==================== db_access_sched
===== config.mk =====
export PLATFORM = sky130hd
export DESIGN_NAME = db_access_sched
export DESIGN_NICKNAME = d
export VERILOG_FILES = /design/src/rtl/db_access_sched.sv
export SDC_FILE = /design/constraint.sdc
export NUM_CORES = 1
export LEC_CHECK = 0
export ABC_CLOCK_PERIOD_IN_PS = 2500
export CORE_MARGIN = 1
export CORE_UTILIZATION = 50
export DETAILED_ROUTE_END_ITERATION = 8
export GPL_ROUTABILITY_DRIVEN = 0
export HOLD_SLACK_MARGIN = 0.08
export PLACE_DENSITY = 0.82
export SYNTH_ARGS = -nofsm -noshare
export SYNTH_HDL_FRONTEND = slang
export SYNTH_SLANG_ARGS = --single-unit

===== constraint.sdc =====
create_clock -name CLK -period 2.5 [get_ports CLK]
set_input_delay 0.25 -clock CLK [delete_from_list [all_inputs] [get_ports CLK]]
set_output_delay 0.25 -clock CLK [all_outputs]
set_load 0.1 [all_outputs]

===== src/rtl/db_access_sched.sv =====
// Sequencer/arbiter for the data-bank router: shares the bank between a host port
// (write, read, clear-all) and the ALU writeback port, decoding router selects from state.
module db_access_sched #(
  parameter int ADDRW    = 5,
  parameter int MAX_WAIT = 64
) (
  input  logic             CLK,
  input  logic             RST,
  input  logic             HOST_REQ,
  input  logic [1:0]       HOST_OP,
  input  logic [ADDRW-1:0] HOST_ADDR,
  output logic             HOST_ACK,
  input  logic             ALU_REQ,
  input  logic             WRITE_REQ,
  input  logic             READY,
  output logic             ALU_DONE,
  output logic             ALU_ERR,
  output logic             BUSY,
  output logic [1:0]       sel_data,
  output logic             sel_dira,
  output logic             sel_dirb,
  output logic [1:0]       sel_write,
  output logic [ADDRW-1:0] DIR_EXT,
  output logic [2:0]       dbg_state
);

  localparam int WW = $clog2(MAX_WAIT + 1);

  typedef enum logic [2:0] {
    S_IDLE     = 3'd0,
    S_H_WR     = 3'd1,
    S_H_RD     = 3'd2,
    S_H_RD_ACK = 3'd3,
    S_CLR      = 3'd4,
    S_ALU_RUN  = 3'd5
  } state_t;

  localparam logic GRANT_HOST = 1'b0;
  localparam logic GRANT_ALU  = 1'b1;

  state_t           state, state_nx;
  logic [ADDRW-1:0] clr_cnt, clr_nx;
  logic [WW-1:0]    wait_cnt, wait_nx;
  logic             last_grant, last_nx;
  logic             ack_c, done_c, err_c;
  logic             host_win, alu_win;

  always_ff @(posedge CLK) begin
    if (RST) begin
      state      <= S_IDLE;
      clr_cnt    <= '0;
      wait_cnt   <= '0;
      last_grant <= GRANT_ALU;
    end else begin
      state      <= state_nx;
      clr_cnt    <= clr_nx;
      wait_cnt   <= wait_nx;
      last_grant <= last_nx;
    end
  end

  // On a tie the side that did not win last time gets the grant.
  assign host_win = HOST_REQ & (~ALU_REQ | (last_grant == GRANT_ALU));
  assign alu_win  = ALU_REQ & (~HOST_REQ | (last_grant == GRANT_HOST));

  always_comb begin
    state_nx = state;
    clr_nx   = clr_cnt;
    wait_nx  = wait_cnt;
    last_nx  = last_grant;
    ack_c    = 1'b0;
    done_c   = 1'b0;
    err_c    = 1'b0;
    case (state)
      S_IDLE: begin
        if (host_win) begin
          last_nx = GRANT_HOST;
          case (HOST_OP)
            2'b00:   state_nx = S_H_WR;
            2'b01:   state_nx = S_H_RD;
            2'b10:   state_nx = S_CLR;
            default: ack_c    = 1'b1;
          endcase
        end else if (alu_win) begin
          last_nx  = GRANT_ALU;
          wait_nx  = '0;
          state_nx = S_ALU_RUN;
        end
      end
      S_H_WR: begin
        ack_c    = 1'b1;
        state_nx = S_IDLE;
      end
      S_H_RD: state_nx = S_H_RD_ACK;
      S_H_RD_ACK: begin
        ack_c    = 1'b1;
        state_nx = S_IDLE;
      end
      S_CLR: begin
        if (clr_cnt == {ADDRW{1'b1}}) begin
          ack_c    = 1'b1;
          clr_nx   = '0;
          state_nx = S_IDLE;
        end else begin
          clr_nx = clr_cnt + ADDRW'(1);
        end
      end
      S_ALU_RUN: begin
        // A handshake on the final allowed cycle still counts as success.
        if (WRITE_REQ & READY) begin
          done_c   = 1'b1;
          wait_nx  = '0;
          state_nx = S_IDLE;
        end else if (wait_cnt == WW'(MAX_WAIT - 1)) begin
          err_c    = 1'b1;
          wait_nx  = '0;
          state_nx = S_IDLE;
        end else begin
          wait_nx = wait_cnt + WW'(1);
        end
      end
      default: state_nx = S_IDLE;
    endcase
  end

  always_comb begin
    sel_data  = 2'd0;
    sel_dira  = 1'b0;
    sel_dirb  = 1'b0;
    sel_write = 2'd2;
    case (state)
      S_H_WR:     begin sel_dira = 1'b1; sel_write = 2'd3; end
      S_H_RD:     sel_dirb = 1'b1;
      S_H_RD_ACK: sel_dirb = 1'b1;
      S_CLR:      begin sel_data = 2'd2; sel_dira = 1'b1; sel_write = 2'd3; end
      S_ALU_RUN:  begin sel_data = 2'd1; sel_write = 2'd1; end
      default:    ;
    endcase
  end

  assign DIR_EXT   = (state == S_CLR) ? clr_cnt : HOST_ADDR;
  assign BUSY      = (state != S_IDLE);
  assign HOST_ACK  = ack_c & ~RST;
  assign ALU_DONE  = done_c & ~RST;
  assign ALU_ERR   = err_c & ~RST;
  assign dbg_state = state;

endmodule


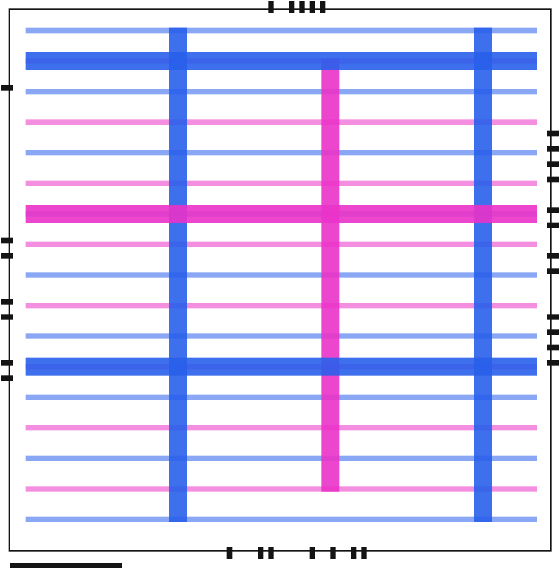
(db_access_sched/pdn.png)
Scale bar: 10 um. Pins as bars on the die edge.
Magenta is VDD. Blue is VSS.
17 met1 rails follow the rows. 3 straps on met5.

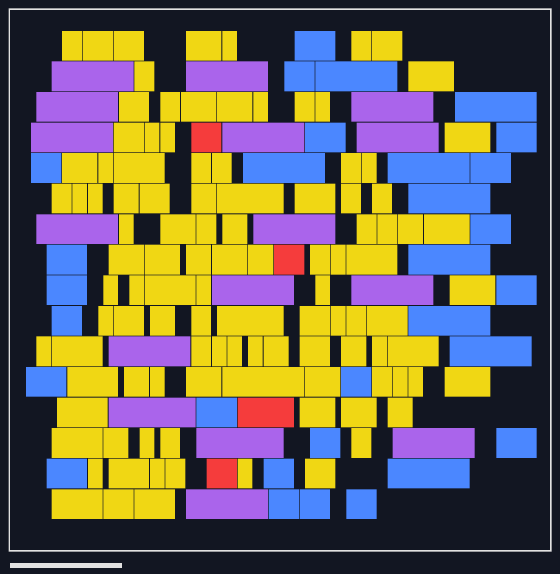
(db_access_sched/cell_classes.png)
Scale bar: 10 um.
Blue is other buffers and delay cells, cells 30, share of their area 25%. Purple is flip-flops, cells 16, share of their area 22%. Red is clock drivers and dummy loads, cells 4, share of their area 2.5%. Yellow is all other logic, cells 107, share of their area 51%.

==> flow_metrics.tcl <==
# place-and-route summary
set metrics [dict create \
    power_leakage_nw 0.637 \
    dieArea_mm2 0.00231 \
    core_mm2 0.00198 \
    track_usage_pct 23.9 \
    reg2regPathDepth 7 \
    crit_type "flop to output pin" \
    slew_violations 0 \
    syn_to_final_growth_pct 41.7 \
    cp_common_cell "ha_1" \
    wl_met3_um 152 \
    highest-signal-layer "met4" \
    whs_ns 0.485 \
    report.final.hold_viol_count 0 \
    routedLengthMet1_um 1090 \
    status "finished, final reports clean" \
    pwr-share-clk_pct 9.3 \
    setup_violations 0 \
    power.switching_w 0.00115 \
    async_flop_share_pct 0 \
    clock_buffers 4 \
    synth_cell_types 40 \
    slowest_delay_ns 0.45 \
    hold_class "flop to flop" \
    lay_top_count "nand2_1" \
    die_w_um 48.1 \
]
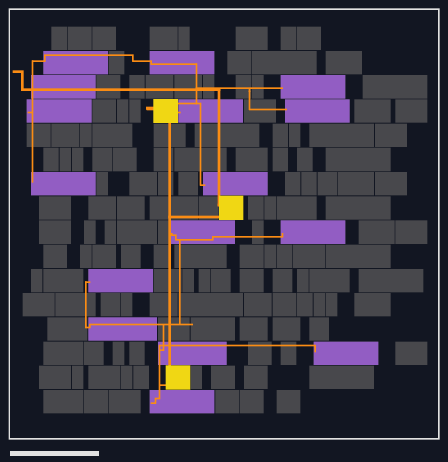
(db_access_sched/clock_map.png)
Scale bar: 10 um.
Orange is clock wires, length 223 um. Yellow is cells driving clock nets, count 3. Purple is flip-flops, count 16.
There are 4 routed clock nets.

## worst max-delay path by stage
stage | start | endpoint
after CTS | clr_cnt[0]$_SDFFE_PP0N_ | HOST_ACK
after global placement | HOST_OP[0] | dbg_state[1]$_SDFFE_PP0P_
final | clr_cnt[0]$_SDFFE_PP0N_ | HOST_ACK
after floorplan | dbg_state[1]$_SDFFE_PP0P_ | ALU_DONE
after global routing | clr_cnt[0]$_SDFFE_PP0N_ | HOST_ACK
after detailed placement | HOST_OP[0] | dbg_state[1]$_SDFFE_PP0P_
## stage by stage
step	std cells	area, um2	setup TNS [ns]	setup slack (ns)	power (W)
after floorplan	128	1100	-1.18	-0.407	0.00141
after global placement	180	1470	0	0.463	0.00171
after detailed placement	180	1470	0	0.357	0.00175
after CTS	184	1500	0	0.164	0.00192
after global routing	184	1500	0	0.0528	0.00199
final	184	1500	0	0.148	0.00193
## cells by family after synthesis
| family | synth area share (%) |
|---|---|
| and+or+nand+nor | 27.5 |
| AOI/OAI and AO/OA | 20.4 |
| DFF | 30.2 |
| buffers and inverters | 5.42 |
| adders and majority gates | 9.43 |
| muxes | 6.25 |
| xor gates and xnor gates | 0.826 |

==================== systolic_feeder
===== src/rtl/systolic_feeder.sv =====
`default_nettype none
// ----------------------------------------------------------------------------
// systolic_feeder -- row-vector FIFO plus skewed lane pipeline feeding a
// systolic array one tile of k_len vectors at a time.   Rev 1.0
// ----------------------------------------------------------------------------
module systolic_feeder #(
  parameter int DATAWITH   = 16,
  parameter int ARRAY_SIZE = 4,
  parameter int DEPTH      = 8,
  parameter int ADDR       = 3
) (
  input  logic                           clk,
  input  logic                           rstn,
  input  logic                           wr_valid,
  input  logic [ARRAY_SIZE*DATAWITH-1:0] wr_data,
  output logic                           wr_ready,
  input  logic                           start,
  input  logic [7:0]                     k_len,
  output logic [ARRAY_SIZE*DATAWITH-1:0] data_out,
  output logic [ARRAY_SIZE-1:0]          lane_valid,
  output logic                           systolic_en,
  output logic                           busy,
  output logic                           done,
  output logic [ADDR:0]                  fifo_count
);

  localparam int            VW        = ARRAY_SIZE * DATAWITH;
  localparam logic [ADDR:0] FULL_CNT  = (ADDR+1)'(DEPTH);
  localparam logic [3:0]    DRAIN_LEN = 4'(ARRAY_SIZE - 1);

  typedef enum logic [1:0] {
    IDLE  = 2'd0,
    FEED  = 2'd1,
    DRAIN = 2'd2,
    FIN   = 2'd3
  } state_t;

  state_t        state_q, state_d;
  logic [7:0]    rem_q, rem_d;
  logic [3:0]    drain_q, drain_d;
  logic          en_q;

  logic [VW-1:0] mem_q [DEPTH];
  logic [ADDR-1:0] wptr_q, rptr_q;
  logic [ADDR:0] count_q;
  logic [VW-1:0] rd_vec;

  logic push;
  logic pop;
  logic shift;

  assign wr_ready   = (count_q != FULL_CNT);
  assign fifo_count = count_q;
  assign push       = wr_valid && wr_ready;
  assign rd_vec     = mem_q[rptr_q];
  assign shift      = pop || (state_q == DRAIN);

  assign busy        = (state_q != IDLE);
  assign done        = (state_q == FIN);
  assign systolic_en = en_q;

  // Pop decision uses the registered count, so a vector written this cycle
  // cannot be read until the next one.
  always_comb begin
    state_d = state_q;
    rem_d   = rem_q;
    drain_d = drain_q;
    pop     = 1'b0;
    case (state_q)
      IDLE: begin
        if (start) begin
          rem_d   = k_len;
          state_d = (k_len != 8'd0) ? FEED : FIN;
        end
      end
      FEED: begin
        if (count_q != '0) begin
          pop   = 1'b1;
          rem_d = rem_q - 8'd1;
          if (rem_q == 8'd1) begin
            state_d = DRAIN;
            drain_d = DRAIN_LEN;
          end
        end
      end
      DRAIN: begin
        drain_d = drain_q - 4'd1;
        if (drain_q == 4'd1) state_d = FIN;
      end
      FIN:     state_d = IDLE;
      default: state_d = IDLE;
    endcase
  end

  always_ff @(posedge clk or negedge rstn) begin
    if (!rstn) begin
      state_q <= IDLE;
      rem_q   <= '0;
      drain_q <= '0;
      en_q    <= 1'b0;
    end else begin
      state_q <= state_d;
      rem_q   <= rem_d;
      drain_q <= drain_d;
      en_q    <= shift;
    end
  end

  always_ff @(posedge clk) begin
    if (push) mem_q[wptr_q] <= wr_data;
  end

  always_ff @(posedge clk or negedge rstn) begin
    if (!rstn) begin
      wptr_q  <= '0;
      rptr_q  <= '0;
      count_q <= '0;
    end else begin
      if (push) wptr_q <= wptr_q + ADDR'(1);
      if (pop)  rptr_q <= rptr_q + ADDR'(1);
      if (push && !pop)      count_q <= count_q + (ADDR+1)'(1);
      else if (!push && pop) count_q <= count_q - (ADDR+1)'(1);
    end
  end

  // Lane i is i+1 stages deep; DRAIN shifts push zero/invalid into stage 0.
  for (genvar i = 0; i < ARRAY_SIZE; i++) begin : g_lane
    logic [DATAWITH-1:0] data_q [0:i];
    logic [i:0]          vld_q;

    always_ff @(posedge clk or negedge rstn) begin
      if (!rstn) begin
        for (int j = 0; j <= i; j++) data_q[j] <= '0;
        vld_q <= '0;
      end else if (shift) begin
        data_q[0] <= pop ? rd_vec[i*DATAWITH +: DATAWITH] : '0;
        vld_q[0]  <= pop;
        for (int j = 1; j <= i; j++) begin
          data_q[j] <= data_q[j-1];
          vld_q[j]  <= vld_q[j-1];
        end
      end
    end

    assign data_out[i*DATAWITH +: DATAWITH] = data_q[i];
    assign lane_valid[i]                    = vld_q[i];
  end

endmodule
`default_nettype wire


===== config.mk =====
export PLATFORM = sky130hd
export DESIGN_NAME = systolic_feeder
export DESIGN_NICKNAME = d
export VERILOG_FILES = /design/src/rtl/systolic_feeder.sv
export SDC_FILE = /design/constraint.sdc
export NUM_CORES = 1
export LEC_CHECK = 0
export ABC_CLOCK_PERIOD_IN_PS = 17100
export CAP_MARGIN = 25
export CORE_ASPECT_RATIO = 1.5
export CORE_UTILIZATION = 34
export DETAILED_ROUTE_END_ITERATION = 10
export DONT_BUFFER_PORTS = 1
export MAX_ROUTING_LAYER = met4
export PLACE_DENSITY = 0.49
export REMOVE_ABC_BUFFERS = 1
export SYNTH_ARGS = -nofsm -noshare
export SYNTH_HDL_FRONTEND = slang
export SYNTH_SLANG_ARGS = --single-unit

===== constraint.sdc =====
create_clock -name clk -period 17.1 [get_ports clk]
set_input_delay 1.71 -clock clk [delete_from_list [all_inputs] [get_ports clk]]
set_output_delay 1.71 -clock clk [all_outputs]
set_load 0.005 [all_outputs]

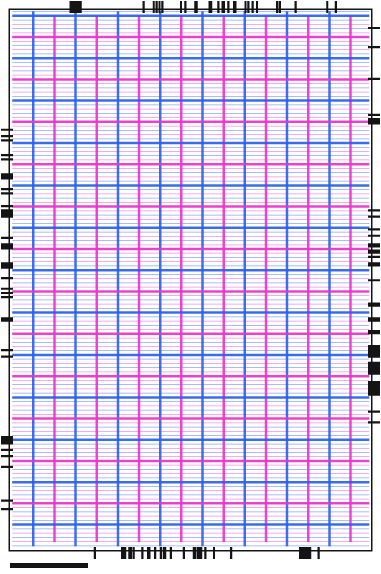
(systolic_feeder/pdn.png)
Scale bar: 50 um. Pins as bars on the die edge.
Magenta is VDD. Blue is VSS.
127 met1 rails follow the rows. 152 signal pins sit on the boundary. The core has 126 rows. 25 straps on met5.

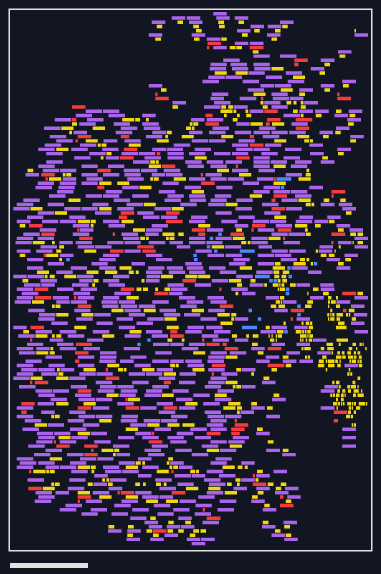
(systolic_feeder/cell_classes.png)
Scale bar: 50 um.
Purple is flip-flops, cells 701, share of their area 70%. Yellow is all other logic, cells 509, share of their area 21%. Red is clock drivers and dummy loads, cells 134, share of their area 8.2%. Blue is other buffers and delay cells, cells 26, share of their area 0.95%.

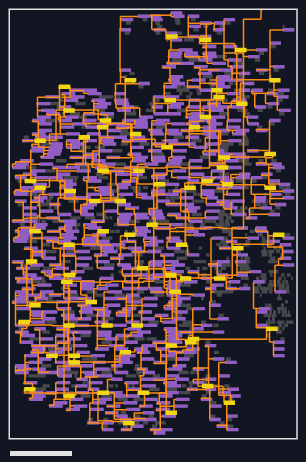
(systolic_feeder/clock_map.png)
Scale bar: 50 um.
Orange is clock wires, length 9050 um. Yellow is cells driving clock nets, count 72. Purple is flip-flops, count 701.
There are 73 routed clock nets. Position of the flops: all over the die.

==> flow_metrics.tcl <==
# place-and-route summary
set metrics [dict create \
    ys_sh_xor_pct 0.195 \
    status "finished with violations" \
    crit_type "flop to flop" \
    hold_class "flop to flop" \
    grt_max_degree 190 \
    final_area_mm2 0.0301 \
    drc 1 \
    nNetsFinal 1401 \
    wl_met3_um 3580 \
    setup_tns_ns 0 \
    drive_gt1_share_pct 28.0 \
    clock_sinks 701 \
    grt_pass1_wl_um 90600 \
    slowest_delay_ns 0.73 \
    drtIter0Drc 793 \
    crit_path_end_kind "flop" \
    avgSynthCellArea_um2 20.2 \
    routedLengthMet1_um 23600 \
    violations "DRC" \
]
-- cells in the final DEF (no fill, tap or decap), types with 3 or more instances in the layout --
master | netlist | routed
nor3_2 | 0 | 4
xnor2_1 | 4 | 4
clkbuf_1 | 29 | 15
ha_1 | 14 | 14
edfxtp_1 | 512 | 512
nor2_4 | 0 | 5
clkinv_1 | 0 | 6
mux2i_1 | 4 | 4
buf_4 | 58 | 22
inv_1 | 16 | 15
dfrtp_1 | 189 | 187
o31ai_1 | 4 | 4
nand2b_1 | 5 | 5
nor2b_1 | 4 | 4
clkinv_8 | 0 | 3
bufinv_16 | 0 | 5
nor3_1 | 9 | 5
clkinv_2 | 0 | 17
nor2_1 | 13 | 8
a21oi_1 | 5 | 5
inv_6 | 0 | 4
clkbuf_8 | 0 | 5
clkbuf_16 | 0 | 73
mux2_2 | 100 | 100
nor4_1 | 5 | 4
mux4_2 | 128 | 128
clkinvlp_4 | 0 | 3
clkinv_4 | 0 | 4
and3_1 | 64 | 64
nand3b_1 | 3 | 3
buf_16 | 0 | 4
a221o_1 | 64 | 64
o21ai_0 | 17 | 17
a31oi_1 | 4 | 4
nand2_1 | 17 | 17

==================== neuron_mac_writer
==> neuron_mac_writer/cell_classes.png <==
Scale bar: 20 um.
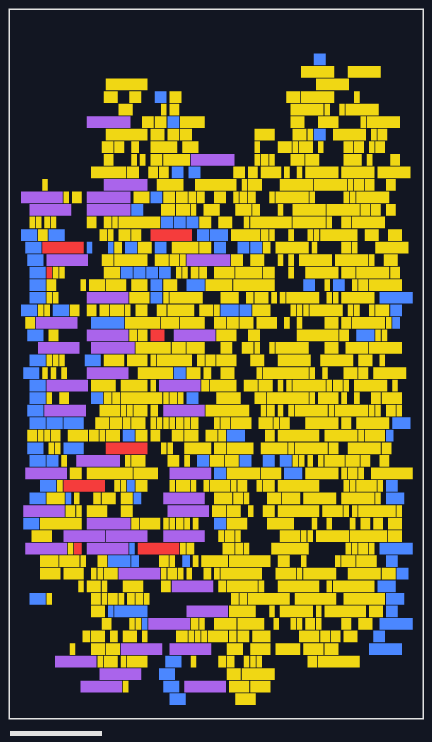
==> neuron_mac_writer/pdn.png <==
Scale bar: 20 um. Pins as bars on the die edge.
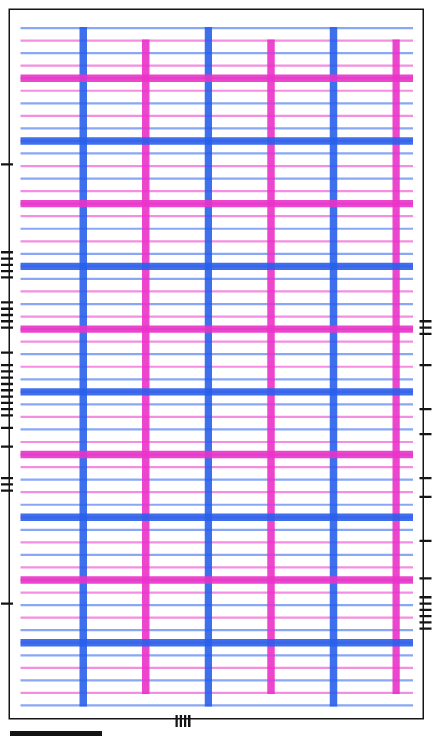
## src/rtl/neuron_mac_writer.sv

```systemverilog
// Accumulates N_INPUTS signed fixed-point products, then writes one saturated 8-bit result to neuron memory.
// Optional build macro NEURON_MAC_RELU_EN clamps negative results to zero before the write.
module neuron_mac_writer #(
  parameter int N_INPUTS  = 4,
  parameter int FRAC_BITS = 4
) (
  input  logic       clk,
  input  logic       reset,
  input  logic       start,
  input  logic [7:0] neuro_write_addr,
  input  logic       in_valid,
  input  logic [7:0] weight_data,
  input  logic [7:0] neuro_data,
  output logic       busy,
  output logic       write_en,
  output logic [7:0] write_addr,
  output logic [7:0] write_data,
  output logic       done
);

  typedef enum logic [1:0] {
    IDLE  = 2'd0,
    ACCUM = 2'd1,
    WRITE = 2'd2
  } state_t;

  localparam logic [7:0] LAST_COUNT = 8'(N_INPUTS);

  state_t             state, state_nxt;
  logic signed [23:0] acc;
  logic [7:0]         count;
  logic [7:0]         addr_q;

  logic               all_in;
  logic               take;
  logic signed [15:0] w_ext, n_ext, product;
  logic signed [23:0] shifted;
  logic [7:0]         sat;
  logic [7:0]         result;

  // The FSM stays in ACCUM for one cycle after the final pair lands, so the
  // saturation logic sees a registered accumulator.
  assign all_in  = (count == LAST_COUNT);
  assign take    = (state == ACCUM) && in_valid && !all_in;
  assign w_ext   = $signed({{8{weight_data[7]}}, weight_data});
  assign n_ext   = $signed({{8{neuro_data[7]}}, neuro_data});
  assign product = w_ext * n_ext;

  // NOTE: every signal driven here gets a default first, so no path leaves it unassigned and no latch is inferred.
  always_comb begin
    state_nxt = state;
    unique case (state)
      IDLE:    if (start) state_nxt = ACCUM;
      ACCUM:   if (all_in) state_nxt = WRITE;
      WRITE:   state_nxt = IDLE;
      default: state_nxt = IDLE;
    endcase
  end

  // NOTE: clocked state uses non-blocking assignments so every register samples pre-edge values.
  always_ff @(posedge clk or posedge reset) begin
    if (reset) state <= IDLE;
    else       state <= state_nxt;
  end

  always_ff @(posedge clk or posedge reset) begin
    if (reset) begin
      acc    <= '0;
      count  <= '0;
      addr_q <= '0;
    end else if (state == IDLE && start) begin
      acc    <= '0;
      count  <= '0;
      addr_q <= neuro_write_addr;
    end else if (take) begin
      acc   <= acc + {{8{product[15]}}, product};
      count <= count + 8'd1;
    end
  end

  // Arithmetic shift drops the fraction bits, then clamp to the signed 8-bit range.
  always_comb begin
    shifted = acc >>> FRAC_BITS;
    if (shifted > 24'sd127)       sat = 8'h7F;
    else if (shifted < -24'sd128) sat = 8'h80;
    else                          sat = shifted[7:0];
  end

`ifdef NEURON_MAC_RELU_EN
  assign result = sat[7] ? 8'h00 : sat;
`else
  assign result = sat;
`endif

  assign busy       = (state == ACCUM) || (state == WRITE);
  assign write_en   = (state == WRITE);
  assign done       = write_en;
  assign write_addr = write_en ? addr_q : 8'h00;
  assign write_data = write_en ? result : 8'h00;

endmodule

```

## config.mk

```make
export PLATFORM = sky130hd
export DESIGN_NAME = neuron_mac_writer
export DESIGN_NICKNAME = d
export VERILOG_FILES = /design/src/rtl/neuron_mac_writer.sv
export SDC_FILE = /design/constraint.sdc
export NUM_CORES = 1
export LEC_CHECK = 0
export CORE_ASPECT_RATIO = 1.75
export CORE_MARGIN = 2
export CORE_UTILIZATION = 45
export CTS_CLUSTER_SIZE = 12
export DETAILED_ROUTE_END_ITERATION = 12
export GPL_TIMING_DRIVEN = 0
export PLACE_DENSITY = 0.71
export SYNTH_ARGS = -nofsm -noshare
export SYNTH_HDL_FRONTEND = slang
export SYNTH_SLANG_ARGS = --single-unit
```

## constraint.sdc

```tcl
create_clock -name clk -period 2.6 [get_ports clk]
set_input_delay 0.52 -clock clk [delete_from_list [all_inputs] [get_ports clk]]
set_output_delay 0.52 -clock clk [all_outputs]
set_load 0.01 [all_outputs]
```

==> flow_metrics.tcl <==
# place-and-route summary
set metrics [dict create \
    setup_ws_ns -3.13 \
    violations "setup timing" \
    setup_violations 26 \
    buffer_area_share_pct 11.9 \
    n_antenna_cell 0 \
    syn_area_mm2 0.00575 \
    min_delay_path_depth 2 \
    vias 5038 \
    comb-cell-share_pct 65.0 \
    status "finished with violations" \
    final.period_utilization_pct 220 \
    fp.dieH_um 154 \
    viasPerCell 5.37 \
]
Notes on neuron_mac_writer/cell_classes.png above:
Red is clock drivers and dummy loads, cells 8, share of their area 1.9%. Blue is other buffers and delay cells, cells 102, share of their area 12%. Yellow is all other logic, cells 618, share of their area 72%. Purple is flip-flops, cells 42, share of their area 14%.

Notes on neuron_mac_writer/pdn.png above:
Magenta is VDD. Blue is VSS.
The core has 54 rows. 6 straps on met4. 10 straps on met5.

layout by cell type (no fill, tap or decap), types with 6 or more instances in the layout:
master and instances:
buf_2 6, and2_1 40, fa_1 52, nand4_1 7, inv_2 18, clkdlybuf4s50_1 28
nor2_2 7, nand3_1 8, ha_4 23, a21oi_4 6, xor2_1 9, a21oi_1 18
nor2b_1 6, buf_12 6, a21oi_2 11, inv_1 87, nor3_1 7, dfrtp_2 9
nand2_1 70, o21ai_0 8, dfrtp_1 33, nor2_1 38, xnor2_1 14, a21o_1 15
o21ai_2 6, and2_4 17, clkbuf_1 6, ha_1 32, nand2_2 6, buf_4 43
buf_6 10
layer usage:
layer | vias up | global-route usage [%] | routed length [um]
met3 | 42 | 2.79 | 481
met5 | - | 0 | 0
met4 | 0 | 9.24 | 605
li1 | 2394 | - | -
met1 | 2459 | 23.1 | 5370
met2 | 143 | 42.6 | 8730
sequential cells by signal, indices dropped and copies added, names as in the netlist:
signal  cells
state       2
acc        24
addr_q      8
count       8

==================== regfile_dump_seq
==> regfile_dump_seq/pdn.png <==
Scale bar: 100 um. Pins as bars on the die edge.
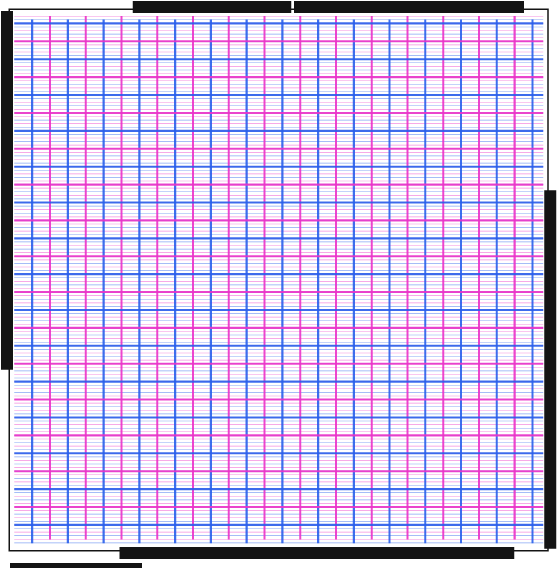
==> regfile_dump_seq/cell_classes.png <==
Scale bar: 100 um.
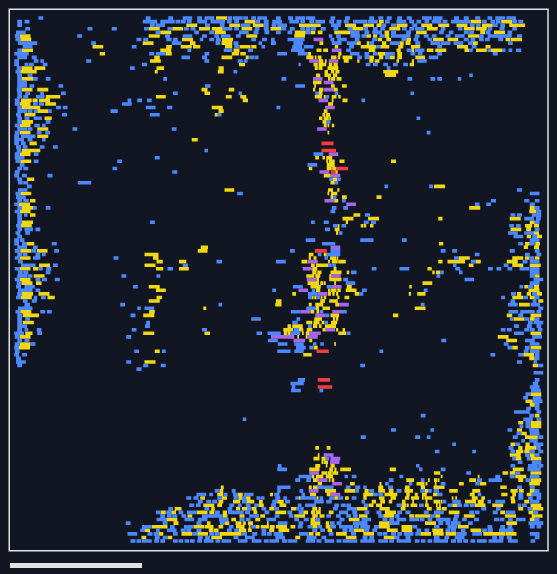
**src/rtl/regdump_pkg.sv**
```systemverilog
// Shared definitions for the register-file dump sequencer.
//   - Geometry of the flattened register bus (N_REGS x WORD_W).
//   - FSM state encoding and the optional header byte value.
package regdump_pkg;

  localparam int N_REGS         = 32;
  localparam int WORD_W         = 32;
  localparam int REGS_W         = N_REGS * WORD_W;
  localparam int IDX_W          = $clog2(N_REGS);
  localparam int BYTES_PER_WORD = WORD_W / 8;
  localparam int CNT_W          = (BYTES_PER_WORD > 1) ? $clog2(BYTES_PER_WORD) : 1;

  localparam logic [7:0] HEADER_BYTE = 8'hA5;

  localparam logic [2:0] ST_IDLE = 3'd0;
  localparam logic [2:0] ST_LOAD = 3'd1;
  localparam logic [2:0] ST_SEND = 3'd2;
  localparam logic [2:0] ST_DONE = 3'd3;
  localparam logic [2:0] ST_HDR  = 3'd4;

  typedef enum logic [2:0] {
    IDLE = ST_IDLE,
    LOAD = ST_LOAD,
    SEND = ST_SEND,
    DONE = ST_DONE,
    HDR  = ST_HDR
  } state_t;

endpackage

```
**src/rtl/regdump_word_ser.sv**
```systemverilog
// Word serializer: captures one WORD_W word on load and shifts it out
// MSB byte first. A byte is consumed on each cycle with send_en && ready.
// Ports:
//   clk, rst_n      clock, synchronous active-low reset
//   load            capture word, restart byte count
//   word            word to capture
//   send_en         upstream FSM is presenting tx_byte as valid
//   ready           downstream accepts this cycle
//   tx_byte         current MSB byte of the shift register
//   last_byte       final byte of the word is being accepted this cycle
module regdump_word_ser
  import regdump_pkg::*;
(
  input  logic              clk,
  input  logic              rst_n,
  input  logic              load,
  input  logic [WORD_W-1:0] word,
  input  logic              send_en,
  input  logic              ready,
  output logic [7:0]        tx_byte,
  output logic              last_byte
);

  logic [WORD_W-1:0] shift_q;
  logic [CNT_W-1:0]  cnt_q;
  logic              xfer;

  assign xfer      = send_en && ready;
  assign tx_byte   = shift_q[WORD_W-1 -: 8];
  assign last_byte = xfer && (cnt_q == CNT_W'(BYTES_PER_WORD - 1));

  always_ff @(posedge clk) begin
    if (!rst_n) begin
      shift_q <= '0;
      cnt_q   <= '0;
    end else if (load) begin
      shift_q <= word;
      cnt_q   <= '0;
    end else if (xfer) begin
      shift_q <= {shift_q[WORD_W-9:0], 8'h00};
      cnt_q   <= cnt_q + CNT_W'(1);
    end
  end

endmodule

```
**src/rtl/regfile_dump_seq.sv**
```systemverilog
// Register-file dump sequencer: on i_start (in IDLE) walks registers
// 0..N_REGS-1, latching each word in its LOAD cycle and streaming it MSB
// byte first over a valid/ready byte interface toward the UART TX.
// Build option: define REGDUMP_HEADER_EN to prefix each dump with 0xA5.
// Ports:
//   clk, i_rst_n    clock, synchronous active-low reset
//   i_start         dump request, honoured only in IDLE
//   i_registers     flattened register file, reg0 in the MSBs
//   i_tx_ready      TX accepts a byte this cycle
//   o_tx_data       byte to send, o_tx_valid qualifies it
//   o_busy          any state other than IDLE
//   o_done          one-cycle pulse after the last accepted byte
//   o_reg_idx       register currently being sent
//
// state | meaning
// IDLE  | waiting for i_start
// HDR   | presenting header byte (REGDUMP_HEADER_EN only)
// LOAD  | capturing word reg_idx into the serializer
// SEND  | presenting the word's bytes under valid/ready
// DONE  | o_done pulse, back to IDLE
module regfile_dump_seq
  import regdump_pkg::*;
(
  input  logic              clk,
  input  logic              i_rst_n,
  input  logic              i_start,
  input  logic [REGS_W-1:0] i_registers,
  input  logic              i_tx_ready,
  output logic [7:0]        o_tx_data,
  output logic              o_tx_valid,
  output logic              o_busy,
  output logic              o_done,
  output logic [IDX_W-1:0]  o_reg_idx
);

  state_t             state_q, state_nxt;
  logic [IDX_W-1:0]   reg_idx_q, reg_idx_nxt;
  logic               load, send_en, hdr_valid, last_byte;
  logic [7:0]         ser_byte;
  logic [WORD_W-1:0]  reg_words [N_REGS];

  for (genvar k = 0; k < N_REGS; k++) begin : g_unpack
    assign reg_words[k] = i_registers[REGS_W-1-k*WORD_W -: WORD_W];
  end

  regdump_word_ser u_ser (
    .clk       (clk),
    .rst_n     (i_rst_n),
    .load      (load),
    .word      (reg_words[reg_idx_q]),
    .send_en   (send_en),
    .ready     (i_tx_ready),
    .tx_byte   (ser_byte),
    .last_byte (last_byte)
  );

  always_ff @(posedge clk) begin
    if (!i_rst_n) begin
      state_q   <= IDLE;
      reg_idx_q <= '0;
    end else begin
      state_q   <= state_nxt;
      reg_idx_q <= reg_idx_nxt;
    end
  end

  always_comb begin
    state_nxt   = state_q;
    reg_idx_nxt = reg_idx_q;
    load        = 1'b0;
    send_en     = 1'b0;
    hdr_valid   = 1'b0;
    o_done      = 1'b0;
    case (state_q)
      IDLE: begin
        if (i_start) begin
          reg_idx_nxt = '0;
`ifdef REGDUMP_HEADER_EN
          state_nxt   = HDR;
`else
          state_nxt   = LOAD;
`endif
        end
      end
      HDR: begin
        hdr_valid = 1'b1;
        if (i_tx_ready) state_nxt = LOAD;
      end
      LOAD: begin
        load      = 1'b1;
        state_nxt = SEND;
      end
      SEND: begin
        send_en = 1'b1;
        if (last_byte) begin
          // Last register finishes the dump rather than wrapping the index.
          if (reg_idx_q == IDX_W'(N_REGS - 1)) begin
            state_nxt = DONE;
          end else begin
            reg_idx_nxt = reg_idx_q + IDX_W'(1);
            state_nxt   = LOAD;
          end
        end
      end
      DONE: begin
        o_done    = 1'b1;
        state_nxt = IDLE;
      end
      default: state_nxt = IDLE;
    endcase
  end

  assign o_tx_valid = send_en || hdr_valid;
  assign o_tx_data  = hdr_valid ? HEADER_BYTE : (send_en ? ser_byte : 8'h00);
  assign o_busy     = (state_q != IDLE);
  assign o_reg_idx  = reg_idx_q;

endmodule
```
**config.mk**
```make
export PLATFORM = sky130hd
export DESIGN_NAME = regfile_dump_seq
export DESIGN_NICKNAME = d
export VERILOG_FILES = /design/src/rtl/regdump_pkg.sv /design/src/rtl/regdump_word_ser.sv /design/src/rtl/regfile_dump_seq.sv
export SDC_FILE = /design/constraint.sdc
export NUM_CORES = 1
export LEC_CHECK = 0
export CORE_AREA = 3 3 405 407
export DETAILED_ROUTE_END_ITERATION = 10
export DIE_AREA = 0 0 408 410
export GPL_ROUTABILITY_DRIVEN = 0
export SLEW_MARGIN = 20
export SYNTH_ARGS = -nofsm -noshare
export SYNTH_HDL_FRONTEND = slang
export SYNTH_SLANG_ARGS = --single-unit
```
**constraint.sdc**
```tcl
create_clock -name clk -period 2.55 [get_ports clk]
set_clock_uncertainty 0.2 [all_clocks]
set_input_delay 0.51 -clock clk [delete_from_list [all_inputs] [get_ports clk]]
set_output_delay 0.51 -clock clk [all_outputs]
set_load 0.1 [all_outputs]
```
==> flow_metrics.tcl <==
# place-and-route summary
set metrics [dict create \
    cts.clk_slew.worst_paths_ns 0.08 \
    clock_area_share_pct 0.727 \
    cts-buffers-inserted 5 \
    ys.flops 41 \
    powerComb_w 0.00318 \
    drtAntennaViolNets 0 \
    comb-cell-share_pct 36.5 \
    antenna_found_initial 131 \
    cp.arrival_ns 2.54 \
    avgSynthCellArea_um2 10.9 \
    pre_cts_ws_ns -0.567 \
    core_mm2 0.161 \
    edf_count 0 \
    p_sw_share_pct 32.0 \
    comb_power_share_pct 64.8 \
    dpl.hpwl_um 119000 \
    yosys.stat.seqShare_pct 7.55 \
    tapCellCount 2160 \
    slew_violations 0 \
    cts-root-buf "clkbuf_16" \
    rsz0062_at_grt "yes" \
    critPathLaunchType "flop" \
    synth_top_area_share_pct 40.2 \
    drtIter0Drc 1534 \
    maxSlewHeadroom_pct 42.5 \
    cts_max_level 2 \
    async_flop_share_pct 0 \
    wl_met3_um 11200 \
    initial_core_util_pct 6.77 \
    seq_area_share_pct 3.15 \
    status "finished, final reports clean" \
    highest-signal-layer "met5" \
]
## Picture notes: regfile_dump_seq/pdn.png
Magenta is VDD. Blue is VSS.
148 met1 rails follow the rows. 1044 signal pins sit on the boundary. 29 straps on met5. The core has 147 rows.

## Picture notes: regfile_dump_seq/cell_classes.png
Yellow is all other logic, cells 838, share of their area 41%. Red is clock drivers and dummy loads, cells 8, share of their area 0.81%. Blue is other buffers and delay cells, cells 1263, share of their area 55%. Purple is flip-flops, cells 41, share of their area 3.5%.

flip-flops by register name (all words and copies together), names as in the netlist:
name and count:
state_q 2, u_ser.cnt_q 2, o_reg_idx 5, u_ser.shift_q 32
per-stage QoR:
stage | area [um2] | cells
2_1_floorplan | 10900 | 1000
3_3_place_gp | 25100 | 4255
3_5_place_dp | 25100 | 4255
4_1_cts | 26200 | 4307
5_1_grt | 26600 | 4329
6_report | 26700 | 4346
worst max-delay path, cell delays in order, from the launching register on:
cell and delay (ns):
dfxtp_4 0.40, buf_12 0.17, buf_16 0.14, buf_12 0.13
mux4_2 0.57, mux2i_2 0.28, nor2_1 0.07, o22ai_1 0.20
buf_4 0.16, a21oi_1 0.06
cells by family after synthesis:
family	after synthesis	share of synthesized area (%)
muxes	394	59.2
AOI/OAI and AO/OA	271	18.4
buffers and inverters	145	7.75
and+or+nand+nor	144	6.57
DFF	41	7.55
adders and majority gates	3	0.345
xor gates and xnor gates	2	0.161
timing repair:
action	CTS	global route
buffers inserted	35	5
gates resized	66	80
pin swaps	10	11
endpoints found under the setup margin	18	36
cloned	10	0

==================== mc_controller
==> mc_controller/pdn.png <==
Scale bar: 10 um. Pins as bars on the die edge.
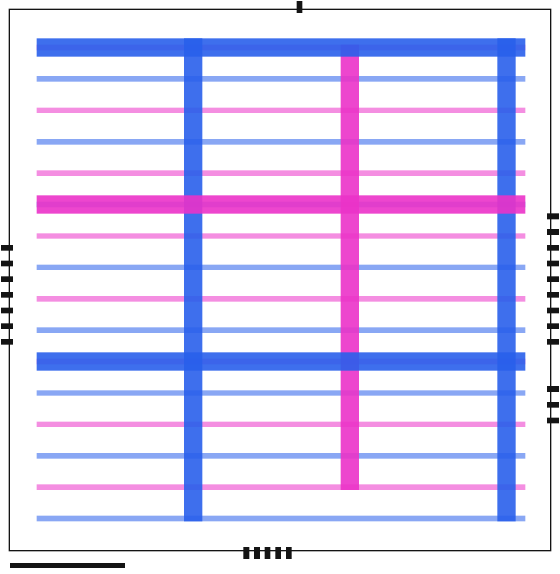
==> config.mk <==
export PLATFORM = sky130hd
export DESIGN_NAME = mc_controller
export DESIGN_NICKNAME = d
export VERILOG_FILES = /design/src/rtl/mc_pkg.sv /design/src/rtl/mc_controller_outdec.sv /design/src/rtl/mc_controller.sv
export SDC_FILE = /design/constraint.sdc
export NUM_CORES = 1
export LEC_CHECK = 0
export CAP_MARGIN = 20
export CORE_MARGIN = 2
export CORE_UTILIZATION = 29
export CTS_CLUSTER_SIZE = 25
export DETAILED_ROUTE_END_ITERATION = 12
export PLACE_DENSITY = 0.61
export SKIP_LAST_GASP = 1
export SLEW_MARGIN = 30
export SYNTH_ARGS = -nofsm -noshare
export SYNTH_HDL_FRONTEND = slang
export SYNTH_SLANG_ARGS = --single-unit
==> constraint.sdc <==
create_clock -name clk -period 2.09 [get_ports clk]
set_input_delay 0.209 -clock clk [delete_from_list [all_inputs] [get_ports clk]]
set_output_delay 0.209 -clock clk [all_outputs]
set_load 0.02 [all_outputs]
==> src/rtl/mc_pkg.sv <==
// Shared types and encodings for the multicycle RV32I main controller.
package mc_pkg;

  typedef enum logic [3:0] {
    FETCH    = 4'd0,
    DECODE   = 4'd1,
    MEMADR   = 4'd2,
    MEMREAD  = 4'd3,
    MEMWB    = 4'd4,
    MEMWRITE = 4'd5,
    EXECUTER = 4'd6,
    EXECUTEI = 4'd7,
    ALUWB    = 4'd8,
    BEQ      = 4'd9,
    JAL      = 4'd10,
    TRAP     = 4'd11
  } state_t;

  localparam logic [6:0] OP_LW  = 7'b0000011;
  localparam logic [6:0] OP_SW  = 7'b0100011;
  localparam logic [6:0] OP_R   = 7'b0110011;
  localparam logic [6:0] OP_I   = 7'b0010011;
  localparam logic [6:0] OP_BEQ = 7'b1100011;
  localparam logic [6:0] OP_JAL = 7'b1101111;

  localparam logic [1:0] RES_ALUOUT    = 2'b00;
  localparam logic [1:0] RES_DATA      = 2'b01;
  localparam logic [1:0] RES_ALURESULT = 2'b10;

  localparam logic [1:0] SRCA_PC    = 2'b00;
  localparam logic [1:0] SRCA_OLDPC = 2'b01;
  localparam logic [1:0] SRCA_RS1   = 2'b10;

  localparam logic [1:0] SRCB_RS2  = 2'b00;
  localparam logic [1:0] SRCB_IMM  = 2'b01;
  localparam logic [1:0] SRCB_FOUR = 2'b10;

  localparam logic [1:0] ALUOP_ADD   = 2'b00;
  localparam logic [1:0] ALUOP_SUB   = 2'b01;
  localparam logic [1:0] ALUOP_FUNCT = 2'b10;

  // Moore control word decoded from the state register
  typedef struct packed {
    logic       pcupdate;
    logic       branch;
    logic       regwrite;
    logic       memwrite;
    logic       irwrite;
    logic       adrsrc;
    logic [1:0] resultsrc;
    logic [1:0] alusrca;
    logic [1:0] alusrcb;
    logic [1:0] aluop;
    logic       illegal_op;
  } ctrl_t;

  localparam ctrl_t CTRL_NONE = ctrl_t'(15'h0000);

endpackage

==> src/rtl/mc_controller_outdec.sv <==
// Pure state -> control word decoder (no handshake gating here).
module mc_outdec
  import mc_pkg::*;
(
  input  state_t state,
  output ctrl_t  ctrl
);

  // Decode the Moore control word; unlisted fields stay at zero
  always_comb begin
    ctrl = CTRL_NONE;
    case (state)
      FETCH: begin
        ctrl.adrsrc    = 1'b0;
        ctrl.alusrca   = SRCA_PC;
        ctrl.alusrcb   = SRCB_FOUR;
        ctrl.aluop     = ALUOP_ADD;
        ctrl.resultsrc = RES_ALURESULT;
        ctrl.irwrite   = 1'b1;
        ctrl.pcupdate  = 1'b1;
      end
      DECODE: begin
        ctrl.alusrca = SRCA_OLDPC;
        ctrl.alusrcb = SRCB_IMM;
        ctrl.aluop   = ALUOP_ADD;
      end
      MEMADR: begin
        ctrl.alusrca = SRCA_RS1;
        ctrl.alusrcb = SRCB_IMM;
        ctrl.aluop   = ALUOP_ADD;
      end
      MEMREAD: begin
        ctrl.adrsrc    = 1'b1;
        ctrl.resultsrc = RES_ALUOUT;
      end
      MEMWB: begin
        ctrl.resultsrc = RES_DATA;
        ctrl.regwrite  = 1'b1;
      end
      MEMWRITE: begin
        ctrl.adrsrc    = 1'b1;
        ctrl.resultsrc = RES_ALUOUT;
        ctrl.memwrite  = 1'b1;
      end
      EXECUTER: begin
        ctrl.alusrca = SRCA_RS1;
        ctrl.alusrcb = SRCB_RS2;
        ctrl.aluop   = ALUOP_FUNCT;
      end
      EXECUTEI: begin
        ctrl.alusrca = SRCA_RS1;
        ctrl.alusrcb = SRCB_IMM;
        ctrl.aluop   = ALUOP_FUNCT;
      end
      ALUWB: begin
        ctrl.resultsrc = RES_ALUOUT;
        ctrl.regwrite  = 1'b1;
      end
      BEQ: begin
        ctrl.alusrca   = SRCA_RS1;
        ctrl.alusrcb   = SRCB_RS2;
        ctrl.aluop     = ALUOP_SUB;
        ctrl.resultsrc = RES_ALUOUT;
        ctrl.branch    = 1'b1;
      end
      JAL: begin
        ctrl.alusrca   = SRCA_OLDPC;
        ctrl.alusrcb   = SRCB_FOUR;
        ctrl.aluop     = ALUOP_ADD;
        ctrl.resultsrc = RES_ALUOUT;
        ctrl.pcupdate  = 1'b1;
      end
      TRAP: begin
        ctrl.illegal_op = 1'b1;
      end
      default: begin
        ctrl = CTRL_NONE;
      end
    endcase
  end

endmodule

==> src/rtl/mc_controller.sv <==
// Main control FSM of the multicycle RV32I core: state sequencing plus
// the memory-ready gating of the fetch strobes.
module mc_controller
  import mc_pkg::*;
#(
  parameter bit MEM_WAIT_EN = 1'b1
) (
  input  logic       clk,
  input  logic       reset,
  input  logic [6:0] op,
  input  logic       mem_ready,
  output logic       pcupdate,
  output logic       branch,
  output logic       regwrite,
  output logic       memwrite,
  output logic       irwrite,
  output logic       adrsrc,
  output logic [1:0] resultsrc,
  output logic [1:0] alusrca,
  output logic [1:0] alusrcb,
  output logic [1:0] aluop,
  output logic       illegal_op
);

  state_t state_r;
  state_t next_state_s;
  ctrl_t  ctrl_s;
  logic   ready_s;
  logic   fetch_s;

  // With waiting disabled every access completes in one cycle
  assign ready_s = MEM_WAIT_EN ? mem_ready : 1'b1;
  assign fetch_s = (state_r == FETCH);

  // State register; reset always restarts at FETCH
  always_ff @(posedge clk or posedge reset) begin
    if (reset) begin
      state_r <= FETCH;
    end else begin
      state_r <= next_state_s;
    end
  end

  // Next-state sequencing; op only matters in DECODE and MEMADR
  always_comb begin
    next_state_s = state_r;
    case (state_r)
      FETCH:    next_state_s = ready_s ? DECODE : FETCH;
      DECODE: begin
        case (op)
          OP_LW, OP_SW: next_state_s = MEMADR;
          OP_R:         next_state_s = EXECUTER;
          OP_I:         next_state_s = EXECUTEI;
          OP_BEQ:       next_state_s = BEQ;
          OP_JAL:       next_state_s = JAL;
          default:      next_state_s = TRAP;
        endcase
      end
      MEMADR:   next_state_s = (op == OP_LW) ? MEMREAD : MEMWRITE;
      MEMREAD:  next_state_s = ready_s ? MEMWB : MEMREAD;
      MEMWB:    next_state_s = FETCH;
      MEMWRITE: next_state_s = ready_s ? FETCH : MEMWRITE;
      EXECUTER: next_state_s = ALUWB;
      EXECUTEI: next_state_s = ALUWB;
      ALUWB:    next_state_s = FETCH;
      BEQ:      next_state_s = FETCH;
      JAL:      next_state_s = ALUWB;
      TRAP:     next_state_s = TRAP;
      default:  next_state_s = FETCH;
    endcase
  end

  mc_outdec u_outdec (
    .state (state_r),
    .ctrl  (ctrl_s)
  );

  // Drive outputs: fetch strobes wait for memory, all enables die during reset
  always_comb begin
    resultsrc  = ctrl_s.resultsrc;
    alusrca    = ctrl_s.alusrca;
    alusrcb    = ctrl_s.alusrcb;
    aluop      = ctrl_s.aluop;
    adrsrc     = ctrl_s.adrsrc;
    branch     = ctrl_s.branch;
    illegal_op = ctrl_s.illegal_op;
    irwrite    = ctrl_s.irwrite  & ready_s & ~reset;
    pcupdate   = ctrl_s.pcupdate & (ready_s | ~fetch_s) & ~reset;
    regwrite   = ctrl_s.regwrite & ~reset;
    memwrite   = ctrl_s.memwrite & ~reset;
  end

endmodule

==> flow_metrics.tcl <==
# place-and-route summary
set metrics [dict create \
    status "finished, final reports clean" \
    dpl.hpwl_um 1180 \
    ys_area_um2 531 \
    totalWireLength_um 1430 \
    cts-root-buf "clkbuf_4" \
    ys_cells 72 \
    fmax_mhz 495 \
    top_power_group "combinational logic" \
    core_mm2 0.00173 \
    synthCells 72 \
    ys.flop_type "dfrtp_1" \
    cap_violations 0 \
    path_buffers 1 \
    pre_cts_ws_ns 0.0751 \
    worstPathRequired_ns 1.88 \
    gr-usage-met3_pct 1.92 \
    nNetsFinal 115 \
    power.internal_w 0.000578 \
    grt_pass1_wl_um 2390 \
    cp.arrival_ns 1.81 \
    globalRouteMet2Util_pct 28.5 \
    io_pins 25 \
    rows 15 \
    die_w_um 46.8 \
    lay_top_cells "clkdlybuf4s50_1 (17), buf_4 (8), nor2_1 (7), nor3_1 (7), nand3_1 (6)" \
    crit_type "flop to output pin" \
]
## Picture notes: mc_controller/pdn.png
Magenta is VDD. Blue is VSS.
25 signal pins sit on the boundary. 3 straps on met5. The core has 15 rows. 16 met1 rails follow the rows. 3 straps on met4.

[cell families after synthesis]
family | synth area share [%]
AOI/OAI and AO/OA | 13.4
xor gates and xnor gates | 3.30
buffers and inverters | 6.84
DFF | 18.9
muxes | 1.89
and+or+nand+nor | 55.7
[path summary, 6_finish.rpt]
| path | from | to | depth (start not counted) |
|---|---|---|---|
| min in group clk | state_r[1]$_DFF_PP0_ | state_r[3]$_DFF_PP0_ | 2 |
| hold reg to reg | state_r[1]$_DFF_PP0_ | state_r[3]$_DFF_PP0_ | 2 |
| setup reg to reg | state_r[1]$_DFF_PP0_ | state_r[2]$_DFF_PP0_ | 5 |
| setup / recovery | state_r[3]$_DFF_PP0_ | resultsrc[0] | 3 |
| hold / removal | reset | state_r[2]$_DFF_PP0_ | 3 |
| max in group asynchronous | reset | state_r[0]$_DFF_PP0_ | 3 |
[tightest hold or removal path: stages]
cell	delay [ns]
clkdlybuf4s50_1	0.49
inv_1	0.10
buf_4	0.13
[layout make-up]
class                      instances  area [um2]
timing repair buffer              32         310
tap                               25        31.3
fill                             180         846
clock buffer                       3        22.5
multi-input combinational         61         403
inverter                           3        11.3
sequential                         4         103

==================== mac_sequencer
[src/rtl/mac_seq_pkg.sv]
// ============================================================================
// Module   : mac_seq_pkg
// Brief    : Shared types and constants for the mac_sequencer job controller.
// Revision : 1.0 - initial release
// ============================================================================
`default_nettype none

package mac_seq_pkg;

    // Controller states; the encoding is fixed so waveforms stay readable.
    typedef enum logic [2:0] {
        S_IDLE    = 3'd0,
        S_CLEAR   = 3'd1,
        S_FETCH   = 3'd2,
        S_ISSUE   = 3'd3,
        S_RELEASE = 3'd4,
        S_DRAIN   = 3'd5,
        S_RESULT  = 3'd6
    } state_t;

    // Result for an empty dot product.
    localparam logic [15:0] FP16_ZERO = 16'h0000;
    // Quiet NaN returned when the watchdog aborts a job.
    localparam logic [15:0] FP16_QNAN = 16'h7E00;

endpackage

`default_nettype wire

[src/rtl/mac_seq_watchdog.sv]
// ============================================================================
// Module   : mac_seq_watchdog
// Brief    : Saturating cycle counter that flags a stalled handshake phase.
//            'expired' is high in the cycle whose closing edge brings the
//            count to TIMEOUT, so a phase may last exactly TIMEOUT cycles.
// Revision : 1.0 - initial release
// ============================================================================
`default_nettype none

module mac_seq_watchdog #(
    parameter int TIMEOUT = 64,
    localparam int CNT_W  = $clog2(TIMEOUT + 1)
) (
    input  logic clk,
    input  logic reset,
    input  logic clear,
    input  logic run,
    output logic expired
);

    logic [CNT_W-1:0] cnt_q;

    // Count cycles spent in a watched phase; restart on phase entry, hold at TIMEOUT.
    always_ff @(posedge clk or posedge reset) begin
        if (reset) begin
            cnt_q <= '0;
        end else if (clear) begin
            cnt_q <= '0;
        end else if (run && (cnt_q != CNT_W'(TIMEOUT))) begin
            cnt_q <= cnt_q + CNT_W'(1);
        end
    end

    // Expiry is announced one count early so the abort lands on the edge the count hits TIMEOUT.
    always_comb begin
        expired = run && (cnt_q == CNT_W'(TIMEOUT - 1));
    end

endmodule

`default_nettype wire

[src/rtl/mac_sequencer.sv]
// ============================================================================
// Module   : mac_sequencer
// Brief    : Job-level controller for one multiply-accumulate cell. Accepts a
//            length-N dot-product command, clears the cell, streams N FP16
//            operand pairs through the cell handshake and returns the
//            accumulated result. A watchdog aborts jobs on a stalled cell.
// Revision : 1.0 - initial release
// ============================================================================
`default_nettype none

module mac_sequencer
    import mac_seq_pkg::*;
#(
    parameter int MAX_LEN = 256,
    parameter int LEN_W   = $clog2(MAX_LEN + 1),
    parameter int TIMEOUT = 64
) (
    input  logic             clk,
    input  logic             reset,
    input  logic             cmd_valid,
    output logic             cmd_ready,
    input  logic [LEN_W-1:0] cmd_len,
    input  logic             op_valid,
    output logic             op_ready,
    input  logic [15:0]      op_a,
    input  logic [15:0]      op_b,
    output logic             res_valid,
    input  logic             res_ready,
    output logic [15:0]      res_data,
    output logic             res_err,
    output logic             busy,
    output logic             pu_rst,
    output logic             pu_start,
    output logic [15:0]      pu_a,
    output logic [15:0]      pu_b,
    input  logic [15:0]      pu_p,
    input  logic             pu_ready
);

    state_t            state_q,    state_d;
    logic [LEN_W-1:0]  rem_q,      rem_d;
    logic              pu_rst_q,   pu_rst_d;
    logic              pu_start_q, pu_start_d;
    logic [15:0]       pu_a_q,     pu_a_d;
    logic [15:0]       pu_b_q,     pu_b_d;
    logic [15:0]       res_data_q, res_data_d;
    logic              res_err_q,  res_err_d;

    logic              wd_clear;
    logic              wd_run;
    logic              wd_expired;
    logic [LEN_W-1:0]  len_sat;
    logic [LEN_W-1:0]  rem_dec;

    // Watchdog restarts on the edges that enter S_ISSUE or S_RELEASE. These
    // conditions are taken from inputs only, so they never depend on expiry.
    always_comb begin
        wd_run   = (state_q == S_ISSUE) || (state_q == S_RELEASE);
        wd_clear = ((state_q == S_FETCH) && op_valid) ||
                   ((state_q == S_ISSUE) && pu_ready);
    end

    mac_seq_watchdog #(
        .TIMEOUT (TIMEOUT)
    ) u_watchdog (
        .clk     (clk),
        .reset   (reset),
        .clear   (wd_clear),
        .run     (wd_run),
        .expired (wd_expired)
    );

    // Saturate oversized commands and keep the pair counter from wrapping.
    always_comb begin
        len_sat = (cmd_len > LEN_W'(MAX_LEN)) ? LEN_W'(MAX_LEN) : cmd_len;
        rem_dec = (rem_q == '0) ? '0 : (rem_q - LEN_W'(1));
    end

    // State and datapath registers; the cell is held in reset while we are.
    always_ff @(posedge clk or posedge reset) begin
        if (reset) begin
            state_q    <= S_IDLE;
            rem_q      <= '0;
            pu_rst_q   <= 1'b1;
            pu_start_q <= 1'b0;
            pu_a_q     <= '0;
            pu_b_q     <= '0;
            res_data_q <= '0;
            res_err_q  <= 1'b0;
        end else begin
            state_q    <= state_d;
            rem_q      <= rem_d;
            pu_rst_q   <= pu_rst_d;
            pu_start_q <= pu_start_d;
            pu_a_q     <= pu_a_d;
            pu_b_q     <= pu_b_d;
            res_data_q <= res_data_d;
            res_err_q  <= res_err_d;
        end
    end

    // Next-state and next-datapath logic for the job sequence.
    always_comb begin
        state_d    = state_q;
        rem_d      = rem_q;
        pu_start_d = pu_start_q;
        pu_a_d     = pu_a_q;
        pu_b_d     = pu_b_q;
        res_data_d = res_data_q;
        res_err_d  = res_err_q;

        case (state_q)
            S_IDLE: begin
                if (cmd_valid) begin
                    rem_d = len_sat;
                    if (len_sat == '0) begin
                        // Empty job completes without touching the cell.
                        res_data_d = FP16_ZERO;
                        res_err_d  = 1'b0;
                        state_d    = S_RESULT;
                    end else begin
                        state_d = S_CLEAR;
                    end
                end
            end

            S_CLEAR: begin
                state_d = S_FETCH;
            end

            S_FETCH: begin
                if (op_valid) begin
                    pu_a_d     = op_a;
                    pu_b_d     = op_b;
                    pu_start_d = 1'b1;
                    state_d    = S_ISSUE;
                end
            end

            S_ISSUE: begin
                // Completion takes priority over a simultaneous expiry.
                if (pu_ready) begin
                    pu_start_d = 1'b0;
                    state_d    = S_RELEASE;
                end else if (wd_expired) begin
                    pu_start_d = 1'b0;
                    res_err_d  = 1'b1;
                    res_data_d = FP16_QNAN;
                    rem_d      = rem_dec;
                    state_d    = (rem_dec != '0) ? S_DRAIN : S_RESULT;
                end
            end

            S_RELEASE: begin
                // P is only trustworthy once the cell has dropped ready.
                if (!pu_ready) begin
                    rem_d = rem_dec;
                    if (rem_dec == '0) begin
                        res_data_d = pu_p;
                        state_d    = S_RESULT;
                    end else begin
                        state_d = S_FETCH;
                    end
                end else if (wd_expired) begin
                    res_err_d  = 1'b1;
                    res_data_d = FP16_QNAN;
                    rem_d      = rem_dec;
                    state_d    = (rem_dec != '0) ? S_DRAIN : S_RESULT;
                end
            end

            S_DRAIN: begin
                // Swallow the rest of the aborted job's operands.
                if (op_valid) begin
                    rem_d = rem_dec;
                    if (rem_dec == '0) begin
                        state_d = S_RESULT;
                    end
                end
            end

            S_RESULT: begin
                if (res_ready) begin
                    res_err_d = 1'b0;
                    state_d   = S_IDLE;
                end
            end

            default: begin
                state_d = S_IDLE;
            end
        endcase
    end

    // The cell reset is a one-cycle pulse that coincides with S_CLEAR.
    always_comb begin
        pu_rst_d = (state_d == S_CLEAR);
    end

    // Handshake outputs decode straight from the state register.
    always_comb begin
        cmd_ready = (state_q == S_IDLE);
        op_ready  = (state_q == S_FETCH) || (state_q == S_DRAIN);
        res_valid = (state_q == S_RESULT);
        busy      = (state_q != S_IDLE);
        pu_rst    = pu_rst_q;
        pu_start  = pu_start_q;
        pu_a      = pu_a_q;
        pu_b      = pu_b_q;
        res_data  = res_data_q;
        res_err   = res_err_q;
    end

endmodule

`default_nettype wire

[config.mk]
export PLATFORM = sky130hd
export DESIGN_NAME = mac_sequencer
export DESIGN_NICKNAME = d
export VERILOG_FILES = /design/src/rtl/mac_seq_pkg.sv /design/src/rtl/mac_seq_watchdog.sv /design/src/rtl/mac_sequencer.sv
export SDC_FILE = /design/constraint.sdc
export NUM_CORES = 1
export LEC_CHECK = 0
export ABC_AREA = 1
export CORE_ASPECT_RATIO = 1.25
export CORE_MARGIN = 2
export CORE_UTILIZATION = 47
export DETAILED_ROUTE_END_ITERATION = 10
export PLACE_DENSITY_LB_ADDON = 0.2
export SETUP_SLACK_MARGIN = 0.05
export SLEW_MARGIN = 10
export SYNTH_ARGS = -nofsm -noshare
export SYNTH_HDL_FRONTEND = slang
export SYNTH_SLANG_ARGS = --single-unit
[constraint.sdc]
create_clock -name clk -period 2.7 [get_ports clk]
set_input_delay 0.405 -clock clk [delete_from_list [all_inputs] [get_ports clk]]
set_output_delay 0.405 -clock clk [all_outputs]
set_load 0.005 [all_outputs]
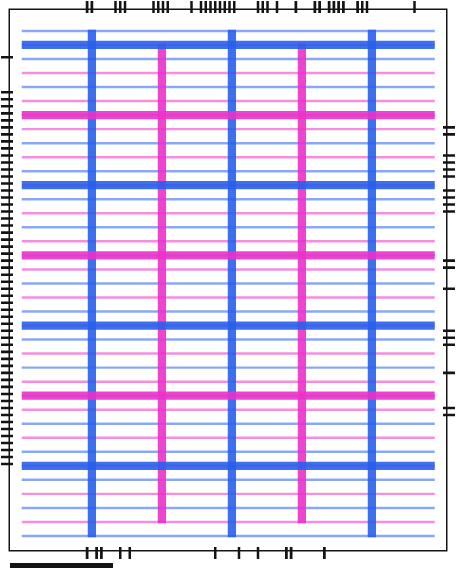
(mac_sequencer/pdn.png)
Scale bar: 20 um. Pins as bars on the die edge.
Magenta is VDD. Blue is VSS.
37 met1 rails follow the rows. The core has 36 rows.

==> flow_metrics.tcl <==
# place-and-route summary
set metrics [dict create \
    place_area_mm2 0.00507 \
    logic_gates 366 \
    edf_count 0 \
    synthCells 493 \
    drc 0 \
    drive_gt1_share_pct 11.0 \
    utilization_pct 67.4 \
    totalWireLength_um 9860 \
    critical_path_peak_fanout 17 \
    cts_resized 0 \
    synth_cell_types 38 \
    dpl.hpwl_um 7330 \
    n_antenna_cell 0 \
    ys.flop_type "dfrtp_1" \
    place.gp.congestion 0.899 \
    rsz0062_at_grt "no" \
    n_sequential_cell 70 \
    muxShareOfSynthArea_pct 0 \
    warnings 27 \
    clock_buffers 10 \
    report.final.hold_viol_count 0 \
    die_w_um 84.6 \
    io_pins 118 \
    cts-buffers-inserted 9 \
    status "finished, final reports clean" \
    totalPowerFinal_w 0.00571 \
    yosysTopAreaCell "dfrtp_1" \
    buffer_area_share_pct 22.8 \
    cp.arrival_ns 2.67 \
    hold_class "input pin to asynchronous set/reset pin" \
    io_buffers 117 \
    crit_family "simple AND/OR/NAND/NOR gates" \
    cp-startpoint "rem_q[0]$_DFFE_PP0P_" \
    clock_area_share_pct 4.03 \
    synth_nets 559 \
    cp.depth 13 \
    avgSynthCellArea_um2 7.73 \
    cp_cell_sequence "inv_1 > ha_2 > nand2_2 > nor2_4 > nand3_4 > nand2_1 > nand2_2 > nor2_4 > nand3_4 > nand2_8 > nand3_4 > nand2_1 > nand2_1" \
    ys_cells 493 \
    adder_share_pct 0.985 \
]
==> routing by layer <==
layer	up-vias	track usage [%]	routed length [um]
li1	1835	-	-
met4	0	8.28	254
met1	1736	28.0	3930
met3	20	7.98	878
met5	-	0	0
met2	145	37.5	4800
==> worst reg2reg max path: cells and delay by family (launching register included) <==
kind          cells  cell delay, ns
flops             1            0.38
buf+inv           1            0.20
fa+ha+maj         1            0.27
simple gates     11            1.48
==> flip-flops by register name (all words and copies together) (netlist names) <==
register and count:
u_watchdog.cnt_q 7, res_err 1, rem_q 9, pu_start 1, res_data 16, pu_a 16
pu_b 16, state_q 3, pu_rst 1
==> stage by stage <==
| step | instances | setup slack (ns) |
|---|---|---|
| after floorplan | 493 | 0.528 |
| after global placement | 697 | 0.254 |
| after detailed placement | 697 | 0.245 |
| after CTS | 713 | 0.239 |
| after global routing | 713 | 0.0747 |
| final | 713 | 0.283 |
==> power by group <==
part	internal (W)	leakage, nW	total (W)	switching, W
clock	0.000468	0.106	0.000908	0.000440
combinational	0.00133	1.60	0.00304	0.00171
sequential	0.00147	0.907	0.00177	0.000304
total	0.00326	2.61	0.00571	0.00245

==================== reg_write_arbiter
## src/rtl/reg_arb_pkg.sv

```systemverilog
// Shared types for the register write arbiter: FSM state encoding and
// the width of the committed-write counter.
package reg_arb_pkg;
   typedef enum logic {IDLE = 1'b0, WRITE = 1'b1} state_t;
   localparam int CNT_W = 8;
endpackage

```

## src/rtl/shared_reg.sv

```systemverilog
// WIDTH-bit storage flop with load enable and synchronous active-high clear.
module shared_reg #(
   parameter int WIDTH = 4
) (
   input  logic             clk,
   input  logic             reset,
   input  logic             load,
   input  logic [WIDTH-1:0] d,
   output logic [WIDTH-1:0] q
);
   always_ff @(posedge clk) begin
      if (reset)     q <= '0;
      else if (load) q <= d;
   end
endmodule

```

## src/rtl/reg_write_arbiter.sv

```systemverilog
// Arbitrates N requesters onto one shared register, one write per two cycles.
// Define RR_ARB_EN for round-robin arbitration; default is fixed lowest-index priority.
module reg_write_arbiter
   import reg_arb_pkg::*;
#(
   parameter int WIDTH = 4,
   parameter int N     = 4
) (
   input  logic                 clk,
   input  logic                 reset,
   input  logic [N-1:0]         req,
   input  logic [N*WIDTH-1:0]   wr_data,
   output logic [N-1:0]         ack,
   output logic [WIDTH-1:0]     q,
   output logic                 busy,
   output logic [$clog2(N)-1:0] grant_id,
   output logic [CNT_W-1:0]     wr_count
);
   localparam int GW = $clog2(N);

   state_t         state, state_nxt;
   logic [GW-1:0]  winner;

`ifdef RR_ARB_EN
   // Search begins just past the previous winner so every requester gets a turn.
   function automatic logic [GW-1:0] pick_winner(input logic [N-1:0] r,
                                                 input logic [GW-1:0] last);
      logic [GW-1:0] w;
      int            idx;
      w = '0;
      for (int k = N; k >= 1; k--) begin
         idx = (int'(last) + k) % N;
         if (r[idx]) w = GW'(idx);
      end
      return w;
   endfunction

   assign winner = pick_winner(req, grant_id);
`else
   function automatic logic [GW-1:0] pick_winner(input logic [N-1:0] r);
      logic [GW-1:0] w;
      w = '0;
      for (int i = N - 1; i >= 0; i--)
         if (r[i]) w = GW'(i);
      return w;
   endfunction

   assign winner = pick_winner(req);
`endif

   always_ff @(posedge clk) begin
      if (reset) state <= IDLE;
      else       state <= state_nxt;
   end

   always_comb begin
      state_nxt = state;
      case (state)
         IDLE:    if (|req) state_nxt = WRITE;
         WRITE:   state_nxt = IDLE;
         default: state_nxt = IDLE;
      endcase
   end

   always_comb begin
      ack  = '0;
      busy = 1'b0;
      if (state == WRITE) begin
         ack[grant_id] = 1'b1;
         busy          = 1'b1;
      end
   end

   // grant_id also serves as the round-robin pointer; N-1 makes requester 0 first.
   always_ff @(posedge clk) begin
      if (reset)                     grant_id <= GW'(N - 1);
      else if (state == IDLE && |req) grant_id <= winner;
   end

   always_ff @(posedge clk) begin
      if (reset)               wr_count <= '0;
      else if (state == WRITE) wr_count <= wr_count + CNT_W'(1);
   end

   shared_reg #(.WIDTH(WIDTH)) u_reg (
      .clk   (clk),
      .reset (reset),
      .load  (state == WRITE),
      .d     (wr_data[grant_id*WIDTH +: WIDTH]),
      .q     (q)
   );
endmodule

```

## config.mk

```make
export PLATFORM = sky130hd
export DESIGN_NAME = reg_write_arbiter
export DESIGN_NICKNAME = d
export VERILOG_FILES = /design/src/rtl/reg_arb_pkg.sv /design/src/rtl/shared_reg.sv /design/src/rtl/reg_write_arbiter.sv
export SDC_FILE = /design/constraint.sdc
export NUM_CORES = 1
export LEC_CHECK = 0
export CAP_MARGIN = 20
export CORE_UTILIZATION = 34
export CTS_CLUSTER_DIAMETER = 40
export DETAILED_ROUTE_END_ITERATION = 10
export GPL_ROUTABILITY_DRIVEN = 0
export PLACE_DENSITY = 0.76
export SYNTH_ARGS = -nofsm -noshare
export SYNTH_HDL_FRONTEND = slang
export SYNTH_SLANG_ARGS = --single-unit
```

## constraint.sdc

```tcl
create_clock -name clk -period 1.2 [get_ports clk]
set_input_delay 0.24 -clock clk [delete_from_list [all_inputs] [get_ports clk]]
set_output_delay 0.24 -clock clk [all_outputs]
set_load 0.01 [all_outputs]
```

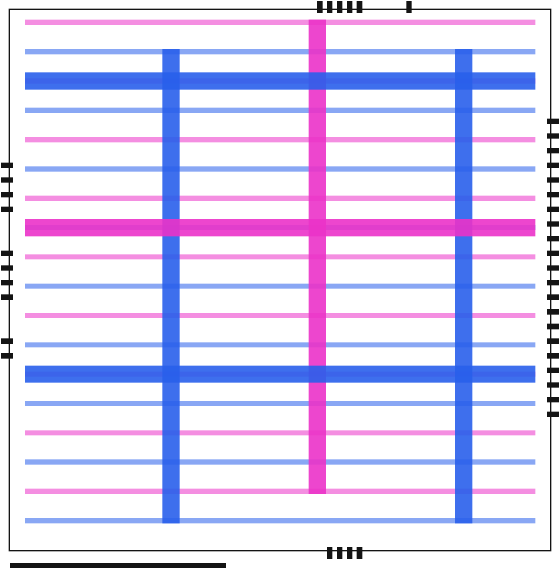
(reg_write_arbiter/pdn.png)
Scale bar: 20 um. Pins as bars on the die edge.
Blue is VSS. Magenta is VDD.
41 signal pins sit on the boundary. The core has 17 rows. 3 straps on met5. 3 straps on met4. 18 met1 rails follow the rows.

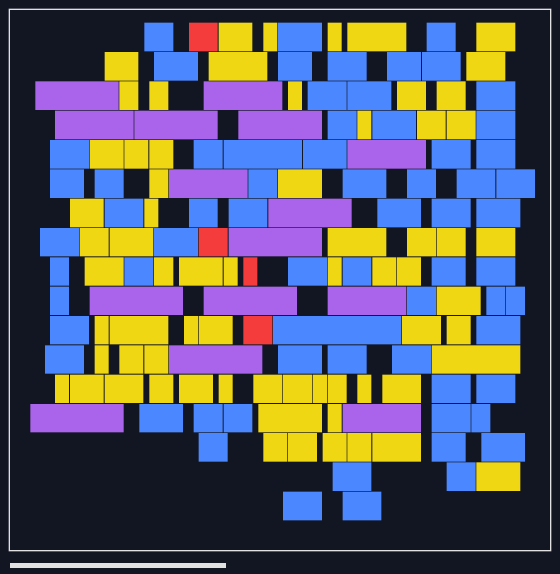
(reg_write_arbiter/cell_classes.png)
Scale bar: 20 um.
Yellow is all other logic, cells 67, share of their area 35%. Purple is flip-flops, cells 15, share of their area 21%. Red is clock drivers and dummy loads, cells 4, share of their area 1.7%. Blue is other buffers and delay cells, cells 66, share of their area 42%.

==> flow_metrics.tcl <==
# place-and-route summary
set metrics [dict create \
    status "finished with violations" \
    violations "setup timing" \
    pwr-share-clk_pct 22.7 \
    lay_top_count "clkdlybuf4s50_1" \
    powerComb_w 0.000446 \
    async_flop_share_pct 0 \
    clkLatencyLatePin_ns 0.28 \
    comb-cell-share_pct 33.6 \
    drive_gt1_share_pct 46.1 \
    setup_violations 12 \
    fp.dieH_um 50.1 \
    syn_to_final_growth_pct 97.0 \
    yosysTopAreaCell "dfxtp_1" \
    ys_sh_aoi_pct 17.6 \
    whs_ns 0.495 \
    ys_cells 87 \
    antenna_found_initial 0 \
    dpl.cell_count 159 \
    met2WireLength_um 1360 \
    io_buffers 40 \
    gr-usage-met3_pct 5.56 \
    crit_path_end_kind "output pin" \
    cts_resized 62 \
    critPathLaunchType "flop" \
    inverters 1 \
    ys_top_cells_by_count "dfxtp_1 (15), nor2_1 (14), mux2i_1 (5), nand2_1 (5)" \
    routedLengthMet1_um 1060 \
    muxShareOfSynthArea_pct 9.70 \
    rsz0062_at_grt "yes" \
    clock_sinks 15 \
    grt_pass1_vias 902 \
    buffer_area_share_pct 41.3 \
    most_common_cell "dfxtp_1" \
    logic_area_um2 520 \
    avgSynthCellArea_um2 9.05 \
    p_seq_share_pct 42.5 \
    seq_area_share_pct 20.9 \
    setup_ws_ns -0.231 \
    seq_power_w 0.000545 \
]
-- how the worst max path moves through the flow --
stage | cells after the start | start | slack, ns | to
6_report | 3 | state$_SDFF_PP0_ | -0.23 | ack[0]
5_1_grt | 3 | state$_SDFF_PP0_ | -0.30 | ack[0]
3_5_place_dp | 3 | grant_id[0]$_SDFFE_PP1P_ | -0.40 | ack[0]
4_1_cts | 3 | state$_SDFF_PP0_ | -0.25 | ack[0]
2_1_floorplan | 2 | state$_SDFF_PP0_ | 0.01 | ack[0]
3_3_place_gp | 3 | grant_id[0]$_SDFFE_PP1P_ | -0.39 | ack[0]
-- metrics by stage --
stage	instance area (um2)	power, W	setup TNS (ns)	util (%)
after floorplan	808	0.000716	0	-
after global placement	1280	0.000877	-2.87	58.3
after detailed placement	1280	0.000883	-3.33	58.3
after CTS	1460	0.00125	-0.862	66.6
after global routing	1550	0.00135	-1.77	70.8
final	1550	0.00128	-1.04	70.8
-- logic make-up after synthesis --
family	count (synthesis)
adders and majority gates	1
AOI/OAI and AO/OA	18
DFF	15
and+or+nand+nor	38
xor gates and xnor gates	3
muxes	6
buffers and inverters	6
-- registers in the layout (all words and copies together) (netlist names) --
name      flops
wr_count      8
grant_id      2
u_reg.q       4
state         1

==================== fetch_controller_flat
==> fetch_controller_flat/pdn.png <==
Scale bar: 20 um. Pins as bars on the die edge.
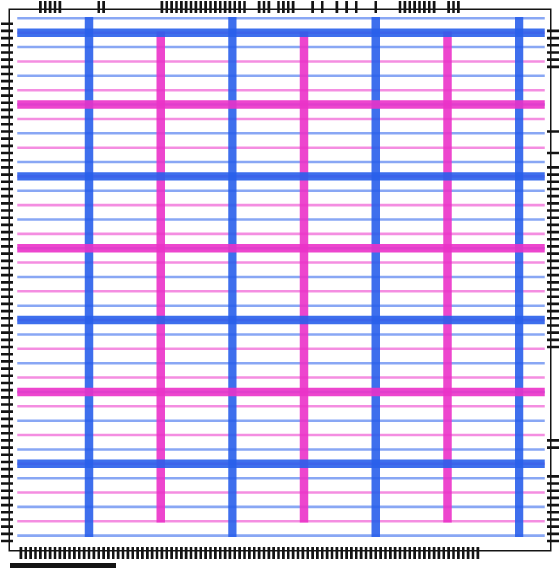
[src/rtl/fetch_controller_pkg.sv]
// Shared constants for the instruction-fetch controller.
package fetch_controller_pkg;

  localparam int unsigned INSTR_W   = 32;
  localparam int unsigned FC_ADDR_W = 14;
  localparam logic [INSTR_W-1:0] FC_RESET_PC = 32'h0000_0000;

  // Fetch sequencer states
  localparam int unsigned STATE_W = 2;
  localparam logic [STATE_W-1:0] ST_IDLE    = 2'd0;
  localparam logic [STATE_W-1:0] ST_RUN     = 2'd1;
  localparam logic [STATE_W-1:0] ST_LOAD    = 2'd2;
  localparam logic [STATE_W-1:0] ST_RESTART = 2'd3;

endpackage

[src/rtl/fetch_controller_if.sv]
// Instruction-memory port plus the program-loader handshake that shares it.
interface fetch_controller_if #(
  parameter int unsigned ADDR_W = fetch_controller_pkg::FC_ADDR_W
);

  localparam int unsigned DATA_W = fetch_controller_pkg::INSTR_W;

  logic              load_req;
  logic              load_we;
  logic [ADDR_W-1:0] load_addr;
  logic [DATA_W-1:0] load_data;
  logic              load_gnt;

  logic [ADDR_W-1:0] mem_addr;
  logic              mem_we;
  logic [DATA_W-1:0] mem_wdata;
  logic [DATA_W-1:0] mem_rdata;

  // Fetch controller side: owns the memory port, grants the loader
  modport master (
    input  load_req, load_we, load_addr, load_data, mem_rdata,
    output load_gnt, mem_addr, mem_we, mem_wdata
  );

  // Loader and memory side
  modport slave (
    output load_req, load_we, load_addr, load_data, mem_rdata,
    input  load_gnt, mem_addr, mem_we, mem_wdata
  );

endinterface

[src/rtl/fetch_controller_next_pc_logic.sv]
// Next-PC selection: stall > jump > taken branch > sequential, word aligned.
module fetch_controller_next_pc_logic
  import fetch_controller_pkg::*;
(
  input  logic [INSTR_W-1:0] pc,
  input  logic               stall,
  input  logic               jump,
  input  logic               branch,
  input  logic               zero,
  input  logic [INSTR_W-1:0] jump_target,
  input  logic [INSTR_W-1:0] branch_offset,
  output logic [INSTR_W-1:0] next_pc_c
);

  localparam logic [INSTR_W-1:0] ALIGN_MASK = ~INSTR_W'(3);

  logic [INSTR_W-1:0] seq_pc_c;
  logic [INSTR_W-1:0] br_pc_c;
  logic [INSTR_W-1:0] raw_pc_c;

  assign seq_pc_c = pc + INSTR_W'(4);
  assign br_pc_c  = pc + branch_offset;

  // Priority mux of the candidate targets
  always_comb begin
    raw_pc_c = seq_pc_c;
    if (stall)
      raw_pc_c = pc;
    else if (jump)
      raw_pc_c = jump_target;
    else if (branch && zero)
      raw_pc_c = br_pc_c;
  end

  assign next_pc_c = raw_pc_c & ALIGN_MASK;

endmodule

[src/rtl/fetch_controller.sv]
// Fetch sequencer: PC register, memory-port arbitration between core and loader.
module fetch_controller
  import fetch_controller_pkg::*;
#(
  parameter int unsigned        ADDR_W   = FC_ADDR_W,
  parameter logic [INSTR_W-1:0] RESET_PC = FC_RESET_PC
) (
  input  logic               clk,
  input  logic               reset,
  input  logic               stall,
  input  logic               branch,
  input  logic               zero,
  input  logic [INSTR_W-1:0] branch_offset,
  input  logic               jump,
  input  logic [INSTR_W-1:0] jump_target,
  fetch_controller_if.master bus,
  output logic [INSTR_W-1:0] pc,
  output logic [INSTR_W-1:0] instr,
  output logic               instr_valid
);

  localparam logic [ADDR_W-1:0] RESET_WORD = RESET_PC[ADDR_W+1:2];

  logic [STATE_W-1:0] state_q;
  logic [STATE_W-1:0] state_d;
  logic [INSTR_W-1:0] pc_d;
  logic [INSTR_W-1:0] next_pc_c;

  logic [ADDR_W-1:0]  mem_addr_c;
  logic               mem_we_c;
  logic [INSTR_W-1:0] mem_wdata_c;
  logic               load_gnt_c;
  logic               instr_valid_c;

  fetch_controller_next_pc_logic u_next_pc (
    .pc            (pc),
    .stall         (stall),
    .jump          (jump),
    .branch        (branch),
    .zero          (zero),
    .jump_target   (jump_target),
    .branch_offset (branch_offset),
    .next_pc_c     (next_pc_c)
  );

  // State register
  always_ff @(posedge clk or posedge reset) begin
    if (reset)
      state_q <= ST_IDLE;
    else
      state_q <= state_d;
  end

  // Program counter register
  always_ff @(posedge clk or posedge reset) begin
    if (reset)
      pc <= RESET_PC;
    else
      pc <= pc_d;
  end

  // Next state, next PC and memory-port mux; the loader owns the port only in LOAD
  always_comb begin
    state_d       = state_q;
    pc_d          = pc;
    mem_addr_c    = RESET_WORD;
    mem_we_c      = 1'b0;
    mem_wdata_c   = '0;
    load_gnt_c    = 1'b0;
    instr_valid_c = 1'b0;
    case (state_q)
      ST_IDLE: begin
        pc_d    = RESET_PC;
        state_d = ST_RUN;
      end
      ST_RUN: begin
        instr_valid_c = 1'b1;
        mem_addr_c    = next_pc_c[ADDR_W+1:2];
        if (bus.load_req)
          state_d = ST_LOAD;
        else
          pc_d = next_pc_c;
      end
      ST_LOAD: begin
        load_gnt_c  = 1'b1;
        mem_addr_c  = bus.load_addr;
        mem_we_c    = bus.load_we;
        mem_wdata_c = bus.load_data;
        if (!bus.load_req)
          state_d = ST_RESTART;
      end
      ST_RESTART: begin
        pc_d    = RESET_PC;
        state_d = bus.load_req ? ST_LOAD : ST_RUN;
      end
      default: begin
        state_d = ST_IDLE;
      end
    endcase
  end

  assign bus.mem_addr  = mem_addr_c;
  assign bus.mem_we    = mem_we_c;
  assign bus.mem_wdata = mem_wdata_c;
  assign bus.load_gnt  = load_gnt_c;
  assign instr_valid   = instr_valid_c;
  assign instr         = bus.mem_rdata;

endmodule

[src/flat_wrapper.sv]
// flat-port wrapper written by rule: the top's interface ports become plain ports
module fetch_controller_flat import fetch_controller_pkg::*;
#(
  parameter int unsigned        ADDR_W   = FC_ADDR_W,
  parameter logic [INSTR_W-1:0] RESET_PC = FC_RESET_PC
)
  (clk, reset, stall, branch, zero, branch_offset, jump, jump_target, pc, instr, instr_valid, bus_load_req, bus_load_we, bus_load_addr, bus_load_data, bus_mem_rdata, bus_load_gnt, bus_mem_addr, bus_mem_we, bus_mem_wdata);
  fetch_controller_if #(.ADDR_W(ADDR_W)) bus_i ();
  input  logic clk;
  input  logic reset;
  input  logic stall;
  input  logic branch;
  input  logic zero;
  input  logic [INSTR_W-1:0] branch_offset;
  input  logic jump;
  input  logic [INSTR_W-1:0] jump_target;
  output logic [INSTR_W-1:0] pc;
  output logic [INSTR_W-1:0] instr;
  output logic instr_valid;
  input wire logic [$bits(bus_i.load_req)-1:0] bus_load_req;
  input wire logic [$bits(bus_i.load_we)-1:0] bus_load_we;
  input wire logic [$bits(bus_i.load_addr)-1:0] bus_load_addr;
  input wire logic [$bits(bus_i.load_data)-1:0] bus_load_data;
  input wire logic [$bits(bus_i.mem_rdata)-1:0] bus_mem_rdata;
  output wire logic [$bits(bus_i.load_gnt)-1:0] bus_load_gnt;
  output wire logic [$bits(bus_i.mem_addr)-1:0] bus_mem_addr;
  output wire logic [$bits(bus_i.mem_we)-1:0] bus_mem_we;
  output wire logic [$bits(bus_i.mem_wdata)-1:0] bus_mem_wdata;
  assign bus_i.load_req = bus_load_req;
  assign bus_i.load_we = bus_load_we;
  assign bus_i.load_addr = bus_load_addr;
  assign bus_i.load_data = bus_load_data;
  assign bus_i.mem_rdata = bus_mem_rdata;
  assign bus_load_gnt = bus_i.load_gnt;
  assign bus_mem_addr = bus_i.mem_addr;
  assign bus_mem_we = bus_i.mem_we;
  assign bus_mem_wdata = bus_i.mem_wdata;
  fetch_controller #(.ADDR_W(ADDR_W), .RESET_PC(RESET_PC)) u_core (.clk(clk), .reset(reset), .stall(stall), .branch(branch), .zero(zero), .branch_offset(branch_offset), .jump(jump), .jump_target(jump_target), .bus(bus_i), .pc(pc), .instr(instr), .instr_valid(instr_valid));
endmodule
[config.mk]
export PLATFORM = sky130hd
export DESIGN_NAME = fetch_controller_flat
export DESIGN_NICKNAME = d
export VERILOG_FILES = /design/src/rtl/fetch_controller_pkg.sv /design/src/rtl/fetch_controller_if.sv /design/src/rtl/fetch_controller_next_pc_logic.sv /design/src/rtl/fetch_controller.sv /design/src/flat_wrapper.sv
export SDC_FILE = /design/constraint.sdc
export NUM_CORES = 1
export LEC_CHECK = 0
export CAP_MARGIN = 20
export CORE_UTILIZATION = 41
export CTS_CLUSTER_SIZE = 40
export DETAILED_ROUTE_END_ITERATION = 16
export HOLD_SLACK_MARGIN = 0.15
export PLACE_DENSITY = 0.85
export SLEW_MARGIN = 10
export SYNTH_ARGS = -nofsm -noshare
export SYNTH_HDL_FRONTEND = slang
export SYNTH_SLANG_ARGS = --single-unit
[constraint.sdc]
create_clock -name clk -period 7.6 [get_ports clk]
set_input_delay 1.52 -clock clk [delete_from_list [all_inputs] [get_ports clk]]
set_output_delay 1.52 -clock clk [all_outputs]
set_load 0.1 [all_outputs]
==> flow_metrics.tcl <==
# place-and-route summary
set metrics [dict create \
    status "finished, final reports clean" \
    dpl.hpwl_um 12400 \
    crit_type "input pin to output pin" \
    rsz0062_at_grt "no" \
    cts_tree "built" \
    post-cts-setup-buffers 0 \
    die_w_um 102 \
    powerComb_w 0.00201 \
    syn_area_mm2 0.00412 \
    cts.clk_slew.worst_paths_ns 0.07 \
    drtIter0Drc 357 \
    drtAntennaViolNets 0 \
    critPathLaunchType "input pin" \
    stdcell_count 829 \
    reg2regPathDepth 9 \
    hold_class "flop to flop" \
    rr_startpoint "u_core.pc[2]$_DFFE_PP0P_" \
    pwr-share-clk_pct 5.7 \
    pg_clk_w 0.000141 \
    cts_resized 0 \
    crit_end "bus_mem_addr[12]" \
    fill_cells 903 \
]
## Picture notes: fetch_controller_flat/pdn.png
Blue is VSS. Magenta is VDD.
7 straps on met5. 37 met1 rails follow the rows. 263 signal pins sit on the boundary.

registers in the layout, indices dropped and copies added (netlist names):
signal	cells
u_core.state_q	2
u_core.pc	30
metal layers:
layer / up-vias / routed length [um] / GRT usage, % / part of all wire (%)
met5: - / 0 / 0 / 0
met4: 0 / 396 / 9.23 / 2.6
met3: 38 / 1370 / 5.47 / 9.1
met2: 300 / 7440 / 53.0 / 49
met1: 2227 / 5850 / 34.4 / 39
li1: 2258 / - / - / -
stage by stage:
stage                     utilization [%]  area [um2]  setup WS [ns]
after floorplan                         -        4120          0.364
after global placement               59.7        5830           1.22
after detailed placement             59.8        5840           1.25
after CTS                            60.7        5940           1.23
after global routing                 60.9        5950          0.977
final                                60.9        5950           1.16
critical path: cells and delay by family:
family          cells  cell delay [ns]
buf+inv             2             1.08
compound gates      3             0.74
fa+ha+maj           2             0.66
simple gates        3             0.61
xor+xnor            1             0.18
mux                 1             0.13
layout make-up:
cell class              instances  area, um2  share of cell area, %
flip-flops and latches         32        801                   13.5
multi-input cells             443       2890                   48.5
repair buffers                198       1950                   32.7
clock inverters                 3       23.8                  0.399
clock buffers                   5       68.8                   1.16
inverters                      15       56.3                  0.946
well taps                     133        166                   2.80

==================== fwd_mux_reg
`config.mk`:
```
export PLATFORM = sky130hd
export DESIGN_NAME = fwd_mux_reg
export DESIGN_NICKNAME = d
export VERILOG_FILES = /design/src/rtl/fwd_mux_reg.sv
export SDC_FILE = /design/constraint.sdc
export NUM_CORES = 1
export LEC_CHECK = 0
export CORE_MARGIN = 5
export CORE_UTILIZATION = 28
export CTS_BUF_LIST = sky130_fd_sc_hd__clkbuf_8
export DETAILED_ROUTE_END_ITERATION = 16
export HOLD_SLACK_MARGIN = 0.08
export PLACE_DENSITY = 0.66
export SETUP_SLACK_MARGIN = 0.3
export SLEW_MARGIN = 10
export SYNTH_ARGS = -nofsm -noshare
export SYNTH_HDL_FRONTEND = slang
export SYNTH_SLANG_ARGS = --single-unit
```
`constraint.sdc`:
```
create_clock -name CLK -period 1.85 [get_ports CLK]
set_clock_uncertainty 0.15 [all_clocks]
set_input_delay 0.37 -clock CLK [delete_from_list [all_inputs] [get_ports CLK]]
set_output_delay 0.37 -clock CLK [all_outputs]
set_load 0.005 [all_outputs]
```
`src/rtl/fwd_mux_reg.sv`:
```
// Registered N-input operand forwarding selector with stall, flush and valid tracking.
// Define FWD_MUX_STATS_EN to add saturating per-input select counters (StatClr/HitCnt).
module fwd_mux_reg #(
    parameter int DWL    = 32,
    parameter int NUM_IN = 3,
    parameter int SWL    = 2,
    parameter int CNT_W  = 16
) (
    input  logic                    CLK,
    input  logic                    RST,
    input  logic                    En,
    input  logic                    Flush,
    input  logic                    InValid,
    input  logic [NUM_IN*DWL-1:0]   In,
    input  logic [SWL-1:0]          Sel,
    output logic [DWL-1:0]          Out,
    output logic                    OutValid,
    output logic                    SelErr
`ifdef FWD_MUX_STATS_EN
    ,
    input  logic                    StatClr,
    output logic [NUM_IN*CNT_W-1:0] HitCnt
`endif
);

    generate
        if (NUM_IN < 2 || NUM_IN > 16 || SWL < $clog2(NUM_IN) || CNT_W < 1) begin : g_param_check
            $error("fwd_mux_reg: illegal parameters (NUM_IN must be 2..16, SWL >= clog2(NUM_IN), CNT_W >= 1)");
        end
    endgenerate

    logic [DWL-1:0] out_q, out_d;
    logic           valid_q, valid_d;
    logic           err_q, err_d;
    logic           sel_legal;
    logic [DWL-1:0] sel_word;

    // Out-of-range selects fall through to a zero word; sel_legal keeps it from reaching Out.
    always_comb begin
        sel_legal = (int'(Sel) < NUM_IN);
        sel_word  = '0;
        for (int k = 0; k < NUM_IN; k++) begin
            if (int'(Sel) == k) begin
                sel_word = In[k*DWL +: DWL];
            end
        end
    end

    always_comb begin
        out_d   = out_q;
        valid_d = valid_q;
        err_d   = err_q;
        if (Flush) begin
            out_d   = '0;
            valid_d = 1'b0;
            err_d   = 1'b0;
        end else if (En) begin
            if (sel_legal) begin
                out_d   = sel_word;
                valid_d = InValid;
                err_d   = 1'b0;
            end else begin
                valid_d = 1'b0;
                err_d   = InValid;
            end
        end
    end

    always_ff @(posedge CLK) begin
        if (RST) begin
            out_q   <= '0;
            valid_q <= 1'b0;
            err_q   <= 1'b0;
        end else begin
            out_q   <= out_d;
            valid_q <= valid_d;
            err_q   <= err_d;
        end
    end

    assign Out      = out_q;
    assign OutValid = valid_q;
    assign SelErr   = err_q;

`ifdef FWD_MUX_STATS_EN
    logic [CNT_W-1:0] hit_q [NUM_IN];
    logic [CNT_W-1:0] hit_d [NUM_IN];
    logic             accept;

    assign accept = !Flush && En && InValid && sel_legal;

    // Counters saturate at all-ones; a clear wins over a same-edge increment.
    always_comb begin
        for (int k = 0; k < NUM_IN; k++) begin
            hit_d[k] = hit_q[k];
            if (StatClr) begin
                hit_d[k] = '0;
            end else if (accept && int'(Sel) == k && hit_q[k] != {CNT_W{1'b1}}) begin
                hit_d[k] = hit_q[k] + CNT_W'(1);
            end
        end
    end

    always_ff @(posedge CLK) begin
        for (int k = 0; k < NUM_IN; k++) begin
            if (RST) begin
                hit_q[k] <= '0;
            end else begin
                hit_q[k] <= hit_d[k];
            end
        end
    end

    generate
        for (genvar g = 0; g < NUM_IN; g++) begin : g_hit_out
            assign HitCnt[g*CNT_W +: CNT_W] = hit_q[g];
        end
    endgenerate
`endif

endmodule

```
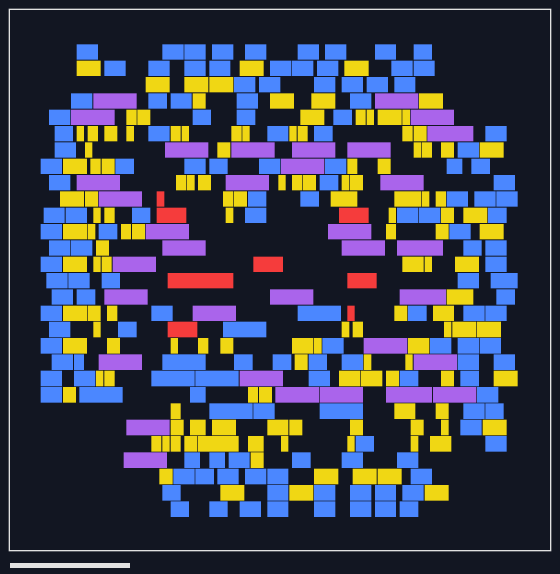
(fwd_mux_reg/cell_classes.png)
Scale bar: 20 um.
Red is clock drivers and dummy loads, cells 8, share of their area 3.2%. Yellow is all other logic, cells 139, share of their area 30%. Blue is other buffers and delay cells, cells 148, share of their area 46%. Purple is flip-flops, cells 34, share of their area 21%.

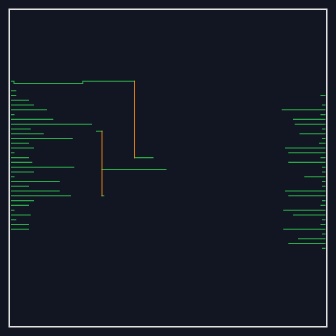
(fwd_mux_reg/metal_stack.png)
Two of the layers only.
Orange is met4, wire length 40.1 um. Green is met3, wire length 437 um.

==> flow_metrics.tcl <==
# place-and-route summary
set metrics [dict create \
    rows 29 \
    initial_core_util_pct 28.5 \
    yosys_warnings 0 \
    pre_cts_ws_ns -0.0249 \
    comb_power_share_pct 26.9 \
    powerComb_w 0.000526 \
    routedLengthMet1_um 2450 \
    holdBufCountCts 0 \
    r2r-end "Out[3]$_SDFFE_PP0P_" \
    pwr-share-clk_pct 33.2 \
    top_power_group "sequential cells" \
    ys.flops 34 \
    grt_max_degree 35 \
    highest-signal-layer "met4" \
    async_flop_share_pct 0 \
    comb-cell-share_pct 29.1 \
    most_common_cell "dfxtp_1" \
    grt-ovfl-total 0 \
    lay_top_cells "clkdlybuf4s50_1 (99), dlygate4sd2_1 (35), nor2_1 (31)" \
    status "finished, final reports clean" \
    cp.arrival_ns 1.50 \
]
[worst min-delay path by stage]
stage | from | end | slack, ns | cells past startpoint
floorplan | OutValid$_SDFFE_PP0P_ | OutValid$_SDFFE_PP0P_ | 0.31 | 2
global placement | OutValid$_SDFFE_PP0P_ | OutValid$_SDFFE_PP0P_ | 0.31 | 2
detailed placement | SelErr$_SDFFE_PP0P_ | SelErr$_SDFFE_PP0P_ | 0.32 | 2
CTS | SelErr$_SDFFE_PP0P_ | SelErr$_SDFFE_PP0P_ | 0.33 | 2
global route | SelErr$_SDFFE_PP0P_ | SelErr$_SDFFE_PP0P_ | 0.35 | 2
finish | SelErr$_SDFFE_PP0P_ | SelErr$_SDFFE_PP0P_ | 0.32 | 2
[kinds of logic (layout without fill, tap and decap cells)]
family,after synthesis,in the layout,synth area share (%)
AND-OR/OR-AND,36,36,13.9
AND/OR/NAND/NOR,72,72,21.2
multiplexers,31,31,19.5
flip-flops,34,34,38.0
buffers and inverters,17,156,7.34
[worst max-delay path, stage by stage]
cell,delay (ns)
clkdlybuf4s50_1,0.39
or2_2,0.31
buf_12,0.18
nor3_1,0.23
[state kept, by name, indices dropped and copies added, names as in the netlist]
register	flops
Out	32
OutValid	1
SelErr	1

==================== lag_router_input_unit_flat
[src/rtl/lag_router_input_unit_pkg.sv]
// Shared types for the LAG router input unit: flit layout, per-PL packet state, error bit positions.
package LAG_pkg;
   localparam int DATA_W       = 16;
   localparam int ERR_OVERFLOW = 0;
   localparam int ERR_PROTOCOL = 1;

   typedef struct packed {
      logic head;
      logic tail;
      logic valid;
   } control_t;

   typedef struct packed {
      control_t          control;
      logic [DATA_W-1:0] data;
   } flit_t;

   typedef enum logic [1:0] {IDLE = 2'd0, REQ = 2'd1, ACTIVE = 2'd2} pl_state_t;
endpackage

[src/rtl/lag_router_input_unit_if.sv]
// Link-side and allocator-side signals of one router input unit; master drives the unit, slave is the unit.
interface lag_router_input_unit_if #(
   parameter int NT  = 5,
   parameter int NPL = 4
);
   import LAG_pkg::*;

   flit_t [NPL-1:0]           flit_in;
   logic  [NPL-1:0]           grant_valid;
   logic  [NPL-1:0][NPL-1:0]  grant_pl;
   logic  [NPL-1:0]           pl_blocked;
   flit_t [NPL-1:0]           flit_out;
   logic  [NPL-1:0]           pl_req;
   logic  [NPL-1:0][NT-1:0]   out_port;
   logic  [NPL-1:0][NPL-1:0]  alloc_pl;
   logic  [NPL-1:0]           alloc_valid;
   logic  [NPL-1:0]           credits_out;
   logic  [NPL-1:0]           full;
   logic  [1:0]               err;

   modport master (
      output flit_in, grant_valid, grant_pl, pl_blocked,
      input  flit_out, pl_req, out_port, alloc_pl, alloc_valid, credits_out, full, err
   );
   modport slave (
      input  flit_in, grant_valid, grant_pl, pl_blocked,
      output flit_out, pl_req, out_port, alloc_pl, alloc_valid, credits_out, full, err
   );
endinterface

[src/rtl/lag_router_input_unit_fifo.sv]
// lag_flit_fifo: per-PL flit buffer, registered head (no bypass); a push into a full FIFO is dropped unless a pop frees the slot.
module lag_flit_fifo
   import LAG_pkg::*;
#(
   parameter int DEPTH = 4
) (
   input  logic                     clk,
   input  logic                     rst_n,
   input  logic                     push,
   input  logic                     pop,
   input  flit_t                    din,
   output flit_t                    dout,
   output logic                     full,
   output logic                     empty,
   output logic [$clog2(DEPTH):0]   count,
   output logic                     overflow
);
   localparam int AW = $clog2(DEPTH);
   localparam logic [AW:0] CNT_FULL = (AW+1)'(DEPTH);

   flit_t          mem [DEPTH];
   logic [AW-1:0]  wr_ptr, rd_ptr;
   logic           wr_en, rd_en;

   assign full     = (count == CNT_FULL);
   assign empty    = (count == '0);
   assign rd_en    = pop && !empty;
   assign wr_en    = push && (!full || rd_en);
   assign overflow = push && full && !rd_en;
   assign dout     = mem[rd_ptr];

   always_ff @(posedge clk or negedge rst_n) begin
      if (!rst_n) begin
         wr_ptr <= '0;
         rd_ptr <= '0;
         count  <= '0;
      end else begin
         if (wr_en) wr_ptr <= wr_ptr + 1'b1;
         if (rd_en) rd_ptr <= rd_ptr + 1'b1;
         count <= count + {{AW{1'b0}}, wr_en} - {{AW{1'b0}}, rd_en};
      end
   end

   always_ff @(posedge clk)
      if (wr_en) mem[wr_ptr] <= din;
endmodule

[src/rtl/lag_router_input_unit.sv]
// LAG NoC router input unit: NPL flit FIFOs, per-PL packet FSM, output-port/PL latches, upstream credits.
// Build option LAG_REG_CREDITS_EN registers credits_out one cycle after the pop.
module lag_router_input_unit
   import LAG_pkg::*;
#(
   parameter int NT            = 5,
   parameter int NPL           = 4,
   parameter int BUF_LEN       = 4,
   parameter int NUM_PLS_ENTRY = 4
) (
   input  logic clk,
   input  logic rst_n,
   lag_router_input_unit_if.slave bus
);
   localparam int CW = $clog2(BUF_LEN) + 1;

   flit_t [NPL-1:0]           head, flit_out;
   logic  [NPL-1:0]           empty, full, overflow, pop, perr, pl_req, alloc_valid;
   logic  [NPL-1:0][NT-1:0]   port_now;
   logic  [NPL-1:0][NPL-1:0]  alloc_pl;
   logic  [1:0]               err_q;

   for (genvar j = 0; j < NPL; j++) begin : g_pl
      localparam bit CAN_REQ = (j < NUM_PLS_ENTRY);
      pl_state_t       state_q, state_d;
      logic [CW-1:0]   count;
      logic            front_head, front_body, req_phase, grant_ok, lane_pop, lane_perr;
      logic [NT-1:0]   port_q;
      logic [NPL-1:0]  alloc_q;
      flit_t           fo;

      lag_flit_fifo #(.DEPTH(BUF_LEN)) u_fifo (
         .clk      (clk),
         .rst_n    (rst_n),
         .push     (bus.flit_in[j].control.valid),
         .pop      (lane_pop),
         .din      (bus.flit_in[j]),
         .dout     (head[j]),
         .full     (full[j]),
         .empty    (empty[j]),
         .count    (count),
         .overflow (overflow[j])
      );

      assign front_head = !empty[j] && head[j].control.head;
      assign front_body = !empty[j] && !head[j].control.head;
      // An idle PL with a head at the front requests in that same cycle so a grant can land one cycle after the push.
      assign req_phase  = CAN_REQ && ((state_q == IDLE && front_head) || state_q == REQ);
      assign grant_ok   = req_phase && bus.grant_valid[j] && $onehot(bus.grant_pl[j]);
      assign port_now[j] = front_head ? head[j].data[NT-1:0] : port_q;

      always_ff @(posedge clk or negedge rst_n)
         if (!rst_n) state_q <= IDLE;
         else        state_q <= state_d;

      always_comb begin
         state_d = state_q;
         case (state_q)
            IDLE:    if (front_head) state_d = grant_ok ? ACTIVE : REQ;
            REQ:     if (grant_ok) state_d = ACTIVE;
            ACTIVE:  if (lane_pop && head[j].control.tail) state_d = IDLE;
            default: state_d = IDLE;
         endcase
      end

      always_comb begin
         lane_pop  = (state_q == ACTIVE) && !empty[j] && !bus.pl_blocked[j];
         lane_perr = (state_q == IDLE && front_body) ||
                     (req_phase && bus.grant_valid[j] && !$onehot(bus.grant_pl[j]));
      end

      always_ff @(posedge clk or negedge rst_n) begin
         if (!rst_n) begin
            port_q  <= '0;
            alloc_q <= '0;
         end else if (grant_ok) begin
            port_q  <= port_now[j];
            alloc_q <= bus.grant_pl[j];
         end else if (lane_pop && head[j].control.tail) begin
            alloc_q <= '0;
         end
      end

      always_comb begin
         fo = head[j];
         fo.control.valid = lane_pop;
         if (empty[j]) fo = '0;
      end

      assign pop[j]         = lane_pop;
      assign perr[j]        = lane_perr;
      assign pl_req[j]      = req_phase;
      assign alloc_valid[j] = (state_q == ACTIVE);
      assign alloc_pl[j]    = alloc_q;
      assign flit_out[j]    = fo;

      a_count_bound: assert property (@(posedge clk) disable iff (!rst_n) count <= CW'(BUF_LEN));
   end

   always_ff @(posedge clk or negedge rst_n) begin
      if (!rst_n) begin
         err_q <= '0;
      end else begin
         err_q[ERR_OVERFLOW] <= err_q[ERR_OVERFLOW] | (|overflow);
         err_q[ERR_PROTOCOL] <= err_q[ERR_PROTOCOL] | (|perr);
      end
   end

`ifdef LAG_REG_CREDITS_EN
   logic [NPL-1:0] cred_q;
   always_ff @(posedge clk or negedge rst_n)
      if (!rst_n) cred_q <= '0;
      else        cred_q <= pop;
   assign bus.credits_out = cred_q;
`else
   assign bus.credits_out = pop;
`endif

   assign bus.flit_out    = flit_out;
   assign bus.pl_req      = pl_req;
   assign bus.out_port    = port_now;
   assign bus.alloc_pl    = alloc_pl;
   assign bus.alloc_valid = alloc_valid;
   assign bus.full        = full;
   assign bus.err         = err_q;
endmodule

[src/flat_wrapper.sv]
// flat-port wrapper written by rule: the top's interface ports become plain ports
module lag_router_input_unit_flat import LAG_pkg::*;
#(
   parameter int NT            = 5,
   parameter int NPL           = 4,
   parameter int BUF_LEN       = 4,
   parameter int NUM_PLS_ENTRY = 4
)
  (clk, rst_n, bus_flit_in, bus_grant_valid, bus_grant_pl, bus_pl_blocked, bus_flit_out, bus_pl_req, bus_out_port, bus_alloc_pl, bus_alloc_valid, bus_credits_out, bus_full, bus_err);
  lag_router_input_unit_if #(.NT(NT), .NPL(NPL)) bus_i ();
  input  logic clk;
  input  logic rst_n;
  input wire logic [$bits(bus_i.flit_in)-1:0] bus_flit_in;
  input wire logic [$bits(bus_i.grant_valid)-1:0] bus_grant_valid;
  input wire logic [$bits(bus_i.grant_pl)-1:0] bus_grant_pl;
  input wire logic [$bits(bus_i.pl_blocked)-1:0] bus_pl_blocked;
  output wire logic [$bits(bus_i.flit_out)-1:0] bus_flit_out;
  output wire logic [$bits(bus_i.pl_req)-1:0] bus_pl_req;
  output wire logic [$bits(bus_i.out_port)-1:0] bus_out_port;
  output wire logic [$bits(bus_i.alloc_pl)-1:0] bus_alloc_pl;
  output wire logic [$bits(bus_i.alloc_valid)-1:0] bus_alloc_valid;
  output wire logic [$bits(bus_i.credits_out)-1:0] bus_credits_out;
  output wire logic [$bits(bus_i.full)-1:0] bus_full;
  output wire logic [$bits(bus_i.err)-1:0] bus_err;
  assign bus_i.flit_in = bus_flit_in;
  assign bus_i.grant_valid = bus_grant_valid;
  assign bus_i.grant_pl = bus_grant_pl;
  assign bus_i.pl_blocked = bus_pl_blocked;
  assign bus_flit_out = bus_i.flit_out;
  assign bus_pl_req = bus_i.pl_req;
  assign bus_out_port = bus_i.out_port;
  assign bus_alloc_pl = bus_i.alloc_pl;
  assign bus_alloc_valid = bus_i.alloc_valid;
  assign bus_credits_out = bus_i.credits_out;
  assign bus_full = bus_i.full;
  assign bus_err = bus_i.err;
  lag_router_input_unit #(.NT(NT), .NPL(NPL), .BUF_LEN(BUF_LEN), .NUM_PLS_ENTRY(NUM_PLS_ENTRY)) u_core (.clk(clk), .rst_n(rst_n), .bus(bus_i));
endmodule
[config.mk]
export PLATFORM = sky130hd
export DESIGN_NAME = lag_router_input_unit_flat
export DESIGN_NICKNAME = d
export VERILOG_FILES = /design/src/rtl/lag_router_input_unit_pkg.sv /design/src/rtl/lag_router_input_unit_if.sv /design/src/rtl/lag_router_input_unit_fifo.sv /design/src/rtl/lag_router_input_unit.sv /design/src/flat_wrapper.sv
export SDC_FILE = /design/constraint.sdc
export NUM_CORES = 1
export LEC_CHECK = 0
export CORE_ASPECT_RATIO = 0.7
export CORE_UTILIZATION = 58
export DETAILED_ROUTE_END_ITERATION = 10
export PLACE_DENSITY_LB_ADDON = 0.15
export SYNTH_ARGS = -nofsm -noshare
export SYNTH_HDL_FRONTEND = slang
export SYNTH_SLANG_ARGS = --single-unit
[constraint.sdc]
create_clock -name clk -period 3.54 [get_ports clk]
set_clock_uncertainty 0.05 [all_clocks]
set_input_delay 0.354 -clock clk [delete_from_list [all_inputs] [get_ports clk]]
set_output_delay 0.354 -clock clk [all_outputs]
set_load 0.05 [all_outputs]
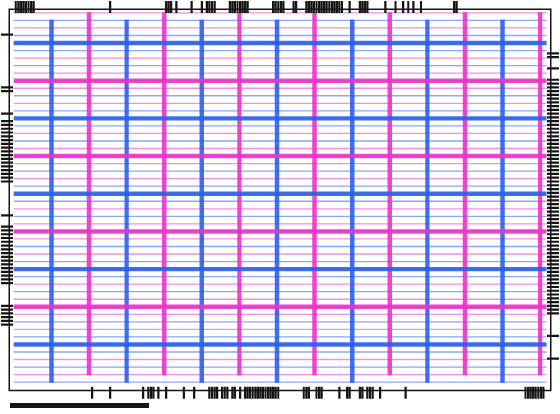
(lag_router_input_unit_flat/pdn.png)
Scale bar: 50 um. Pins as bars on the die edge.
Blue is VSS. Magenta is VDD.
The core has 49 rows. 50 met1 rails follow the rows. 9 straps on met5. 232 signal pins sit on the boundary. 14 straps on met4.

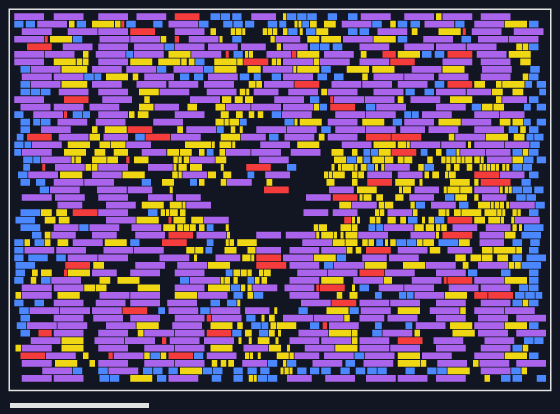
(lag_router_input_unit_flat/cell_classes.png)
Scale bar: 50 um.
Blue is other buffers and delay cells, cells 263, share of their area 14%. Purple is flip-flops, cells 362, share of their area 56%. Red is clock drivers and dummy loads, cells 63, share of their area 6.3%. Yellow is all other logic, cells 445, share of their area 23%.

==> flow_metrics.tcl <==
# place-and-route summary
set metrics [dict create \
    status "finished with violations" \
    violations "hold timing" \
    ys.flop_type "edfxtp_1" \
    core_mm2 0.0256 \
    async_flop_share_pct 20.4 \
    grt_pass1_vias 8200 \
    edf_count 288 \
    cpMaxStageDelayCell "clkdlybuf4s50_1" \
    clock_buffers 49 \
    comb-cell-share_pct 22.2 \
    ys_area_mm2 0.0151 \
    firstDrtPassIters 5 \
    crit_type "flop to output pin" \
    syn_to_final_growth_pct 26.1 \
    globalRouteMet2Util_pct 36.4 \
    period_needed_ns 3.24 \
    seq_area_mm2 0.0105 \
    dpl.cell_count 1401 \
    routedLengthMet1_um 13600 \
    synth_nets 998 \
    rows 49 \
    drc 0 \
    muxShareOfSynthArea_pct 14.1 \
    drive_gt1_share_pct 19.5 \
    r2r_slack_ns 0.78 \
    whs_ns -0.0444 \
    ys_cells 855 \
    track_usage_pct 22.9 \
    report.final.hold_viol_count 16 \
    ys_sh_xor_pct 1.16 \
    critical_path_peak_fanout 11 \
    crit_path_end_kind "output pin" \
    holdBufCountCts 0 \
    slowest_delay_ns 0.69 \
    synth-simple-area-share_pct 7.47 \
    vias 8192 \
    seq_area_share_pct 55.1 \
    n_antenna_cell 0 \
    initial_core_util_pct 59.0 \
    avgSynthCellArea_um2 17.7 \
    synth_top_area_share_pct 57.2 \
    io_buffers 231 \
    tapCellCount 331 \
    cp_cell_sequence "buf_4 > mux4_2 > and2_1 > clkdlybuf4s50_1" \
    post-cts-setup-buffers 0 \
]
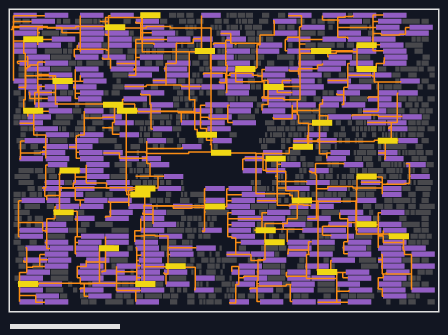
(lag_router_input_unit_flat/clock_map.png)
Scale bar: 50 um.
Yellow is cells driving clock nets, count 35. Orange is clock wires, length 3870 um. Purple is flip-flops, count 362.
Position of the flops: all over the die. There are 36 routed clock nets.

-- worst max path at each step --
stage | from | to | slack [ns] | depth (start not counted)
floorplan | bus_grant_pl[10] | u_core.g_pl[2].port_q[0]$_DFFE_PN0N_ | 0.80 | 8
global placement | bus_grant_pl[10] | u_core.g_pl[2].port_q[2]$_DFFE_PN0N_ | 0.17 | 9
detailed placement | bus_grant_pl[11] | u_core.g_pl[2].port_q[3]$_DFFE_PN0N_ | 0.09 | 9
CTS | u_core.g_pl[1].u_fifo.rd_ptr[0]$_DFFE_PN0P_ | bus_flit_out[22] | 0.22 | 4
global route | u_core.g_pl[2].u_fifo.rd_ptr[1]$_DFFE_PN0N_ | bus_out_port[10] | 0.13 | 5
finish | u_core.g_pl[1].u_fifo.rd_ptr[0]$_DFFE_PN0P_ | bus_flit_out[22] | 0.30 | 4

==================== tia_hsync_counter
==> tia_hsync_counter/pdn.png <==
Scale bar: 10 um. Pins as bars on the die edge.
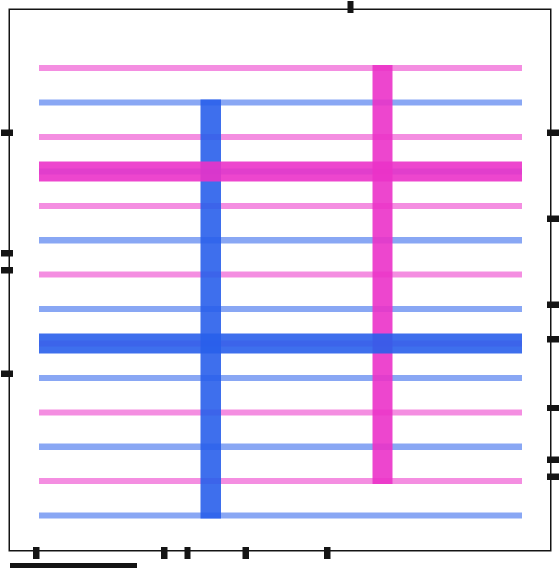
==> tia_hsync_counter/cell_classes.png <==
Scale bar: 10 um.
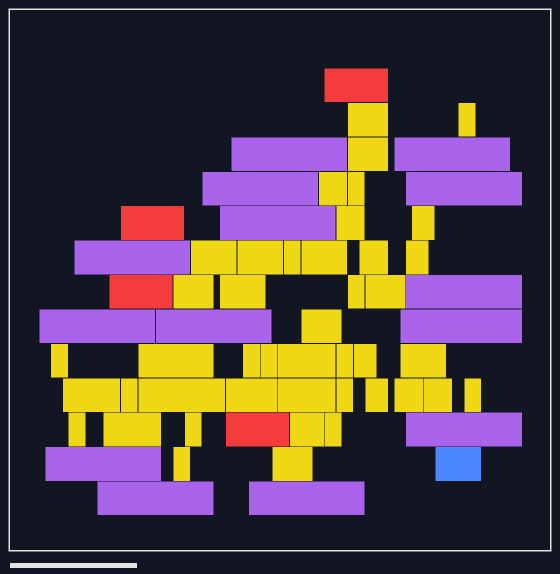
$ cat config.mk
export PLATFORM = sky130hd
export DESIGN_NAME = tia_hsync_counter
export DESIGN_NICKNAME = d
export VERILOG_FILES = /design/src/rtl/tia_hsync_pkg.sv /design/src/rtl/tia_hphase.sv /design/src/rtl/tia_hsync_counter.sv
export SDC_FILE = /design/constraint.sdc
export NUM_CORES = 1
export LEC_CHECK = 0
export CORE_MARGIN = 2
export CORE_UTILIZATION = 45
export CTS_BUF_LIST = sky130_fd_sc_hd__clkbuf_8 sky130_fd_sc_hd__clkbuf_16
export CTS_CLUSTER_SIZE = 40
export DETAILED_ROUTE_END_ITERATION = 12
export DONT_BUFFER_PORTS = 1
export PLACE_DENSITY = 0.66
export SETUP_SLACK_MARGIN = 0.05
export SYNTH_ARGS = -nofsm -noshare
export SYNTH_HDL_FRONTEND = slang
export SYNTH_SLANG_ARGS = --single-unit
$ cat constraint.sdc
create_clock -name clk -period 3.5 [get_ports clk]
set_clock_uncertainty 0.2 [all_clocks]
set_input_delay 0.7 -clock clk [delete_from_list [all_inputs] [get_ports clk]]
set_output_delay 0.7 -clock clk [all_outputs]
set_load 0.01 [all_outputs]
$ cat src/rtl/tia_hsync_pkg.sv
// tia_hsync_pkg: shared constants and types for the TIA horizontal timing generator.
// Holds the LFSR width, the END wrap value, the decoded line-event states and
// the LFSR step function. The decode values are the states the step rule
// reaches at each index, walking from 000000.
// The optional extended-HBLANK feature is controlled by the TIA_HMOVE_EN macro.
package tia_hsync_pkg;

    localparam int HC_W = 6;

    // Phase values that produce the two strobes.
    localparam logic [1:0] PH_HPHI1 = 2'd1;
    localparam logic [1:0] PH_HPHI2 = 2'd3;

    // Index 56: the last state of the 57-state line.
    localparam logic [HC_W-1:0] HC_END   = 6'b001010;

    // Named line-event states (index in the comment).
    localparam logic [HC_W-1:0] HC_IDX0  = 6'b000000; // line start, SHB
    localparam logic [HC_W-1:0] HC_IDX4  = 6'b001111; // HSYNC on
    localparam logic [HC_W-1:0] HC_IDX8  = 6'b111011; // HSYNC off, burst on
    localparam logic [HC_W-1:0] HC_IDX12 = 6'b111100; // burst off
    localparam logic [HC_W-1:0] HC_IDX16 = 6'b001110; // normal HBLANK end
    localparam logic [HC_W-1:0] HC_IDX18 = 6'b111010; // extended HBLANK end
    localparam logic [HC_W-1:0] HC_IDX36 = 6'b001101; // line center, CNT

    // Registered line-event outputs.
    typedef struct packed {
        logic shb;
        logic cnt;
        logic hsync;
        logic hblank;
        logic cburst;
    } hline_t;

    localparam hline_t LINE_RESET = '{shb: 1'b0, cnt: 1'b0, hsync: 1'b0,
                                      hblank: 1'b1, cburst: 1'b0};

    // One step of the horizontal LFSR: shift left, feed back XNOR of the top bits.
    function automatic logic [HC_W-1:0] lfsr_step(input logic [HC_W-1:0] v);
        return {v[HC_W-2:0], ~(v[HC_W-1] ^ v[HC_W-2])};
    endfunction

endpackage

$ cat src/rtl/tia_hphase.sv
// tia_hphase: free-running two-bit phase counter and the non-overlapping
// phase strobes. hphi1 is high at phase 1, hphi2 at phase 3, so the two are
// never high together and there are always two clocks from hphi1 to hphi2.
// Shared by the horizontal, vertical and object counters.
module tia_hphase
    import tia_hsync_pkg::*;
(
    input  logic       clk,
    input  logic       reset_n,
    output logic [1:0] ph_o,
    output logic       hphi1_o,
    output logic       hphi2_o
);

    logic [1:0] ph_q;
    logic [1:0] ph_d;

    // Phase advances every clock and wraps 3 -> 0 by overflow.
    always_comb begin
        ph_d = ph_q + 2'd1;
    end

    // Phase register.
    always_ff @(posedge clk or negedge reset_n) begin
        if (!reset_n) begin
            ph_q <= 2'd0;
        end else begin
            ph_q <= ph_d;
        end
    end

    assign ph_o    = ph_q;
    assign hphi1_o = (ph_q == PH_HPHI1);
    assign hphi2_o = (ph_q == PH_HPHI2);

endmodule

$ cat src/rtl/tia_hsync_counter.sv
// tia_hsync_counter: TIA horizontal timing generator.
// Produces the HPHI1/HPHI2 strobes, runs the 57-state horizontal LFSR (one
// step per hphi2 clock, 228 clocks per line) and registers the decoded line
// events SHB, CNT, HSYNC, HBLANK and CBURST.
// rsync forces the line back to index 0 on the next hphi2 edge (or the same
// edge if it coincides). Defining TIA_HMOVE_EN enables the hmove-driven
// extension of HBLANK from index 16 to index 18; otherwise hmove is ignored.
module tia_hsync_counter
    import tia_hsync_pkg::*;
(
    input  logic            clk,
    input  logic            reset_n,
    input  logic            rsync,
    input  logic            hmove,
    output logic            hphi1,
    output logic            hphi2,
    output logic [HC_W-1:0] hcount,
    output logic            shb,
    output logic            cnt,
    output logic            hsync,
    output logic            hblank,
    output logic            cburst
);

    logic [1:0]      unused_ph;
    logic [HC_W-1:0] hcount_q;
    logic [HC_W-1:0] hcount_d;
    logic            rsync_pend_q;
    logic            rsync_pend_d;
    hline_t          line_q;
    hline_t          line_d;
    logic            hit_idx0;
    logic            extend;

    tia_hphase u_hphase (
        .clk     (clk),
        .reset_n (reset_n),
        .ph_o    (unused_ph),
        .hphi1_o (hphi1),
        .hphi2_o (hphi2)
    );

    // Counter next state: a pending or coincident rsync beats the END wrap,
    // which beats the plain LFSR step. rsync between steps is remembered.
    always_comb begin
        hcount_d     = hcount_q;
        rsync_pend_d = rsync_pend_q;
        if (hphi2) begin
            if (rsync || rsync_pend_q) begin
                hcount_d = HC_IDX0;
            end else if (hcount_q == HC_END) begin
                hcount_d = HC_IDX0;
            end else begin
                hcount_d = lfsr_step(hcount_q);
            end
            rsync_pend_d = 1'b0;
        end else if (rsync) begin
            rsync_pend_d = 1'b1;
        end
    end

    assign hit_idx0 = hphi2 && (hcount_d == HC_IDX0);

`ifdef TIA_HMOVE_EN
    logic ext_q;
    logic ext_d;
    logic ext_next_q;
    logic ext_next_d;

    // hmove while the line is still blanking extends this line; a later one
    // is held and becomes the extend flag at the next index 0.
    always_comb begin
        ext_d      = ext_q;
        ext_next_d = ext_next_q;
        if (hmove) begin
            if (line_q.hblank) begin
                ext_d = 1'b1;
            end else begin
                ext_next_d = 1'b1;
            end
        end
        if (hit_idx0) begin
            ext_d      = ext_next_q | hmove;
            ext_next_d = 1'b0;
        end
    end

    // Extend flag registers.
    always_ff @(posedge clk or negedge reset_n) begin
        if (!reset_n) begin
            ext_q      <= 1'b0;
            ext_next_q <= 1'b0;
        end else begin
            ext_q      <= ext_d;
            ext_next_q <= ext_next_d;
        end
    end

    assign extend = ext_d;
`else
    logic unused_hmove;
    assign unused_hmove = hmove;
    assign extend       = 1'b0;
`endif

    // Line events decode from the state being entered; shb/cnt last one clock.
    always_comb begin
        line_d     = line_q;
        line_d.shb = 1'b0;
        line_d.cnt = 1'b0;
        if (hphi2) begin
            if (hit_idx0) begin
                line_d.shb    = 1'b1;
                line_d.hblank = 1'b1;
            end
            if (hcount_d == HC_IDX4) begin
                line_d.hsync = 1'b1;
            end
            if (hcount_d == HC_IDX8) begin
                line_d.hsync  = 1'b0;
                line_d.cburst = 1'b1;
            end
            if (hcount_d == HC_IDX12) begin
                line_d.cburst = 1'b0;
            end
            if ((hcount_d == HC_IDX16) && !extend) begin
                line_d.hblank = 1'b0;
            end
            if ((hcount_d == HC_IDX18) && extend) begin
                line_d.hblank = 1'b0;
            end
            if (hcount_d == HC_IDX36) begin
                line_d.cnt = 1'b1;
            end
        end
    end

    // Counter, rsync flag and line-event registers.
    always_ff @(posedge clk or negedge reset_n) begin
        if (!reset_n) begin
            hcount_q     <= HC_IDX0;
            rsync_pend_q <= 1'b0;
            line_q       <= LINE_RESET;
        end else begin
            hcount_q     <= hcount_d;
            rsync_pend_q <= rsync_pend_d;
            line_q       <= line_d;
        end
    end

    assign hcount = hcount_q;
    assign shb    = line_q.shb;
    assign cnt    = line_q.cnt;
    assign hsync  = line_q.hsync;
    assign hblank = line_q.hblank;
    assign cburst = line_q.cburst;

endmodule

==> flow_metrics.tcl <==
# place-and-route summary
set metrics [dict create \
    status "finished, final reports clean" \
    highest-signal-layer "met4" \
    utilization_pct 55.5 \
    final_area_um2 749 \
    critPathLaunchType "flop" \
    totalWireLength_um 1180 \
    rsz0062_at_grt "no" \
    r2r_slack_ns 1.63 \
    io_pins 17 \
    cts-root-buf "clkbuf_8" \
    cap_violations 0 \
    maxSlewHeadroom_pct 61.8 \
    setup_tns_ns 0 \
    cts.clk_slew.worst_paths_ns 0.06 \
    post-cts-setup-buffers 0 \
    antenna_found_initial 0 \
]
About tia_hsync_counter/pdn.png:
Magenta is VDD. Blue is VSS.
2 straps on met5. 2 straps on met4. 17 signal pins sit on the boundary. 14 met1 rails follow the rows. The core has 13 rows.

About tia_hsync_counter/cell_classes.png:
Red is clock drivers and dummy loads, cells 4, share of their area 7.5%. Blue is other buffers and delay cells, cells 1, share of their area 1.4%. Yellow is all other logic, cells 43, share of their area 43%. Purple is flip-flops, cells 14, share of their area 48%.

worst max path at each step:
stage               cells after the start           startpoint                end  slack (ns)
floorplan                               5  hcount[4]$_DFF_PN0_  hsync$_DFFE_PN0P_        1.80
global route                            5  hcount[4]$_DFF_PN0_  hsync$_DFFE_PN0P_        1.47
global placement                        5  hcount[4]$_DFF_PN0_  hsync$_DFFE_PN0P_        1.62
detailed placement                      5  hcount[4]$_DFF_PN0_  hsync$_DFFE_PN0P_        1.62
finish                                  5  hcount[4]$_DFF_PN0_  hsync$_DFFE_PN0P_        1.63
CTS                                     5  hcount[4]$_DFF_PN0_  hsync$_DFFE_PN0P_        1.61
final cells by class:
| type | instances | area share (%) |
|---|---|---|
| clock buffer | 4 | 7.35 |
| inverter | 9 | 4.51 |
| sequential | 14 | 46.9 |
| tap | 15 | 2.50 |
| timing repair buffer | 1 | 1.34 |
| multi-input combinational | 34 | 37.4 |
placed cells by master, fill, tap and decap left out, types with 2 or more instances in the layout:
master     n
clkbuf_8   4
nor2_1     4
nand4_1    2
inv_1      9
dfrtp_1   13
ha_1       3
a32o_1     4
nand2_1    2
nand3_1    2


==> gallery <==
Placement by cell class.
picture 1
Scale bar: 20 um.
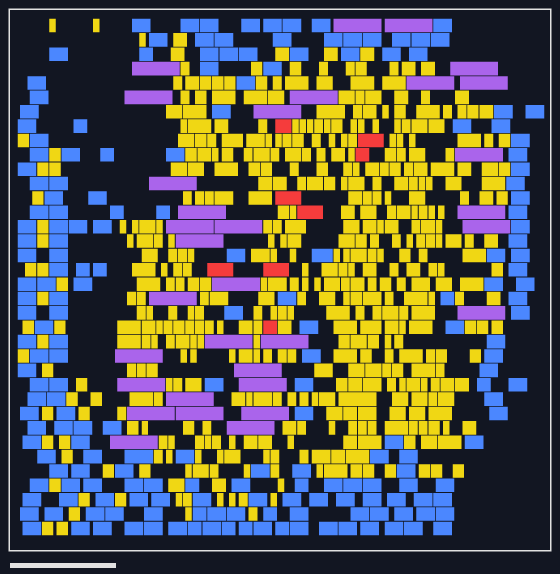
picture 2
Scale bar: 10 um.
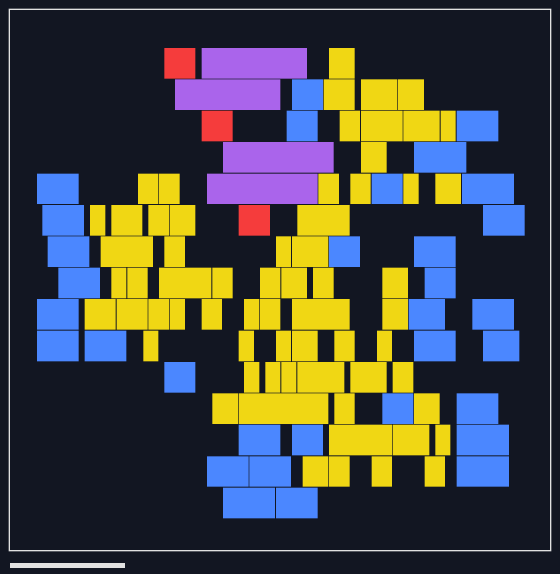
picture 3
Scale bar: 20 um.
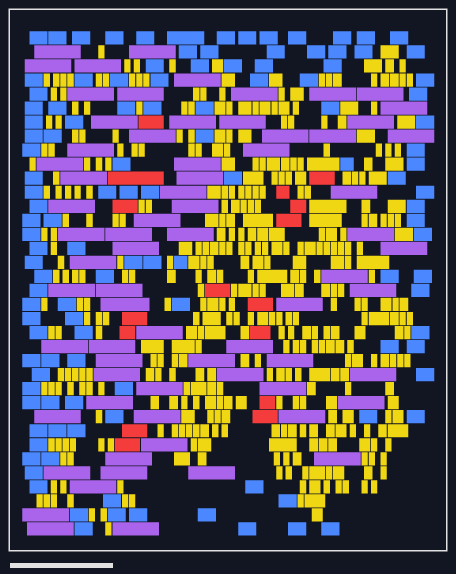
Of these, most sequential cells: picture 3
Of these, largest die: picture 1
picture 3: mac_sequencer
picture 1: fetch_controller_flat
picture 2: mc_controller

Key to picture 1:
Red is clock drivers and dummy loads, cells 8, share of their area 1.6%. Purple is flip-flops, cells 32, share of their area 14%. Yellow is all other logic, cells 458, share of their area 51%. Blue is other buffers and delay cells, cells 198, share of their area 34%.


==> screenshots <==
Cell placement.
image #1
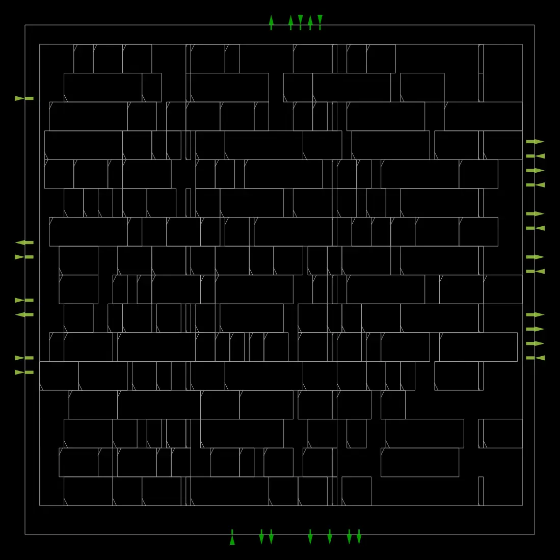
image #2
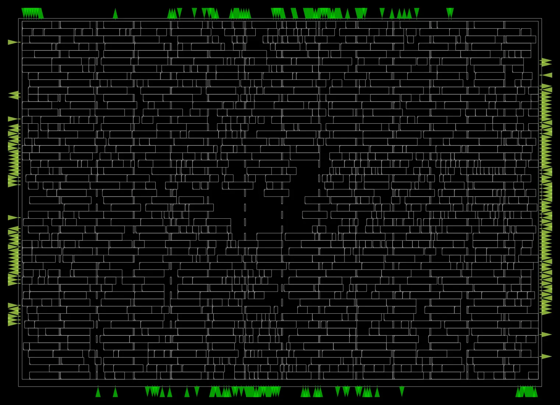
image #3
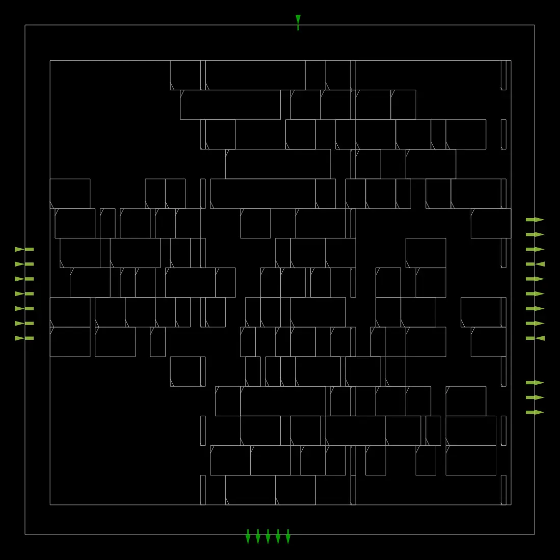
image #4
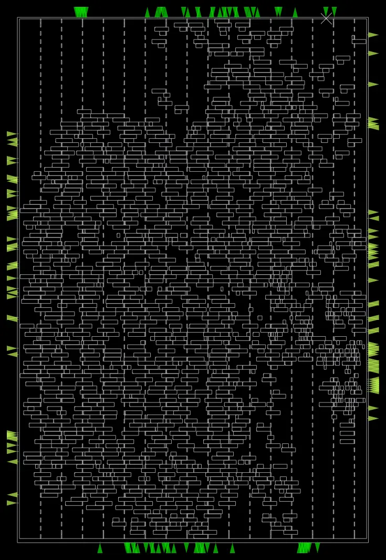
image #5
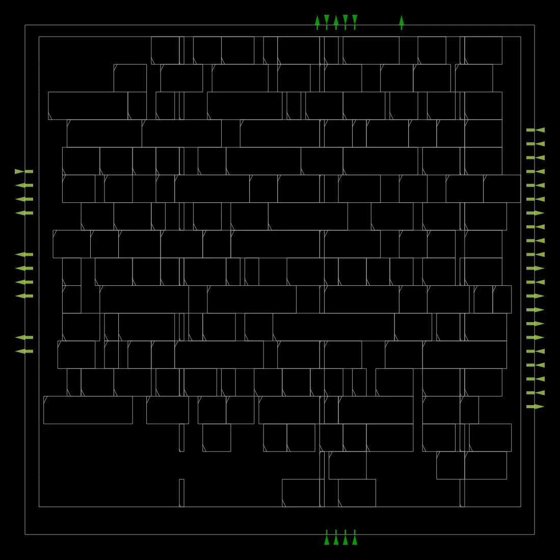
image #6
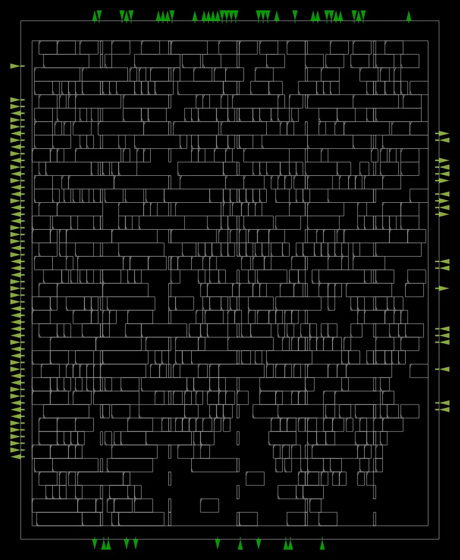
The one with the most sequential cells is image #4.
The one with the fewest sequential cells is image #3.
- image #2 = lag_router_input_unit_flat
- image #1 = db_access_sched
- image #6 = mac_sequencer
- image #5 = reg_write_arbiter
- image #3 = mc_controller
- image #4 = systolic_feeder

Power figures rest on the tool's default switching activity, not on a simulated workload.
